# ---- block 1 ----
### Port wiring, block 1

Bar = 50 µm.
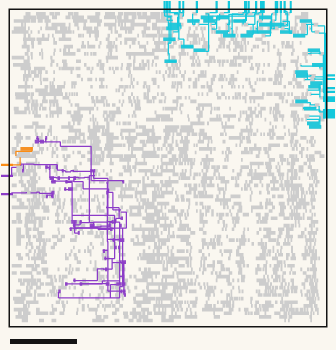
### Placement density heat map, block 1

Bar = 50 µm. 24 x 24 tiles, from white (low) to dark blue (high), 0 to 100% covered.
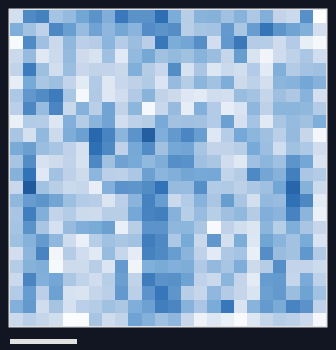
### Gate-type map, block 1

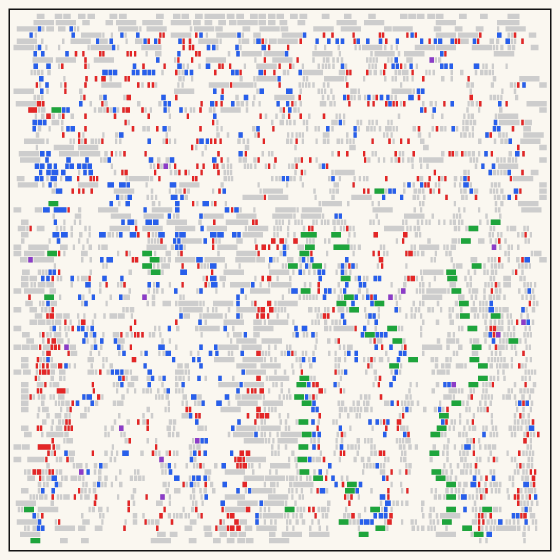
[src/rtl/mdu_controller.sv]
// Iterative multiply/divide unit holding the architectural HI/LO registers.
// One shift-add (MUL) or restoring shift-subtract (DIV) step per cycle, then a sign-fix cycle.
module mdu_controller #(
  parameter int unsigned ITER = 32
) (
  input  logic        clk,
  input  logic        reset,
  input  logic        StartE,
  input  logic [1:0]  OpE,
  input  logic [31:0] SrcAE,
  input  logic [31:0] SrcBE,
  input  logic        MtHiE,
  input  logic        MtLoE,
  input  logic        MduUseD,
  output logic [31:0] HI,
  output logic [31:0] LO,
  output logic        BusyE,
  output logic        StallMDU,
  output logic        DivZero
);

  localparam int unsigned W    = 32;
  localparam int unsigned CntW = (ITER > 1) ? $clog2(ITER) : 1;

  typedef enum logic [1:0] {IDLE, MUL, DIV, FIX} stateT;

  stateT           state, stateNext;
  logic [CntW-1:0] count;
  logic [W-1:0]    accHi, accLo, opB;
  logic            signQ, signR, isMul;

  logic            isSigned, divByZero;
  logic [W-1:0]    absA, absB;
  logic [W:0]      mulSum, divTrial;
  logic            divFits;
  logic [2*W-1:0]  prodFix;
  logic [W-1:0]    quoFix, remFix;

  // Issue-time operand decode
  always_comb begin
    isSigned  = ~OpE[0];
    divByZero = StartE & OpE[1] & (SrcBE == '0);
    absA      = (isSigned & SrcAE[W-1]) ? -SrcAE : SrcAE;
    absB      = (isSigned & SrcBE[W-1]) ? -SrcBE : SrcBE;
  end

  // Per-cycle arithmetic step and final sign correction
  always_comb begin
    mulSum   = {1'b0, accHi} + {1'b0, (accLo[0] ? opB : '0)};
    divTrial = {accHi, accLo[W-1]} - {1'b0, opB};
    divFits  = ~divTrial[W];
    prodFix  = signQ ? -{accHi, accLo} : {accHi, accLo};
    quoFix   = signQ ? -accLo : accLo;
    remFix   = signR ? -accHi : accHi;
  end

  // State register
  always_ff @(posedge clk or negedge reset) begin
    if (!reset) state <= IDLE;
    else        state <= stateNext;
  end

  // Next-state logic
  always_comb begin
    stateNext = state;
    case (state)
      IDLE: begin
        if (StartE) begin
          if (!OpE[1])        stateNext = MUL;
          else if (divByZero) stateNext = FIX;
          else                stateNext = DIV;
        end
      end
      MUL, DIV: begin
        if (count == CntW'(ITER - 1)) stateNext = FIX;
      end
      FIX:     stateNext = IDLE;
      default: stateNext = IDLE;
    endcase
  end

  assign StallMDU = (state != IDLE) & MduUseD;

  // Datapath, HI/LO and status registers
  always_ff @(posedge clk or negedge reset) begin
    if (!reset) begin
      count   <= '0;
      accHi   <= '0;
      accLo   <= '0;
      opB     <= '0;
      signQ   <= 1'b0;
      signR   <= 1'b0;
      isMul   <= 1'b0;
      HI      <= '0;
      LO      <= '0;
      BusyE   <= 1'b0;
      DivZero <= 1'b0;
    end else begin
      BusyE   <= (stateNext != IDLE);
      DivZero <= (state == IDLE) & divByZero;
      case (state)
        IDLE: begin
          count <= '0;
          if (StartE) begin
            isMul <= ~OpE[1];
            signQ <= isSigned & (SrcAE[W-1] ^ SrcBE[W-1]) & ~divByZero;
            signR <= isSigned & SrcAE[W-1] & ~divByZero;
            // Divide by zero preloads the architectural result straight into the accumulator
            if (divByZero) begin
              accHi <= SrcAE;
              accLo <= '1;
              opB   <= '0;
            end else if (!OpE[1]) begin
              accHi <= '0;
              accLo <= absB;
              opB   <= absA;
            end else begin
              accHi <= '0;
              accLo <= absA;
              opB   <= absB;
            end
          end else begin
            if (MtHiE) HI <= SrcAE;
            if (MtLoE) LO <= SrcAE;
          end
        end
        MUL: begin
          {accHi, accLo} <= {mulSum, accLo[W-1:1]};
          count          <= count + CntW'(1);
        end
        DIV: begin
          accHi <= divFits ? divTrial[W-1:0] : {accHi[W-2:0], accLo[W-1]};
          accLo <= {accLo[W-2:0], divFits};
          count <= count + CntW'(1);
        end
        FIX: begin
          count <= '0;
          if (isMul) begin
            {HI, LO} <= prodFix;
          end else begin
            HI <= remFix;
            LO <= quoFix;
          end
        end
        default: count <= '0;
      endcase
    end
  end

endmodule

[config.mk]
export PLATFORM = sky130hd
export DESIGN_NAME = mdu_controller
export DESIGN_NICKNAME = d
export VERILOG_FILES = /design/src/rtl/mdu_controller.sv
export SDC_FILE = /design/constraint.sdc
export NUM_CORES = 1
export LEC_CHECK = 0
export ABC_AREA = 1
export CAP_MARGIN = 10
export CORE_MARGIN = 1
export CORE_UTILIZATION = 35
export CTS_BUF_LIST = sky130_fd_sc_hd__clkbuf_16
export CTS_CLUSTER_SIZE = 25
export DETAILED_ROUTE_END_ITERATION = 10
export GPL_TIMING_DRIVEN = 0
export PLACE_DENSITY_LB_ADDON = 0.08
export SLEW_MARGIN = 40
export SYNTH_ARGS = -nofsm -noshare
export SYNTH_HDL_FRONTEND = slang
export SYNTH_SLANG_ARGS = --single-unit
[constraint.sdc]
create_clock -name clk -period 7 [get_ports clk]
set_input_delay 1.05 -clock clk [delete_from_list [all_inputs] [get_ports clk]]
set_output_delay 1.05 -clock clk [all_outputs]
set_load 0.01 [all_outputs]
==> flow_summary_export.csv <==
group,metric,value,unit
final_layout,buffers,256,
drt,ant_nets,0,
final_layout,layout.nonclk_buf_share,8.88,%
run_status,status,"finished clean",
drt,drtIter0Drc,2637,
final_timing,worst-slew-pin-transition,947,ps
run,openroad.warnings,30,
worst_hold_path,hold_class,"input port to asynchronous set/reset pin",
logic_synthesis,top_area_share,22.6,%
drt,num_vias,24100,
clock_network,tritoncts,"done",
drt,firstDrtPassIters,6,
pwr,total_power,10600,µW
logic_synthesis,compound_area_share,14.5,%
final_layout,fill_cells,6080,
global_route,overflow,0,
final_timing,finalCritPeriodShare,56.7,%
final_layout,n_antenna_cell,1,
clock_network,cts_buffers,17,
setup_path,cp-startpoint,"accLo[0]",
global_route,grt_max_degree,64,
placement,place_congestion,1.05,
setup_path,cp-end-kind,"flop",
setup_path,crit_type,"flop to flop",
setup_path,crit_path_max_fanout,10,
logic_synthesis,ys_area,19100,µm²
pwr,vdd_drop_max,252,µV
global_route,gr-usage-all-layers,38.5,%
final_timing,slew_headroom,36.7,%
drt,wl_per_cell,25.6,µm
final_timing,fin_tns_setup,0,ps
final_timing,setup_viol,0,
die,die_h,235,µm
pwr,leakage,0.0108,µW
setup_path,worst-path-stages,19,
Notes on 'Port wiring' of block 1 above:
legend:
  orange:
    port: BusyE
    bits: 1
    direction: output
    end_cells: 1
    buffers: 1
    wire: 31.3 µm
  cyan:
    port: HI
    bits: 32
    direction: output
    end_cells: 32
    buffers: 32
    wire: 892 µm
  purple:
    port: OpE
    bits: 2
    direction: input
    end_cells: 61
    buffers: 8
    wire: 1150 µm

Notes on 'Placement density heat map' of block 1 above:
nearly empty tiles: 0.20%
fullest tile: 83%
tiles over 75% full: 0.90%
mean over tiles: 38%
densest ninth of the die: centre

Notes on 'Gate-type map' of block 1 above:
legend:
  blue:
    family: aoi and oai cells
    cells: 486
    most_used: o21ai_0
    where: all over the die
  green:
    family: fa/ha/maj cells
    cells: 77
    most_used: ha_1
  red:
    family: nor cells
    cells: 539
    most_used: nor2_1
    where: all over the die
  purple:
    family: and/or cells
    cells: 16
    most_used: or2_2

==> power by group <==
part | switching (µW) | leakage (µW) | internal [µW] | total, µW
registers | 624 | 0.00209 | 1440 | 2060
clock network | 480 | 0.000253 | 451 | 932
logic | 5310 | 0.00848 | 2340 | 7650
total | 6420 | 0.0108 | 4230 | 10600
==> metal layers <==
metal | global-route usage [%] | vias up
met5 | 0 | -
met4 | 19.0 | 0
met2 | 58.5 | 1314
li1 | - | 11100
met3 | 7.87 | 205
met1 | 51.7 | 11500

# ---- block 2 ----
### Cell placement, block 2

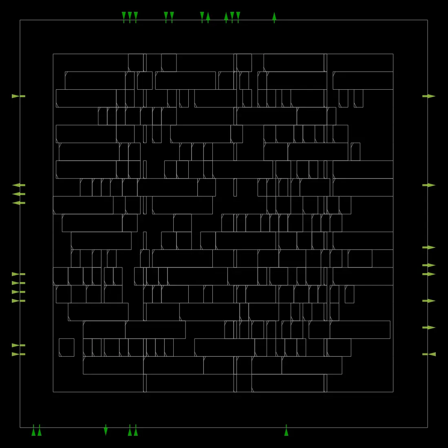
### Placement density heat map, block 2

Bar = 20 µm. 6 x 6 tiles, from white (low) to dark blue (high), 0 to 100% covered.
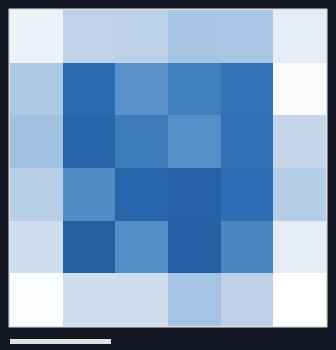
## src/rtl/uart_pkg.sv

```systemverilog
`default_nettype none
// ============================================================================
// Module      : uart_pkg
// Description : Shared types and constants for the UART transmit arbiter.
//               Holds the frame FSM state encoding, the channel tag bit
//               values, the grant encoding and the byte-tagging helper.
// Revision    : 1.0 - initial release
// ============================================================================
package uart_pkg;

  typedef enum logic [1:0] {
    ST_IDLE      = 2'd0,
    ST_START     = 2'd1,
    ST_WAIT_BUSY = 2'd2,
    ST_WAIT_DONE = 2'd3
  } state_t;

  // MSB of every transmitted byte identifies the source channel
  localparam logic TAG_DATA = 1'b0;
  localparam logic TAG_PROT = 1'b1;

  // One-hot owner of the frame in flight
  localparam logic [1:0] GRANT_NONE = 2'b00;
  localparam logic [1:0] GRANT_DATA = 2'b01;
  localparam logic [1:0] GRANT_PROT = 2'b10;

  function automatic logic [7:0] tag_byte(input logic tag, input logic [6:0] payload);
    return {tag, payload};
  endfunction

endpackage
`default_nettype wire

```

## src/rtl/uart_chan_buf.sv

```systemverilog
`default_nettype none
// ============================================================================
// Module      : uart_chan_buf
// Description : One-entry byte buffer for one arbiter input channel.
//               Captures the 7-bit payload on valid && ready; ready is the
//               inverse of the registered full flag, so a captured byte is
//               visible to the arbiter in the following cycle.
// Ports       : i_clk, i_reset_n      - clock, async active-low reset
//               i_valid, i_dat        - offered byte (bit 7 is not stored)
//               o_ready               - buffer empty, byte accepted this cycle
//               i_clear               - arbiter took the byte
//               o_full, o_dat         - buffer status and stored payload
// Revision    : 1.0 - initial release
// ============================================================================
module uart_chan_buf (
  input  logic       i_clk,
  input  logic       i_reset_n,
  input  logic       i_valid,
  input  logic [7:0] i_dat,
  output logic       o_ready,
  input  logic       i_clear,
  output logic       o_full,
  output logic [6:0] o_dat
);

  logic       r_full;
  logic [6:0] r_dat;
  logic       w_unused_msb;

  // The tag replaces bit 7 downstream, so the incoming bit 7 is dropped
  assign w_unused_msb = i_dat[7];

  always_ff @(posedge i_clk or negedge i_reset_n) begin
    if (!i_reset_n) begin
      r_full <= 1'b0;
      r_dat  <= '0;
    end else if (i_clear) begin
      // Clear only happens while full, so it never collides with a capture
      r_full <= 1'b0;
    end else if (i_valid && !r_full) begin
      r_full <= 1'b1;
      r_dat  <= i_dat[6:0];
    end
  end

  assign o_ready = ~r_full;
  assign o_full  = r_full;
  assign o_dat   = r_dat;

endmodule
`default_nettype wire

```

## src/rtl/uart_tx_arbiter.sv

```systemverilog
`default_nettype none
// ============================================================================
// Module      : uart_tx_arbiter
// Description : Merges a data channel and a protocol channel onto a single
//               UART transmitter. Data has fixed priority; a starve counter
//               lets a pending protocol byte through after STARVE_LIMIT
//               consecutive data grants. Each byte is tagged in bit 7.
// Ports       : i_clk, i_reset_n            - clock, async active-low reset
//               i_data_valid/i_data_dat     - data channel in, o_data_ready
//               i_prot_valid/i_prot_dat     - protocol channel in, o_prot_ready
//               o_tx_dat, o_tx_start        - tagged byte and start pulse
//               i_tx_ready                  - transmitter idle
//               o_busy, o_grant             - frame in progress, frame owner
// Revision    : 1.0 - initial release
// ============================================================================
module uart_tx_arbiter
  import uart_pkg::*;
#(
  parameter int STARVE_LIMIT = 4
) (
  input  logic       i_clk,
  input  logic       i_reset_n,
  input  logic       i_data_valid,
  input  logic [7:0] i_data_dat,
  output logic       o_data_ready,
  input  logic       i_prot_valid,
  input  logic [7:0] i_prot_dat,
  output logic       o_prot_ready,
  output logic [7:0] o_tx_dat,
  output logic       o_tx_start,
  input  logic       i_tx_ready,
  output logic       o_busy,
  output logic [1:0] o_grant
);

  // A zero limit still needs a 1-bit counter; it simply never saturates above 0
  localparam int                 c_cnt_w      = (STARVE_LIMIT > 0) ? $clog2(STARVE_LIMIT + 1) : 1;
  localparam logic [c_cnt_w-1:0] c_starve_max = c_cnt_w'(STARVE_LIMIT);

  state_t             r_state;
  logic               r_tx_start;
  logic [7:0]         r_tx_dat;
  logic [1:0]         r_grant;
  logic               r_wait_cnt;
  logic [c_cnt_w-1:0] r_starve_cnt;

  logic       w_data_full;
  logic       w_prot_full;
  logic [6:0] w_data_buf;
  logic [6:0] w_prot_buf;
  logic       w_fire;
  logic       w_starved;
  logic       w_win_prot;
  logic       w_clr_data;
  logic       w_clr_prot;

  uart_chan_buf u_data_buf (
    .i_clk     (i_clk),
    .i_reset_n (i_reset_n),
    .i_valid   (i_data_valid),
    .i_dat     (i_data_dat),
    .o_ready   (o_data_ready),
    .i_clear   (w_clr_data),
    .o_full    (w_data_full),
    .o_dat     (w_data_buf)
  );

  uart_chan_buf u_prot_buf (
    .i_clk     (i_clk),
    .i_reset_n (i_reset_n),
    .i_valid   (i_prot_valid),
    .i_dat     (i_prot_dat),
    .o_ready   (o_prot_ready),
    .i_clear   (w_clr_prot),
    .o_full    (w_prot_full),
    .o_dat     (w_prot_buf)
  );

  // A grant is made only from IDLE with the transmitter idle and work pending
  assign w_fire     = (r_state == ST_IDLE) && i_tx_ready && (w_data_full || w_prot_full);
  assign w_starved  = (STARVE_LIMIT != 0) && (r_starve_cnt == c_starve_max);
  assign w_win_prot = w_prot_full && (!w_data_full || w_starved);
  assign w_clr_data = w_fire && !w_win_prot;
  assign w_clr_prot = w_fire &&  w_win_prot;

  always_ff @(posedge i_clk or negedge i_reset_n) begin
    if (!i_reset_n) begin
      r_state      <= ST_IDLE;
      r_tx_start   <= 1'b0;
      r_tx_dat     <= 8'h00;
      r_grant      <= GRANT_NONE;
      r_wait_cnt   <= 1'b0;
      r_starve_cnt <= '0;
    end else begin
      // Starvation only counts while a protocol byte is actually waiting
      if (!w_prot_full) begin
        r_starve_cnt <= '0;
      end else if (w_fire) begin
        if (w_win_prot) begin
          r_starve_cnt <= '0;
        end else if (r_starve_cnt != c_starve_max) begin
          r_starve_cnt <= r_starve_cnt + 1'b1;
        end
      end

      case (r_state)
        ST_IDLE: begin
          if (w_fire) begin
            r_state    <= ST_START;
            r_tx_start <= 1'b1;
            if (w_win_prot) begin
              r_tx_dat <= tag_byte(TAG_PROT, w_prot_buf);
              r_grant  <= GRANT_PROT;
            end else begin
              r_tx_dat <= tag_byte(TAG_DATA, w_data_buf);
              r_grant  <= GRANT_DATA;
            end
          end
        end
        ST_START: begin
          r_tx_start <= 1'b0;
          r_wait_cnt <= 1'b0;
          r_state    <= ST_WAIT_BUSY;
        end
        ST_WAIT_BUSY: begin
          // Bounded so a transmitter that never shows busy cannot hang us
          if (!i_tx_ready || r_wait_cnt) begin
            r_state <= ST_WAIT_DONE;
          end else begin
            r_wait_cnt <= 1'b1;
          end
        end
        ST_WAIT_DONE: begin
          if (i_tx_ready) begin
            r_state <= ST_IDLE;
            r_grant <= GRANT_NONE;
          end
        end
        default: begin
          r_state <= ST_IDLE;
        end
      endcase
    end
  end

  assign o_tx_dat   = r_tx_dat;
  assign o_tx_start = r_tx_start;
  assign o_grant    = r_grant;
  assign o_busy     = (r_state != ST_IDLE);

endmodule
`default_nettype wire

```

## config.mk

```make
export PLATFORM = sky130hd
export DESIGN_NAME = uart_tx_arbiter
export DESIGN_NICKNAME = d
export VERILOG_FILES = /design/src/rtl/uart_pkg.sv /design/src/rtl/uart_chan_buf.sv /design/src/rtl/uart_tx_arbiter.sv
export SDC_FILE = /design/constraint.sdc
export NUM_CORES = 1
export LEC_CHECK = 0
export ABC_AREA = 1
export CORE_MARGIN = 5
export CORE_UTILIZATION = 60
export DETAILED_ROUTE_END_ITERATION = 7
export DONT_BUFFER_PORTS = 1
export GPL_TIMING_DRIVEN = 1
export PLACE_DENSITY_LB_ADDON = 0.12
export SLEW_MARGIN = 20
export SYNTH_ARGS = -nofsm -noshare
export SYNTH_HDL_FRONTEND = slang
export SYNTH_HIERARCHICAL = 1
export SYNTH_SLANG_ARGS = --single-unit
```

## constraint.sdc

```tcl
create_clock -name i_clk -period 2.2 [get_ports i_clk]
set_input_delay 0.66 -clock i_clk [delete_from_list [all_inputs] [get_ports i_clk]]
set_output_delay 0.66 -clock i_clk [all_outputs]
set_load 0.005 [all_outputs]
```

==> flow_summary_export.csv <==
group,metric,value,unit
final_timing,slew_violations,0,
logic_synthesis,flop_cell,"dfrtp_1",
logic_synthesis,avgSynthCellArea,8.97,µm²
final_timing,worst-slew-pin-transition,800,ps
placement,dp_worst_setup_slack,354,ps
final_layout,final_layout_top_logic_cell,"nand2_1",
final_layout,regArea,826,µm²
final_layout,comb_area_share,40.3,%
logic_synthesis,adder_share,5.34,%
die,io_pins,35,
final_layout,n_all_inverters,16,
global_route,use_met3,7.93,%
setup_path,crit_type,"flop to output pin",
final_timing,hold_violations,0,
pwr,pwr_density_cell,1440,nW/µm²
drt,firstDrtPassIters,4,
setup_path,r2r-start,"r_state[0]",
clock_network,clockRootBuffer,"clkbuf_4",
setup_path,worst-path-stages,3,
setup_path,cp-endpoint,"o_busy",
final_layout,drive_above_1_share,15.8,%
setup_path,critPathMaxStageDelay,430,ps
drt,dr.max_layer_used,"met4",
logic_synthesis,top_cells_by_count,"nand2_1 (51), dfrtp_1 (33), nand4_1 (23), nand3_1 (18)",
logic_synthesis,most_common_cell,"nand2_1",
final_timing,slew_headroom,46.5,%
setup_path,crit_path_max_fanout,4,
logic_synthesis,ys_area,1640,µm²
logic_synthesis,ys_sh_simple,35.1,%
die,die_h,62.3,µm
pwr,powerSeq,1110,µW
setup_path,crit_buf_inv,2,
logic_synthesis,synth_nets,211,
logic_synthesis,yosysUniqueCellTypes,22,
global_route,grt_pass1_vias,1313,
pwr,clock_power,478,µW
final_timing,fin_tns_setup,0,ps
pwr,pwr-share-seq,43.7,%
die,chipArea,3880,µm²
pwr,p_clk_share,18.8,%
run_status,status,"finished clean",
clock_network,post_cts_resized,0,
pwr,pg_comb,950,µW
clock_network,path_clk_slew,100,ps
global_route,antenna_found_initial,0,
placement,place.port_buffers,0,
run,openroad.warnings,33,
logic_synthesis,synth.area.mux_share,0,%
drt,wl_met1,1500,µm
Notes on 'Cell placement' of block 2 above:
final cell count without fillers: 221
Finished Core Util: 65.4%
Core Box Area: 2690 µm²

Notes on 'Placement density heat map' of block 2 above:
mean over tiles: 44%
nearly empty tiles: 5.6%
densest ninth of the die: centre
emptiest ninth of the die: south-east
fullest tile: 81%

==> worst min-delay path by stage <==
stage                        startpoint  cells past startpoint  slack [ps]             endpoint
final                     i_prot_dat[6]                      2         470  u_prot_buf/o_dat[6]
after global routing      i_prot_dat[3]                      2         440  u_prot_buf/o_dat[3]
after CTS                     i_reset_n                      0         0.2          o_tx_dat[0]
after detailed placement      i_reset_n                      0         370           o_tx_start
after global placement        i_reset_n                      0         370           o_tx_start
after floorplan               i_reset_n                      0         360           o_grant[0]

# ---- block 3 ----
<file path="config.mk">
export PLATFORM = sky130hd
export DESIGN_NAME = result_collector_flat
export DESIGN_NICKNAME = d
export VERILOG_FILES = /design/src/rtl/result_collector_if.sv /design/src/rtl/result_collector.sv /design/src/flat_wrapper.sv
export SDC_FILE = /design/constraint.sdc
export NUM_CORES = 2
export LEC_CHECK = 0
export CAP_MARGIN = 20
export CORE_AREA = 2 2 458 460
export DETAILED_ROUTE_END_ITERATION = 10
export DIE_AREA = 0 0 460 462
export SYNTH_ARGS = -nofsm -noshare
export SYNTH_HDL_FRONTEND = slang
export SYNTH_SLANG_ARGS = --single-unit
</file>
<file path="constraint.sdc">
create_clock -name clk -period 4.65 [get_ports clk]
set_clock_uncertainty 0.05 [all_clocks]
set_input_delay 0.93 -clock clk [delete_from_list [all_inputs] [get_ports clk]]
set_output_delay 0.93 -clock clk [all_outputs]
set_load 0.005 [all_outputs]
</file>
<file path="src/rtl/result_collector_if.sv">
// result_collector_if: TOP-side run/capture inputs and result-SRAM write outputs of result_collector.
interface result_collector_if #(
  parameter int DATA_WIDTH = 32,
  parameter int NUM_ROUNDS = 8,
  parameter int ADDR_WIDTH = 10
);
  logic                               startSys;
  logic                               start_check;
  logic [ADDR_WIDTH-1:0]              BankAddr;
  logic [DATA_WIDTH-1:0]              OpC30;
  logic [DATA_WIDTH-1:0]              OpC31;
  logic [DATA_WIDTH-1:0]              OpC32;
  logic [DATA_WIDTH-1:0]              OpC33;
  logic                               WrEn;
  logic [ADDR_WIDTH-1:0]              WrAddr;
  logic [NUM_ROUNDS*4*DATA_WIDTH-1:0] WrData;
  logic [ADDR_WIDTH:0]                CaseCount;
  logic                               Overlap;
  logic                               Done;
  modport master (
    output startSys, start_check, BankAddr, OpC30, OpC31, OpC32, OpC33,
    input  WrEn, WrAddr, WrData, CaseCount, Overlap, Done
  );
  modport slave (
    input  startSys, start_check, BankAddr, OpC30, OpC31, OpC32, OpC33,
    output WrEn, WrAddr, WrData, CaseCount, Overlap, Done
  );
endinterface

</file>
<file path="src/rtl/result_collector.sv">
// result_collector: gathers NUM_ROUNDS bottom-row rounds per case into one word and writes it to the result SRAM.
module result_collector #(
  parameter int DATA_WIDTH = 32,
  parameter int NUM_ROUNDS = 8,
  parameter int ADDR_WIDTH = 10,
  parameter int LAST_ADDR  = 1023
) (
  input logic               clk,
  input logic               rstnSys,
  result_collector_if.slave bus
);
  localparam int LW = 4 * DATA_WIDTH;
  localparam int CW = $clog2(NUM_ROUNDS);
  localparam logic [ADDR_WIDTH:0] CNT_MAX = {1'b1, {ADDR_WIDTH{1'b0}}};
  typedef enum logic {IDLE, CAPTURE} state_t;
  state_t                         state_q;
  logic [CW-1:0]                  cnt_q;
  logic [ADDR_WIDTH-1:0]          addr_q;
  logic [LW*(NUM_ROUNDS-1)-1:0]   buf_q;
  logic                           wr_en_q;
  logic [ADDR_WIDTH-1:0]          wr_addr_q;
  logic [LW*NUM_ROUNDS-1:0]       wr_data_q;
  logic [ADDR_WIDTH:0]            case_cnt_q;
  logic                           overlap_q;
  logic                           done_q;
  logic [LW-1:0]                  round;
  logic                           last;
  assign round = {bus.OpC30, bus.OpC31, bus.OpC32, bus.OpC33};
  assign last  = cnt_q == CW'(NUM_ROUNDS - 1);
  // The final round goes straight into the write word; only earlier rounds are buffered.
  always_ff @(posedge clk or negedge rstnSys) begin
    if (!rstnSys) begin
      state_q    <= IDLE;
      cnt_q      <= '0;
      addr_q     <= '0;
      buf_q      <= '0;
      wr_en_q    <= 1'b0;
      wr_addr_q  <= '0;
      wr_data_q  <= '0;
      case_cnt_q <= '0;
      overlap_q  <= 1'b0;
      done_q     <= 1'b0;
    end else if (!bus.startSys) begin
      state_q    <= IDLE;
      cnt_q      <= '0;
      wr_en_q    <= 1'b0;
      case_cnt_q <= '0;
      overlap_q  <= 1'b0;
      done_q     <= 1'b0;
    end else begin
      wr_en_q <= 1'b0;
      if (state_q == IDLE) begin
        if (bus.start_check) begin
          addr_q       <= bus.BankAddr;
          buf_q[LW-1:0] <= round;
          cnt_q        <= CW'(1);
          state_q      <= CAPTURE;
        end
      end else begin
        if (bus.start_check) overlap_q <= 1'b1;
        if (!last) begin
          buf_q[cnt_q*LW +: LW] <= round;
          cnt_q                 <= cnt_q + 1'b1;
        end else begin
          wr_en_q   <= 1'b1;
          wr_addr_q <= addr_q;
          wr_data_q <= {round, buf_q};
          cnt_q     <= '0;
          state_q   <= IDLE;
          if (case_cnt_q != CNT_MAX) case_cnt_q <= case_cnt_q + 1'b1;
          if (addr_q == ADDR_WIDTH'(LAST_ADDR)) done_q <= 1'b1;
        end
      end
    end
  end
  assign bus.WrEn      = wr_en_q;
  assign bus.WrAddr    = wr_addr_q;
  assign bus.WrData    = wr_data_q;
  assign bus.CaseCount = case_cnt_q;
  assign bus.Overlap   = overlap_q;
  assign bus.Done      = done_q;
endmodule

</file>
<file path="src/flat_wrapper.sv">
// flat-port wrapper written by rule: the top's interface ports become plain ports
module result_collector_flat 
#(
  parameter int DATA_WIDTH = 32,
  parameter int NUM_ROUNDS = 8,
  parameter int ADDR_WIDTH = 10,
  parameter int LAST_ADDR  = 1023
)
  (clk, rstnSys, bus_startSys, bus_start_check, bus_BankAddr, bus_OpC30, bus_OpC31, bus_OpC32, bus_OpC33, bus_WrEn, bus_WrAddr, bus_WrData, bus_CaseCount, bus_Overlap, bus_Done);
  result_collector_if #(.DATA_WIDTH(DATA_WIDTH), .NUM_ROUNDS(NUM_ROUNDS), .ADDR_WIDTH(ADDR_WIDTH)) bus_i ();
  input logic clk;
  input logic rstnSys;
  input wire logic [$bits(bus_i.startSys)-1:0] bus_startSys;
  input wire logic [$bits(bus_i.start_check)-1:0] bus_start_check;
  input wire logic [$bits(bus_i.BankAddr)-1:0] bus_BankAddr;
  input wire logic [$bits(bus_i.OpC30)-1:0] bus_OpC30;
  input wire logic [$bits(bus_i.OpC31)-1:0] bus_OpC31;
  input wire logic [$bits(bus_i.OpC32)-1:0] bus_OpC32;
  input wire logic [$bits(bus_i.OpC33)-1:0] bus_OpC33;
  output wire logic [$bits(bus_i.WrEn)-1:0] bus_WrEn;
  output wire logic [$bits(bus_i.WrAddr)-1:0] bus_WrAddr;
  output wire logic [$bits(bus_i.WrData)-1:0] bus_WrData;
  output wire logic [$bits(bus_i.CaseCount)-1:0] bus_CaseCount;
  output wire logic [$bits(bus_i.Overlap)-1:0] bus_Overlap;
  output wire logic [$bits(bus_i.Done)-1:0] bus_Done;
  assign bus_i.startSys = bus_startSys;
  assign bus_i.start_check = bus_start_check;
  assign bus_i.BankAddr = bus_BankAddr;
  assign bus_i.OpC30 = bus_OpC30;
  assign bus_i.OpC31 = bus_OpC31;
  assign bus_i.OpC32 = bus_OpC32;
  assign bus_i.OpC33 = bus_OpC33;
  assign bus_WrEn = bus_i.WrEn;
  assign bus_WrAddr = bus_i.WrAddr;
  assign bus_WrData = bus_i.WrData;
  assign bus_CaseCount = bus_i.CaseCount;
  assign bus_Overlap = bus_i.Overlap;
  assign bus_Done = bus_i.Done;
  result_collector #(.DATA_WIDTH(DATA_WIDTH), .NUM_ROUNDS(NUM_ROUNDS), .ADDR_WIDTH(ADDR_WIDTH), .LAST_ADDR(LAST_ADDR)) u_core (.clk(clk), .rstnSys(rstnSys), .bus(bus_i));
endmodule
</file>
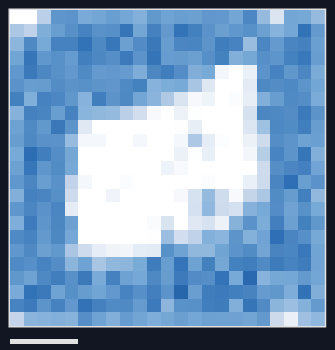
*Placement density heat map, block 3*
Bar = 100 µm. 23 x 23 tiles, from white (low) to dark blue (high), 0 to 100% covered.
nearly empty tiles: 16%
mean over tiles: 43%
tiles over 75% full: 0.60%

==> flow_summary_export.csv <==
group,metric,value,unit
logic_synthesis,flop_cell,"dfrtp_1",
drt,drt_wl_total,245000,µm
logic_synthesis,ys_ff,1958,
global_route,met1_usage,29.2,%
logic_synthesis,yosysUniqueCellTypes,41,
placement,place.port_buffers,1189,
run_status,status,"finished clean",
clock_network,post_cts_resized,0,
logic_synthesis,ys_area,73300,µm²
logic_synthesis,ys_top_cells_by_area,"dfrtp_1 (67%), nand2_1 (19%), mux2_2 (5.1%)",
global_route,top_usage_layer,"met2",
logic_synthesis,edf_count,0,
setup_path,rrSetupSlack,1160,ps
setup_path,required,5330,ps
setup_path,critPathMaxStageDelay,1030,ps
setup_path,path_common_cell,"ha_1",
clock_network,clk-insertion-delay-late,870,ps
worst_hold_path,hold_class,"flop to flop",
final_layout,regArea,49000,µm²
final_layout,seq_share,51.5,%
die,die_w,460,µm
drt,met3WireLength,20700,µm
clock_network,numClockSinks,1958,
clock_network,cts_buffers,204,
final_timing,fmax,287,MHz
drt,viasPerCell,4.84,
logic_synthesis,adder_share,0.120,%
die,die_h,462,µm
global_route,gr-usage-all-layers,22.8,%
die,taps,2720,
run,drv_cap,0,
clock_network,htree_levels,4,
placement,place_congestion,0.850,
final_timing,slew_headroom,29.3,%
final_timing,slew_violations,0,
final_timing,hold_violations,0,
final_timing,worst-slew-pin-transition,1060,ps
pwr,pwr_density_cell,385,nW/µm²
placement,dp_worst_setup_slack,918,ps
logic_synthesis,synthCells,7168,
global_route,use_met2,35.6,%
logic_synthesis,top_area_share,66.9,%
drt,wl_per_cell,22.0,µm
die,rows,168,
die,chipArea,213000,µm²
final_layout,final_layout_top_logic_cell,"nand2_1",
final_layout,layout.nets,8396,
final_timing,setup_viol,0,
global_route,use_met3,7.33,%
setup_path,cp-endpoint,"u_core.buf_q[605]",
logic_synthesis,ys_sh_simple,19.9,%
drt,dr.max_layer_used,"met5",
clock_network,path_clk_slew,60,ps
==> report_power, final <==
part | internal, µW | switching [µW]
combinational | 697 | 1030
sequential | 17700 | 344
clock | 9870 | 7040
total | 28200 | 8420
==> through the flow <==
stage | cells | area [µm²]
2_1_floorplan | 7168 | 73300
3_3_place_gp | 10800 | 88300
3_5_place_dp | 10800 | 88300
4_1_cts | 11100 | 95200
5_1_grt | 11100 | 95200
6_report | 11100 | 95200
==> timing repair <==
item	in CTS	in global routing
buffers inserted	0	0
hold endpoints to repair	17	0
hold buffers	1	0

# ---- block 4 ----
### Sequential cells grouped by signal name, block 4

Bar = 20 µm. Other sequential cells in the stronger grey, the rest of the logic in the fainter grey.
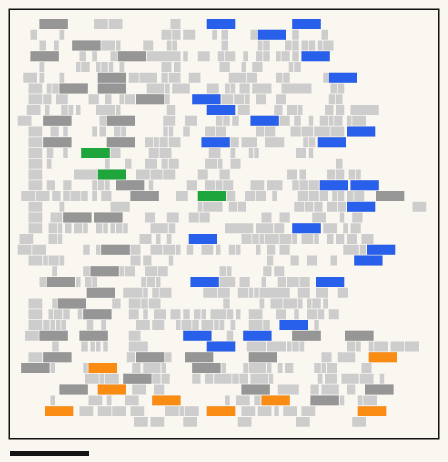
### Port wiring, block 4

Bar = 20 µm.
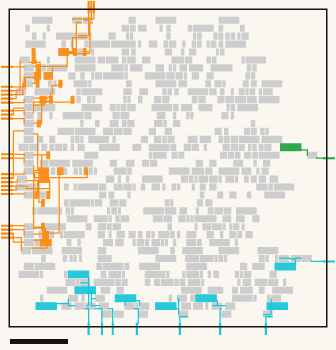
### Placement density heat map, block 4

Bar = 20 µm. 11 x 11 tiles, from white (low) to dark blue (high), 0 to 100% covered.
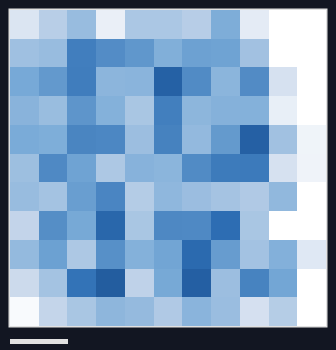
### src/rtl/encoder_gate_ctrl_pkg.sv
//----------------------------------------------------------------------
// encoder_pkg: shared state encoding and default widths. Rev 1.0
//----------------------------------------------------------------------
`default_nettype none

package encoder_pkg;

  localparam int unsigned C_CW_DEFAULT     = 8;
  localparam int unsigned C_GW_DEFAULT     = 24;
  localparam int unsigned C_SETTLE_DEFAULT = 2;

  typedef enum logic [2:0] {
    ST_IDLE   = 3'd0,
    ST_CLR    = 3'd1,
    ST_GATE   = 3'd2,
    ST_SETTLE = 3'd3,
    ST_OUT    = 3'd4
  } state_t;

endpackage

`default_nettype wire

### src/rtl/encoder_gate_ctrl_if.sv
//----------------------------------------------------------------------
// encoder_gate_ctrl_if: control, encoder and sample-handshake bundle. Rev 1.0
//----------------------------------------------------------------------
`default_nettype none

interface encoder_gate_ctrl_if #(
  parameter int CW = 8,
  parameter int GW = 24
) ();

  logic          i_start;
  logic          i_cont;
  logic [GW-1:0] i_gate_len;
  logic [CW-1:0] i_enc_count;
  logic          i_sample_ready;
  logic          o_enc_en;
  logic          o_enc_clr;
  logic          o_busy;
  logic [CW-1:0] o_sample;
  logic          o_sample_ovf;
  logic          o_sample_valid;

  modport slave (
    input  i_start, i_cont, i_gate_len, i_enc_count, i_sample_ready,
    output o_enc_en, o_enc_clr, o_busy, o_sample, o_sample_ovf, o_sample_valid
  );

  modport master (
    output i_start, i_cont, i_gate_len, i_enc_count, i_sample_ready,
    input  o_enc_en, o_enc_clr, o_busy, o_sample, o_sample_ovf, o_sample_valid
  );

endinterface

`default_nettype wire

### src/rtl/encoder_gate_timer.sv
//----------------------------------------------------------------------
// encoder_gate_timer: loadable down-counter shared by GATE and SETTLE. Rev 1.0
//----------------------------------------------------------------------
`default_nettype none

module encoder_gate_timer #(
  parameter int GW = 24
) (
  input  wire logic          clk,
  input  wire logic          rst,
  input  wire logic          i_load,
  input  wire logic [GW-1:0] i_load_val,
  input  wire logic          i_dec,
  output logic               o_zero
);

  logic [GW-1:0] r_count;

  always_ff @(posedge clk) begin
    if (rst) begin
      r_count <= '0;
    end else if (i_load) begin
      r_count <= i_load_val;
    end else if (i_dec && !o_zero) begin
      r_count <= r_count - {{(GW-1){1'b0}}, 1'b1};
    end
  end

  assign o_zero = (r_count == '0);

endmodule

`default_nettype wire

### src/rtl/encoder_gate_ctrl.sv
//----------------------------------------------------------------------
// encoder_gate_ctrl: clear / gate / settle / capture sequencer. Rev 1.0
//----------------------------------------------------------------------
`default_nettype none

module encoder_gate_ctrl
  import encoder_pkg::*;
#(
  parameter int CW     = C_CW_DEFAULT,
  parameter int GW     = C_GW_DEFAULT,
  parameter int SETTLE = C_SETTLE_DEFAULT
) (
  input  wire logic         clk,
  input  wire logic         rst,
  encoder_gate_ctrl_if.slave ctrl_if
);

  state_t        r_state;
  state_t        w_state_nxt;
  logic [GW-1:0] r_gl;
  logic          w_tmr_load;
  logic [GW-1:0] w_tmr_val;
  logic          w_tmr_dec;
  logic          w_tmr_zero;
  logic [CW-1:0] r_prev;
  logic          r_ovf;
  logic          w_wrap;
  logic          w_capture;
  logic          w_latch_gl;
  logic [CW-1:0] r_sample;
  logic          r_sample_ovf;
  logic          r_enc_en;
  logic          r_enc_clr;
  logic          r_busy;
  logic          r_valid;

  encoder_gate_timer #(.GW(GW)) u_timer (
    .clk        (clk),
    .rst        (rst),
    .i_load     (w_tmr_load),
    .i_load_val (w_tmr_val),
    .i_dec      (w_tmr_dec),
    .o_zero     (w_tmr_zero)
  );

  // Timer is loaded with length-1 so the zero flag marks the last cycle of a phase.
  always_comb begin
    w_state_nxt = r_state;
    w_tmr_load  = 1'b0;
    w_tmr_val   = '0;
    w_tmr_dec   = 1'b0;
    case (r_state)
      ST_IDLE: begin
        if (ctrl_if.i_start || ctrl_if.i_cont) w_state_nxt = ST_CLR;
      end
      ST_CLR: begin
        w_state_nxt = ST_GATE;
        w_tmr_load  = 1'b1;
        w_tmr_val   = r_gl - {{(GW-1){1'b0}}, 1'b1};
      end
      ST_GATE: begin
        if (w_tmr_zero) begin
          w_state_nxt = ST_SETTLE;
          w_tmr_load  = 1'b1;
          w_tmr_val   = GW'(SETTLE - 1);
        end else begin
          w_tmr_dec = 1'b1;
        end
      end
      ST_SETTLE: begin
        if (w_tmr_zero) w_state_nxt = ST_OUT;
        else            w_tmr_dec   = 1'b1;
      end
      ST_OUT: begin
        if (ctrl_if.i_sample_ready) w_state_nxt = ctrl_if.i_cont ? ST_CLR : ST_IDLE;
      end
      default: w_state_nxt = ST_IDLE;
    endcase
  end

  assign w_wrap     = (ctrl_if.i_enc_count < r_prev);
  assign w_capture  = (r_state == ST_SETTLE) && w_tmr_zero;
  assign w_latch_gl = (w_state_nxt == ST_CLR);

  always_ff @(posedge clk) begin
    if (rst) begin
      r_state      <= ST_IDLE;
      r_gl         <= '0;
      r_prev       <= '0;
      r_ovf        <= 1'b0;
      r_sample     <= '0;
      r_sample_ovf <= 1'b0;
      r_enc_en     <= 1'b0;
      r_enc_clr    <= 1'b0;
      r_busy       <= 1'b0;
      r_valid      <= 1'b0;
    end else begin
      r_state <= w_state_nxt;
      if (w_latch_gl) begin
        r_gl <= (ctrl_if.i_gate_len == '0) ? {{(GW-1){1'b0}}, 1'b1} : ctrl_if.i_gate_len;
      end
      if (r_state == ST_CLR) begin
        r_prev <= '0;
        r_ovf  <= 1'b0;
      end else begin
        r_prev <= ctrl_if.i_enc_count;
        if ((r_state == ST_GATE || r_state == ST_SETTLE) && w_wrap) r_ovf <= 1'b1;
      end
      // A wrap seen on the capture cycle itself still belongs to this sample.
      if (w_capture) begin
        r_sample     <= ctrl_if.i_enc_count;
        r_sample_ovf <= r_ovf | w_wrap;
      end
      r_enc_clr <= (w_state_nxt == ST_CLR);
      r_enc_en  <= (w_state_nxt == ST_GATE);
      r_busy    <= (w_state_nxt != ST_IDLE);
      r_valid   <= (w_state_nxt == ST_OUT);
    end
  end

  assign ctrl_if.o_enc_en       = r_enc_en;
  assign ctrl_if.o_enc_clr      = r_enc_clr;
  assign ctrl_if.o_busy         = r_busy;
  assign ctrl_if.o_sample       = r_sample;
  assign ctrl_if.o_sample_ovf   = r_sample_ovf;
  assign ctrl_if.o_sample_valid = r_valid;

endmodule

`default_nettype wire
### src/flat_wrapper.sv
// flat-port wrapper written by rule: the top's interface ports become plain ports
module encoder_gate_ctrl_flat import encoder_pkg::*;
#(
  parameter int CW     = C_CW_DEFAULT,
  parameter int GW     = C_GW_DEFAULT,
  parameter int SETTLE = C_SETTLE_DEFAULT
)
  (clk, rst, ctrl_if_i_start, ctrl_if_i_cont, ctrl_if_i_gate_len, ctrl_if_i_enc_count, ctrl_if_i_sample_ready, ctrl_if_o_enc_en, ctrl_if_o_enc_clr, ctrl_if_o_busy, ctrl_if_o_sample, ctrl_if_o_sample_ovf, ctrl_if_o_sample_valid);
  encoder_gate_ctrl_if #(.CW(CW), .GW(GW)) ctrl_if_i ();
  input  wire logic clk;
  input  wire logic rst;
  input wire logic [$bits(ctrl_if_i.i_start)-1:0] ctrl_if_i_start;
  input wire logic [$bits(ctrl_if_i.i_cont)-1:0] ctrl_if_i_cont;
  input wire logic [$bits(ctrl_if_i.i_gate_len)-1:0] ctrl_if_i_gate_len;
  input wire logic [$bits(ctrl_if_i.i_enc_count)-1:0] ctrl_if_i_enc_count;
  input wire logic [$bits(ctrl_if_i.i_sample_ready)-1:0] ctrl_if_i_sample_ready;
  output wire logic [$bits(ctrl_if_i.o_enc_en)-1:0] ctrl_if_o_enc_en;
  output wire logic [$bits(ctrl_if_i.o_enc_clr)-1:0] ctrl_if_o_enc_clr;
  output wire logic [$bits(ctrl_if_i.o_busy)-1:0] ctrl_if_o_busy;
  output wire logic [$bits(ctrl_if_i.o_sample)-1:0] ctrl_if_o_sample;
  output wire logic [$bits(ctrl_if_i.o_sample_ovf)-1:0] ctrl_if_o_sample_ovf;
  output wire logic [$bits(ctrl_if_i.o_sample_valid)-1:0] ctrl_if_o_sample_valid;
  assign ctrl_if_i.i_start = ctrl_if_i_start;
  assign ctrl_if_i.i_cont = ctrl_if_i_cont;
  assign ctrl_if_i.i_gate_len = ctrl_if_i_gate_len;
  assign ctrl_if_i.i_enc_count = ctrl_if_i_enc_count;
  assign ctrl_if_i.i_sample_ready = ctrl_if_i_sample_ready;
  assign ctrl_if_o_enc_en = ctrl_if_i.o_enc_en;
  assign ctrl_if_o_enc_clr = ctrl_if_i.o_enc_clr;
  assign ctrl_if_o_busy = ctrl_if_i.o_busy;
  assign ctrl_if_o_sample = ctrl_if_i.o_sample;
  assign ctrl_if_o_sample_ovf = ctrl_if_i.o_sample_ovf;
  assign ctrl_if_o_sample_valid = ctrl_if_i.o_sample_valid;
  encoder_gate_ctrl #(.CW(CW), .GW(GW), .SETTLE(SETTLE)) u_core (.clk(clk), .rst(rst), .ctrl_if(ctrl_if_i));
endmodule
### config.mk
export PLATFORM = sky130hd
export DESIGN_NAME = encoder_gate_ctrl_flat
export DESIGN_NICKNAME = d
export VERILOG_FILES = /design/src/rtl/encoder_gate_ctrl_pkg.sv /design/src/rtl/encoder_gate_ctrl_if.sv /design/src/rtl/encoder_gate_timer.sv /design/src/rtl/encoder_gate_ctrl.sv /design/src/flat_wrapper.sv
export SDC_FILE = /design/constraint.sdc
export NUM_CORES = 1
export LEC_CHECK = 0
export CAP_MARGIN = 20
export CORE_MARGIN = 1.5
export CORE_UTILIZATION = 35
export CTS_BUF_LIST = sky130_fd_sc_hd__clkbuf_4 sky130_fd_sc_hd__clkbuf_8
export DETAILED_ROUTE_END_ITERATION = 8
export HOLD_SLACK_MARGIN = 0.02
export PLACE_DENSITY_LB_ADDON = 0.1
export SLEW_MARGIN = 0
export SYNTH_ARGS = -nofsm -noshare
export SYNTH_HDL_FRONTEND = slang
export SYNTH_SLANG_ARGS = --single-unit
### constraint.sdc
create_clock -name clk -period 2.3 [get_ports clk]
set_input_delay 0.46 -clock clk [delete_from_list [all_inputs] [get_ports clk]]
set_output_delay 0.46 -clock clk [all_outputs]
set_load 0.05 [all_outputs]
==> flow_summary_export.csv <==
group,metric,value,unit
final_timing,period_minus_slack,2200,ps
drt,drtIter0Drc,145,
die,fp_util,35.8,%
logic_synthesis,yosysUniqueCellTypes,59,
final_layout,fill_cells,1109,
pwr,pg_comb,3600,µW
placement,dp_worst_setup_slack,-142,ps
logic_synthesis,most_common_cell,"dfxtp_1",
clock_network,htree_levels,3,
pwr,pwr-share-seq,29.3,%
logic_synthesis,synth_area,3880,µm²
setup_path,crit_buf_inv,1,
logic_synthesis,top_area_share,37.7,%
die,die_h,108,µm
global_route,grt_pass1_wl,18000,µm
setup_path,rrSetupSlack,100,ps
clock_network,cts_buffers,9,
pwr,power-top-group,"combinational logic",
final_timing,rsz0062_at_grt,"yes",
placement,place.port_buffers,49,
logic_synthesis,ys_warn_count,0,
final_layout,layout.nets,614,
pwr,internal-power,3590,µW
logic_synthesis,synthCells,487,
final_layout,syn_to_final_growth,29.8,%
final_timing,fin_ws,97.5,ps
setup_path,r2r-start,"u_core.u_timer.r_count[16]",
setup_path,critPathLaunchType,"flop",
final_layout,regArea,1460,µm²
setup_path,required,2560,ps
placement,place_area,4810,µm²
logic_synthesis,ys_seq_share,37.7,%
logic_synthesis,ys_cells,487,
placement,dp.cells,697,
run,drv_cap,0,
setup_path,arrival,2460,ps
final_layout,buffers,95,
run,openroad.warnings,27,
setup_path,crit_type,"flop to flop",
pwr,p_sw_share,43.5,%
setup_path,critPathMaxStageDelay,570,ps
setup_path,cp_slowest_cell,"or4_4",
pwr,powerSeq,1860,µW
final_timing,clock_skew,9.76,ps
final_layout,layout.nonclk_buf_share,17.0,%
clock_network,post_cts_buffers,0,
final_layout,logic_gate_count,368,
drt,wl_per_cell,15.6,µm
run_status,status,"finished clean",
final_timing,fmax,454,MHz
final_timing,hold_violations,0,
drt,firstDrtPassIters,4,
logic_synthesis,yosysTopAreaCell,"dfxtp_1",
pwr,p_clk_share,14.1,%
setup_path,cpLargestDelayFamily,"simple AND/OR/NAND/NOR gates",
clock_network,clockRootBuffer,"clkbuf_8",
die,chipArea,11700,µm²
final_timing,worst-slew-pin-transition,642,ps
About 'Sequential cells grouped by signal name' of block 4:
legend:
  orange:
    netlist_name: u_core.ctrl_if.o_sample
    sequential_cells: 8
  green:
    netlist_name: u_core.r_state
    sequential_cells: 3
  blue:
    netlist_name: u_core.u_timer.r_count
    sequential_cells: 24
not coloured: 38

About 'Port wiring' of block 4:
legend:
  orange:
    port: ctrl_if_i_gate_len
    bits: 24
    direction: input
    end_cells: 30
    buffers: 24
    wire: 516 µm
  cyan:
    port: ctrl_if_o_sample
    bits: 8
    direction: output
    end_cells: 8
    buffers: 8
    wire: 129 µm
  green:
    port: ctrl_if_o_enc_en
    bits: 1
    direction: output
    end_cells: 1
    buffers: 1
    wire: 7.20 µm

About 'Placement density heat map' of block 4:
tiles over 75% full: 5.8%
mean over tiles: 42%
fullest tile: 82%
emptiest ninth of the die: north-east
nearly empty tiles: 9.1%

==> logic make-up after synthesis <==
family	count (synthesis)	share of synthesized area [%]
AOI/OAI and AO/OA	109	18.3
xor gates and xnor gates	21	4.75
adders and majority gates	9	2.91
buffers and inverters	46	4.75
DFF	73	37.7
muxes	10	2.58
and+or+nand+nor	219	29.0
==> layer usage <==
layer	GRT usage (%)	vias up	share of wire, %
li1	-	1921	-
met1	27.6	1771	49
met2	30.5	95	45
met3	3.74	11	4.9
met4	6.58	0	1.2
met5	0	-	0

# ---- block 5 ----
### Supply network, block 5

Bar = 20 µm. Pins as bars on the die edge. Tap cells in grey.
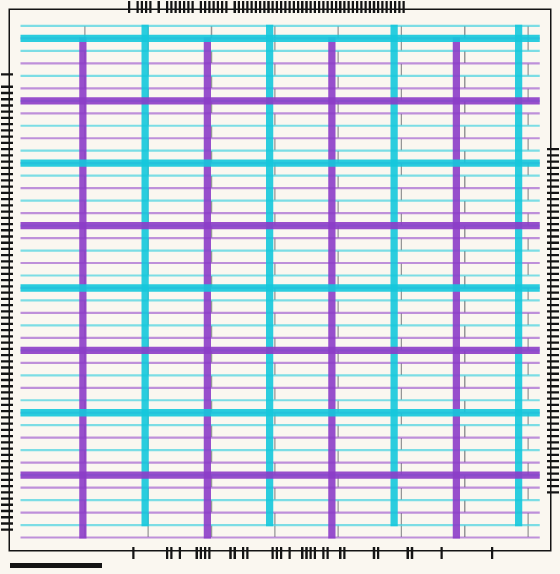
### Port wiring, block 5

Bar = 20 µm.
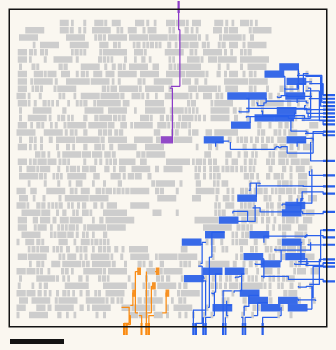
## src/rtl/riscv_lsu.sv

```systemverilog
// riscv_lsu - RV32I load/store unit sitting behind the ALU.
//
// Takes the ALU result as the effective address plus rs2 as store data and
// runs a single request/grant/rvalid transaction on the data-memory port.
// Loads return lane-extracted, sign/zero-extended data tagged with rd. Only
// one access is in flight; req_ready stays low until the unit is idle again.
// Misaligned accesses and unsupported funct3 codes never reach memory; they
// produce a one-cycle err pulse instead.
//
// Ports
//   clk, rst_n                 clock, synchronous active-low reset
//   req_valid / req_ready      issue handshake from the execute stage
//   req_we, req_funct3         store flag and RV32I width/sign code
//   req_addr, req_wdata        effective address and rs2 store data
//   req_rd                     destination register tag for loads
//   mem_req / mem_gnt          memory request, held until granted
//   mem_addr, mem_we           word-aligned address and write enable
//   mem_be, mem_wdata          byte enables and lane-replicated store data
//   mem_rvalid, mem_rdata      returned load word
//   rsp_valid, rsp_rd          one-cycle completion pulse and rd tag
//   rsp_data                   extended load data (0 for stores)
//   err                        one-cycle pulse for a rejected request

module riscv_lsu #(
  parameter int WORD_LENGTH = 32
) (
  input  logic                   clk,
  input  logic                   rst_n,
  input  logic                   req_valid,
  output logic                   req_ready,
  input  logic                   req_we,
  input  logic [2:0]             req_funct3,
  input  logic [WORD_LENGTH-1:0] req_addr,
  input  logic [WORD_LENGTH-1:0] req_wdata,
  input  logic [4:0]             req_rd,
  output logic                   mem_req,
  output logic [WORD_LENGTH-1:0] mem_addr,
  output logic                   mem_we,
  output logic [3:0]             mem_be,
  output logic [WORD_LENGTH-1:0] mem_wdata,
  input  logic                   mem_gnt,
  input  logic                   mem_rvalid,
  input  logic [WORD_LENGTH-1:0] mem_rdata,
  output logic                   rsp_valid,
  output logic [4:0]             rsp_rd,
  output logic [WORD_LENGTH-1:0] rsp_data,
  output logic                   err
);

  typedef enum logic [1:0] {
    IDLE = 2'd0,
    REQ  = 2'd1,
    WAIT = 2'd2,
    RESP = 2'd3
  } state_e;

  state_e                 state_q, state_d;
  logic [WORD_LENGTH-1:0] addr_q, addr_d;
  logic [3:0]             be_q, be_d;
  logic [WORD_LENGTH-1:0] wdata_q, wdata_d;
  logic                   we_q, we_d;
  logic [2:0]             funct3_q, funct3_d;
  logic [1:0]             offset_q, offset_d;
  logic [4:0]             rd_q, rd_d;
  logic [4:0]             rsp_rd_q, rsp_rd_d;
  logic [WORD_LENGTH-1:0] rsp_data_q, rsp_data_d;
  logic                   err_q, err_d;

  logic                   accept;
  logic                   illegal;
  logic [3:0]             store_be;
  logic [WORD_LENGTH-1:0] store_wdata;
  logic [7:0]             load_byte;
  logic [15:0]            load_half;
  logic [WORD_LENGTH-1:0] load_ext;

  assign accept = req_valid && req_ready;

  // Legality of the incoming request: unsupported width codes and accesses
  // not naturally aligned to their size are rejected before any memory access.
  always_comb begin
    illegal = 1'b0;
    if (req_we) begin
      case (req_funct3)
        3'b000:  illegal = 1'b0;
        3'b001:  illegal = req_addr[0];
        3'b010:  illegal = |req_addr[1:0];
        default: illegal = 1'b1;
      endcase
    end else begin
      case (req_funct3)
        3'b000, 3'b100: illegal = 1'b0;
        3'b001, 3'b101: illegal = req_addr[0];
        3'b010:         illegal = |req_addr[1:0];
        default:        illegal = 1'b1;
      endcase
    end
  end

  // Store data is replicated across every lane so memory only has to honour
  // the byte enables; loads always read the full word.
  always_comb begin
    store_be    = 4'b1111;
    store_wdata = '0;
    if (req_we) begin
      case (req_funct3[1:0])
        2'b00: begin
          store_be    = 4'b0001 << req_addr[1:0];
          store_wdata = {4{req_wdata[7:0]}};
        end
        2'b01: begin
          store_be    = 4'b0011 << {req_addr[1], 1'b0};
          store_wdata = {2{req_wdata[15:0]}};
        end
        default: begin
          store_be    = 4'b1111;
          store_wdata = req_wdata;
        end
      endcase
    end
  end

  // Lane selection and extension of the returned word, using the offset and
  // width captured when the request was accepted.
  always_comb begin
    case (offset_q)
      2'd0:    load_byte = mem_rdata[7:0];
      2'd1:    load_byte = mem_rdata[15:8];
      2'd2:    load_byte = mem_rdata[23:16];
      default: load_byte = mem_rdata[31:24];
    endcase
    load_half = offset_q[1] ? mem_rdata[31:16] : mem_rdata[15:0];
    case (funct3_q)
      3'b000:  load_ext = {{24{load_byte[7]}}, load_byte};
      3'b100:  load_ext = {24'd0, load_byte};
      3'b001:  load_ext = {{16{load_half[15]}}, load_half};
      3'b101:  load_ext = {16'd0, load_half};
      default: load_ext = mem_rdata;
    endcase
  end

  // State register; reset discards any in-flight access.
  always_ff @(posedge clk) begin
    if (!rst_n) begin
      state_q <= IDLE;
    end else begin
      state_q <= state_d;
    end
  end

  // Next-state logic. An illegal request is consumed in IDLE without leaving it.
  always_comb begin
    state_d = state_q;
    case (state_q)
      IDLE: if (accept && !illegal) state_d = REQ;
      REQ:  if (mem_gnt) state_d = we_q ? RESP : WAIT;
      WAIT: if (mem_rvalid) state_d = RESP;
      RESP: state_d = IDLE;
      default: state_d = IDLE;
    endcase
  end

  // Handshake outputs decoded from the current state.
  always_comb begin
    req_ready = (state_q == IDLE);
    mem_req   = (state_q == REQ);
    mem_we    = (state_q == REQ) && we_q;
    rsp_valid = (state_q == RESP);
  end

  // Request capture and response formation. Captured fields stay untouched
  // while a transaction is pending, which keeps the memory port stable.
  always_comb begin
    addr_d     = addr_q;
    be_d       = be_q;
    wdata_d    = wdata_q;
    we_d       = we_q;
    funct3_d   = funct3_q;
    offset_d   = offset_q;
    rd_d       = rd_q;
    rsp_rd_d   = rsp_rd_q;
    rsp_data_d = rsp_data_q;
    err_d      = 1'b0;
    if (accept) begin
      if (illegal) begin
        err_d = 1'b1;
      end else begin
        addr_d   = {req_addr[WORD_LENGTH-1:2], 2'b00};
        be_d     = store_be;
        wdata_d  = store_wdata;
        we_d     = req_we;
        funct3_d = req_funct3;
        offset_d = req_addr[1:0];
        rd_d     = req_rd;
      end
    end
    if (state_q == REQ && mem_gnt && we_q) begin
      rsp_rd_d   = '0;
      rsp_data_d = '0;
    end
    if (state_q == WAIT && mem_rvalid) begin
      rsp_rd_d   = rd_q;
      rsp_data_d = load_ext;
    end
  end

  always_ff @(posedge clk) begin
    if (!rst_n) begin
      addr_q     <= '0;
      be_q       <= '0;
      wdata_q    <= '0;
      we_q       <= 1'b0;
      funct3_q   <= '0;
      offset_q   <= '0;
      rd_q       <= '0;
      rsp_rd_q   <= '0;
      rsp_data_q <= '0;
      err_q      <= 1'b0;
    end else begin
      addr_q     <= addr_d;
      be_q       <= be_d;
      wdata_q    <= wdata_d;
      we_q       <= we_d;
      funct3_q   <= funct3_d;
      offset_q   <= offset_d;
      rd_q       <= rd_d;
      rsp_rd_q   <= rsp_rd_d;
      rsp_data_q <= rsp_data_d;
      err_q      <= err_d;
    end
  end

  assign mem_addr  = addr_q;
  assign mem_be    = be_q;
  assign mem_wdata = wdata_q;
  assign rsp_rd    = rsp_rd_q;
  assign rsp_data  = rsp_data_q;
  assign err       = err_q;

endmodule

```

## config.mk

```make
export PLATFORM = sky130hd
export DESIGN_NAME = riscv_lsu
export DESIGN_NICKNAME = d
export VERILOG_FILES = /design/src/rtl/riscv_lsu.sv
export SDC_FILE = /design/constraint.sdc
export NUM_CORES = 1
export LEC_CHECK = 0
export ABC_AREA = 1
export CORE_MARGIN = 2
export CORE_UTILIZATION = 40
export CTS_CLUSTER_DIAMETER = 150
export DETAILED_ROUTE_END_ITERATION = 12
export HOLD_SLACK_MARGIN = 0.03
export PLACE_DENSITY = 0.72
export RECOVER_POWER = 100
export SYNTH_ARGS = -nofsm -noshare
export SYNTH_HDL_FRONTEND = slang
export SYNTH_SLANG_ARGS = --single-unit
```

## constraint.sdc

```tcl
create_clock -name clk -period 1.8 [get_ports clk]
set_input_delay 0.36 -clock clk [delete_from_list [all_inputs] [get_ports clk]]
set_output_delay 0.36 -clock clk [all_outputs]
set_load 0.05 [all_outputs]
```

==> flow_summary_export.csv <==
group,metric,value,unit
logic_synthesis,logic_family,"simple AND/OR/NAND/NOR gates",
final_layout,seq_share,30.5,%
logic_synthesis,avgSynthCellArea,6.92,µm²
clock_network,htree_levels,4,
setup_path,rr_worst_depth,9,
global_route,gr-usage-all-layers,23.9,%
logic_synthesis,yosysTopAreaCell,"dfxtp_1",
global_route,grt_max_degree,42,
drt,met2_length,7740,µm
drt,dr.max_layer_used,"met4",
placement,place.port_buffers,217,
final_timing,hold-worst-slack,460,ps
die,die_w,118,µm
setup_path,cpLargestDelayFamily,"buffers and inverters",
logic_synthesis,synthXorXnorAreaFrac,0,%
final_layout,layout.nets,1094,
final_timing,fin_ws,0.226,ps
final_timing,worst-slew-pin-transition,648,ps
final_timing,slew_violations,0,
setup_path,required,1440,ps
die,coreArea,12600,µm²
logic_synthesis,ys_warn_count,0,
final_timing,fin_tns_setup,0,ps
global_route,use_met3,9.21,%
final_layout,final_core_util,60.8,%
final_layout,layout.nonclk_buf_share,25.1,%
final_timing,hold_violations,0,
final_timing,clock_skew,7.65,ps
final_layout,final-clk-cell-share,7.69,%
final_layout,logic_gate_count,547,
run_status,status,"finished clean",
setup_path,rrSetupSlack,80,ps
die,die_h,118,µm
final_layout,fill_cells,1308,
drt,drc_errors,0,
setup_path,crit_path_max_fanout,5,
clock_network,numClockSinks,117,
pwr,leakage,0.00302,µW
logic_synthesis,async_reset_ff_share,0,%
clock_network,clockRootBuffer,"clkbuf_16",
global_route,use_met2,38.8,%
worst_hold_path,hold_end,"mem_wdata[29]",
final_layout,largest_class,"combinational gates",
pwr,total_power,8490,µW
placement,place_area,7500,µm²
drt,wl_met1,6910,µm
placement,dp.final_hpwl,11900,µm
die,io_pins,220,
clock_network,clockBufferDepth,2,
pwr,pwr_density_cell,1110,nW/µm²
logic_synthesis,edf_count,0,
setup_path,cp-end-kind,"output pin",
clock_network,post_cts_buffers,1,
placement,dp_worst_setup_slack,-257,ps
clock_network,cts_buffers,17,
Notes on 'Supply network' of block 5 above:
legend:
  purple:
    net: VSS
  cyan:
    net: VDD
signal pins: 220
met4 straps: 8
met1 rails: 42
tap cells: 172
met5 straps: 8

Notes on 'Port wiring' of block 5 above:
legend:
  orange:
    port: req_rd
    bits: 5
    direction: input
    end_cells: 5
    buffers: 5
    wire: 90.3 µm
  purple:
    port: rsp_valid
    bits: 1
    direction: output
    end_cells: 1
    buffers: 1
    wire: 52.7 µm
  blue:
    port: rsp_data
    bits: 32
    direction: output
    end_cells: 32
    buffers: 32
    wire: 931 µm

[how the worst max path moves through the flow]
stage	end	slack, ps	cells after the start	start
2_1_floorplan	rsp_data[1]	6	10	state_q[1]
3_3_place_gp	mem_addr[28]	-210	8	req_funct3[1]
3_5_place_dp	mem_addr[24]	-260	8	req_funct3[1]
4_1_cts	mem_we	0.09	5	state_q[1]
5_1_grt	mem_be[2]	-50	9	state_q[1]
6_report	mem_we	0.2	5	state_q[1]
[power by group]
group	switching [µW]	internal, µW	total, µW
sequential	93.9	2770	2860
clock	1100	2300	3390
combinational	1430	803	2240

# ---- block 6 ----
### Cell placement, block 6

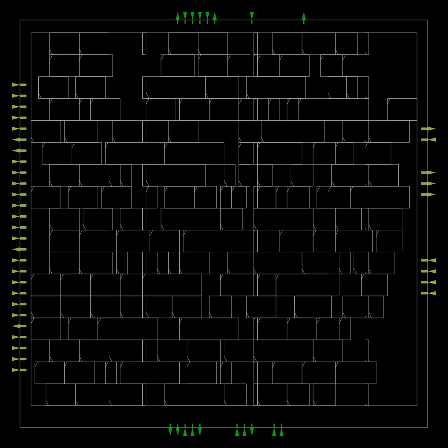
### Sequential cells grouped by signal name, block 6

Bar = 20 µm. Other sequential cells in the stronger grey, the rest of the logic in the fainter grey.
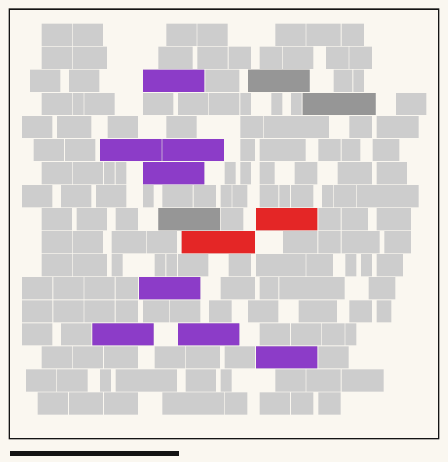
**config.mk**
```make
export PLATFORM = sky130hd
export DESIGN_NAME = vr_rr_arbiter
export DESIGN_NICKNAME = d
export VERILOG_FILES = /design/src/rtl/vr_rr_arbiter.sv
export SDC_FILE = /design/constraint.sdc
export NUM_CORES = 1
export LEC_CHECK = 0
export ABC_CLOCK_PERIOD_IN_PS = 2100
export CORE_MARGIN = 1
export CORE_UTILIZATION = 35
export CTS_CLUSTER_DIAMETER = 30
export DETAILED_ROUTE_END_ITERATION = 10
export PLACE_DENSITY = 0.76
export SYNTH_ARGS = -nofsm -noshare
export SYNTH_HDL_FRONTEND = slang
export SYNTH_SLANG_ARGS = --single-unit
```
**constraint.sdc**
```tcl
create_clock -name clk -period 2.1 [get_ports clk]
set_clock_uncertainty 0.1 [all_clocks]
set_input_delay 0.315 -clock clk [delete_from_list [all_inputs] [get_ports clk]]
set_output_delay 0.315 -clock clk [all_outputs]
set_load 0.05 [all_outputs]
```
**src/rtl/vr_rr_arbiter.sv**
```systemverilog
// Round-robin arbiter sharing one registered valid/ready byte stage among N_REQ requesters.
// Optional macro VR_ARB_BURST_EN lets a granted requester keep the grant for up to MAX_BURST beats.
module vr_rr_arbiter #(
  parameter int unsigned N_REQ     = 4,
  parameter int unsigned DW        = 8,
  parameter int unsigned IDW       = 2,
  parameter int unsigned MAX_BURST = 4
) (
  input  logic                  clk,
  input  logic                  rst,
  input  logic [N_REQ-1:0]      valid_i,
  input  logic [N_REQ*DW-1:0]   din,
  output logic [N_REQ-1:0]      ready_o,
  output logic                  valid_o,
  output logic [DW-1:0]         dout,
  output logic [IDW-1:0]        gnt_id_o,
  input  logic                  ready_i
);

  logic           load;
  logic           take;
  logic           any;
  logic [IDW-1:0] grant;
  logic [IDW-1:0] idx;
  logic [IDW-1:0] ptr;

`ifdef VR_ARB_BURST_EN
  localparam int unsigned BCW = 8;
  logic [BCW-1:0] burst_cnt;
  logic [BCW-1:0] burst_nxt;
`endif

  // Downward scan so the requester closest after ptr is written last and wins.
  always_comb begin
    grant = '0;
    any   = 1'b0;
    idx   = '0;
    for (int i = N_REQ; i >= 1; i--) begin
      idx = IDW'((32'(ptr) + 32'(i)) % N_REQ);
      if (valid_i[idx]) begin
        grant = idx;
        any   = 1'b1;
      end
    end
`ifdef VR_ARB_BURST_EN
    if (burst_cnt != '0 && valid_i[ptr]) begin
      grant = ptr;
      any   = 1'b1;
    end
`endif
  end

  assign load = ~valid_o | ready_i;
  assign take = load & any & ~rst;

  always_comb begin
    ready_o = '0;
    if (take) ready_o[grant] = 1'b1;
  end

`ifdef VR_ARB_BURST_EN
  // Count beats of the current grant; a full burst releases the grant.
  always_comb begin
    burst_nxt = (burst_cnt != '0 && grant == ptr) ? burst_cnt + BCW'(1) : BCW'(1);
    if (burst_nxt == BCW'(MAX_BURST)) burst_nxt = '0;
  end
`endif

  always_ff @(posedge clk) begin
    if (rst) begin
      valid_o  <= 1'b0;
      dout     <= '0;
      gnt_id_o <= '0;
      ptr      <= IDW'(N_REQ - 1);
`ifdef VR_ARB_BURST_EN
      burst_cnt <= '0;
`endif
    end else begin
      if (load) begin
        valid_o <= any;
        if (any) begin
          dout     <= din[32'(grant)*DW +: DW];
          gnt_id_o <= grant;
          ptr      <= grant;
        end
      end
`ifdef VR_ARB_BURST_EN
      if (take) begin
        burst_cnt <= burst_nxt;
      end else if (burst_cnt != '0 && !valid_i[ptr]) begin
        burst_cnt <= '0;
      end
`endif
    end
  end

endmodule

```
==> flow_summary_export.csv <==
group,metric,value,unit
final_layout,final_layout_top_logic_cell,"clkdlybuf4s50_1",
run_status,status,"complete, but fails checks",
final_timing,setup_viol,1,
final_timing,fin_ws,-9.82,ps
clock_network,clockRootBuffer,"clkbuf_4",
global_route,grt_pass1_vias,938,
setup_path,rr_worst_depth,6,
final_layout,final_core_util,73.4,%
die,io_pins,54,
final_layout,final_area,1620,µm²
drt,wl_per_cell,13.0,µm
run_status,failed_checks,"setup timing",
global_route,grt_max_degree,12,
logic_synthesis,yosysTopAreaCell,"dfxtp_1",
drt,drt_wl_total,2430,µm
clock_network,tritoncts,"done",
global_route,overflow,0,
pwr,combPwrFrac,52.4,%
final_timing,rsz0062_at_grt,"yes",
logic_synthesis,ys_ff,13,
final_timing,slew_headroom,61.3,%
setup_path,cp_slowest_cell,"a2111o_1",
die,die_w,50.5,µm
logic_synthesis,synth_nets,126,
die,coreArea,2210,µm²
global_route,use_met2,38.4,%
final_layout,final_cells,187,
clock_network,numClockSinks,13,
placement,place_congestion,0.753,
logic_synthesis,logic_family,"multiplexers",
logic_synthesis,synth.area.mux_share,21.9,%
pwr,internal-power,605,µW
pwr,net-switching-power,347,µW
final_layout,flop-count,13,
setup_path,cp-startpoint,"valid_o",
drt,met2_length,1280,µm
pwr,total_power,952,µW
final_layout,layout.nets,199,
About 'Cell placement' of block 6:
fraction of area in registers: 16.5%
Row Count: 17
# Taps: 28
Fillers: 174

About 'Sequential cells grouped by signal name' of block 6:
legend:
  red:
    netlist_name: ptr
    sequential_cells: 2
  purple:
    netlist_name: dout
    sequential_cells: 8

==> worst min-delay path, delay by kind of cell (launching register included) <==
kind,cells,cell delay (ps)
AOI/OAI and AO/OA,1,60
DFF,1,330
and+or+nand+nor,1,60
==> state kept, by name, indices dropped and copies added, names as in the netlist <==
name	cells
dout	8
gnt_id_o	2
ptr	2
valid_o	1
==> power groups by stage <==
stage | clock network (µW) | registers (µW) | logic [µW]
after detailed placement | 0 | 303 | 474
after global placement | 0 | 302 | 468
after floorplan | 0 | 394 | 181
after CTS | 158 | 299 | 490
after global routing | 170 | 304 | 525
final | 153 | 300 | 499


==> gallery <==
Supply network.
Plate I
Bar = 20 µm. Pins as bars on the die edge. Tap cells in grey.
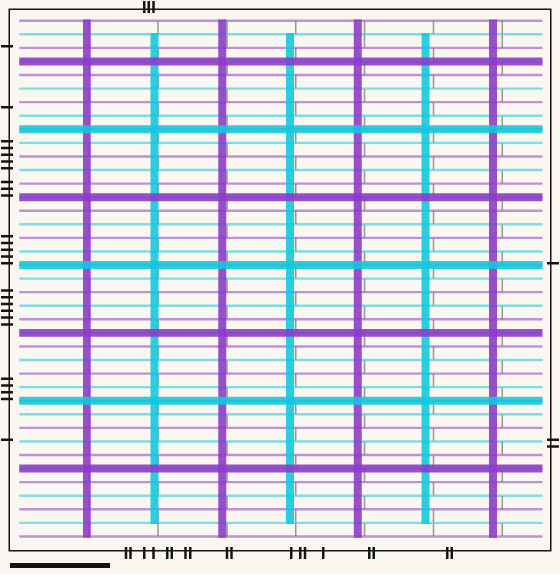
Plate II
Bar = 20 µm. Pins as bars on the die edge. Tap cells in grey.
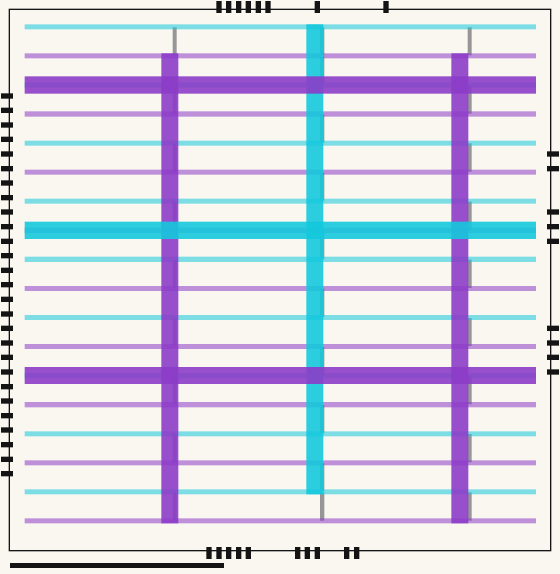
Plate III
Bar = 50 µm. Pins as bars on the die edge. Tap cells in grey.
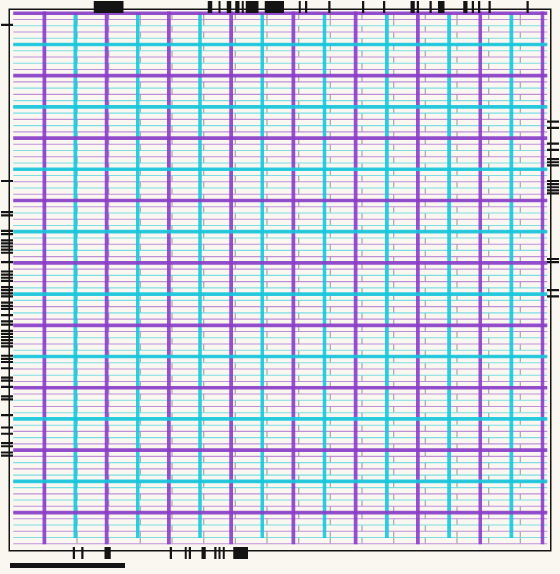
Plate IV
Bar = 20 µm. Pins as bars on the die edge. Tap cells in grey.
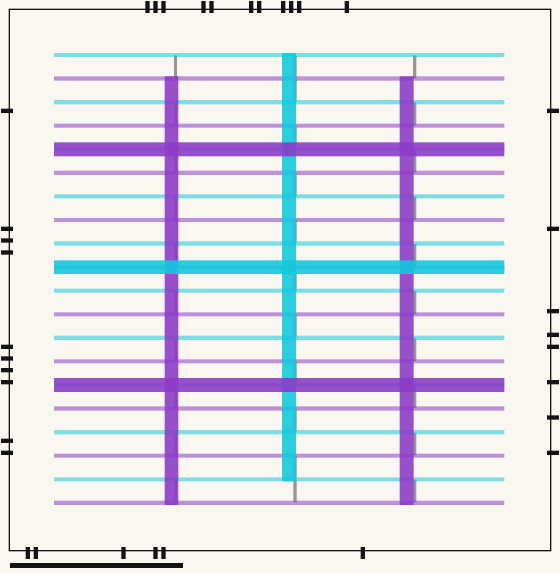
Plate V
Bar = 100 µm. Pins as bars on the die edge. Tap cells in grey.
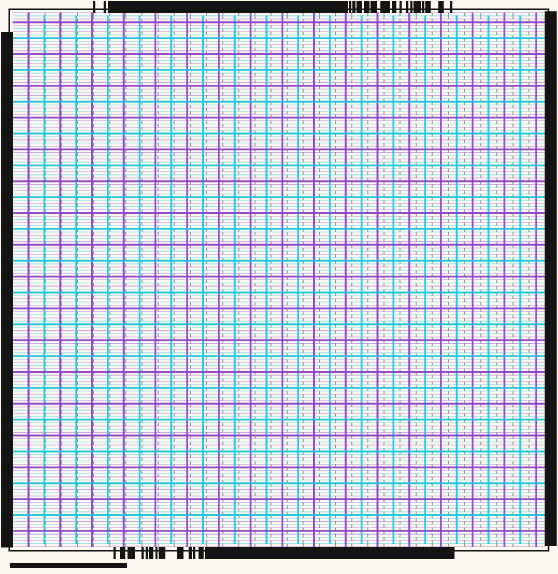
Block 2 is Plate IV.
Block 4 is Plate I.
Block 3 is Plate V.
Block 6 is Plate II.
Block 1 is Plate III.
- fewest pins: Plate IV
- largest die: Plate V


==> screenshots <==
Cell placement.
panel A
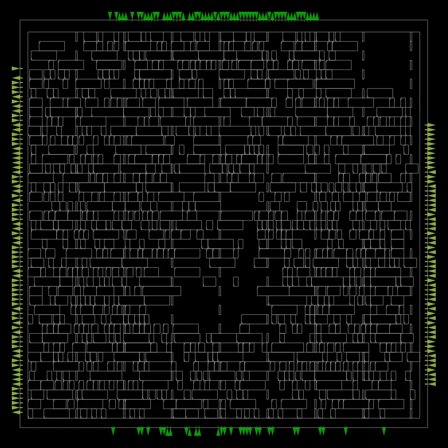
panel B
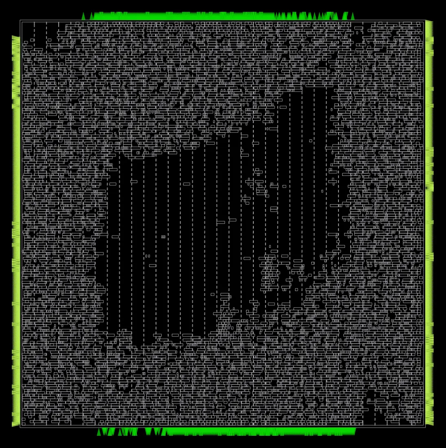
panel C
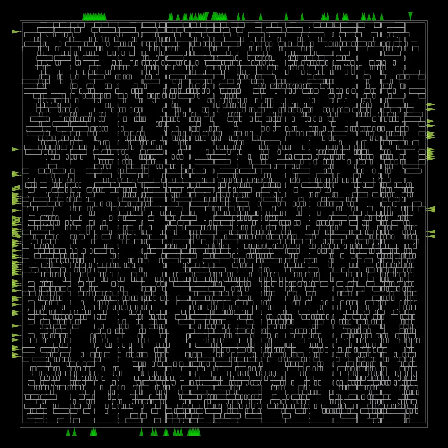
panel D
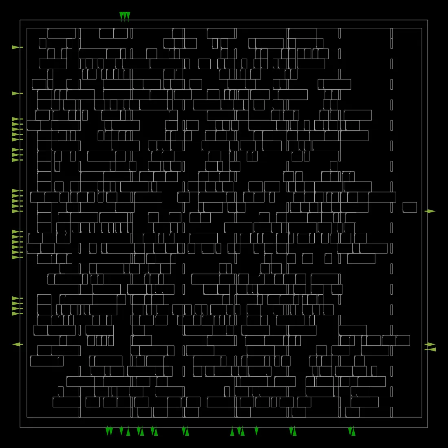
Panel D is block 4.
Panel C is block 1.
Panel A is block 5.
Panel B is block 3.

Power and IR drop assume default switching activity.
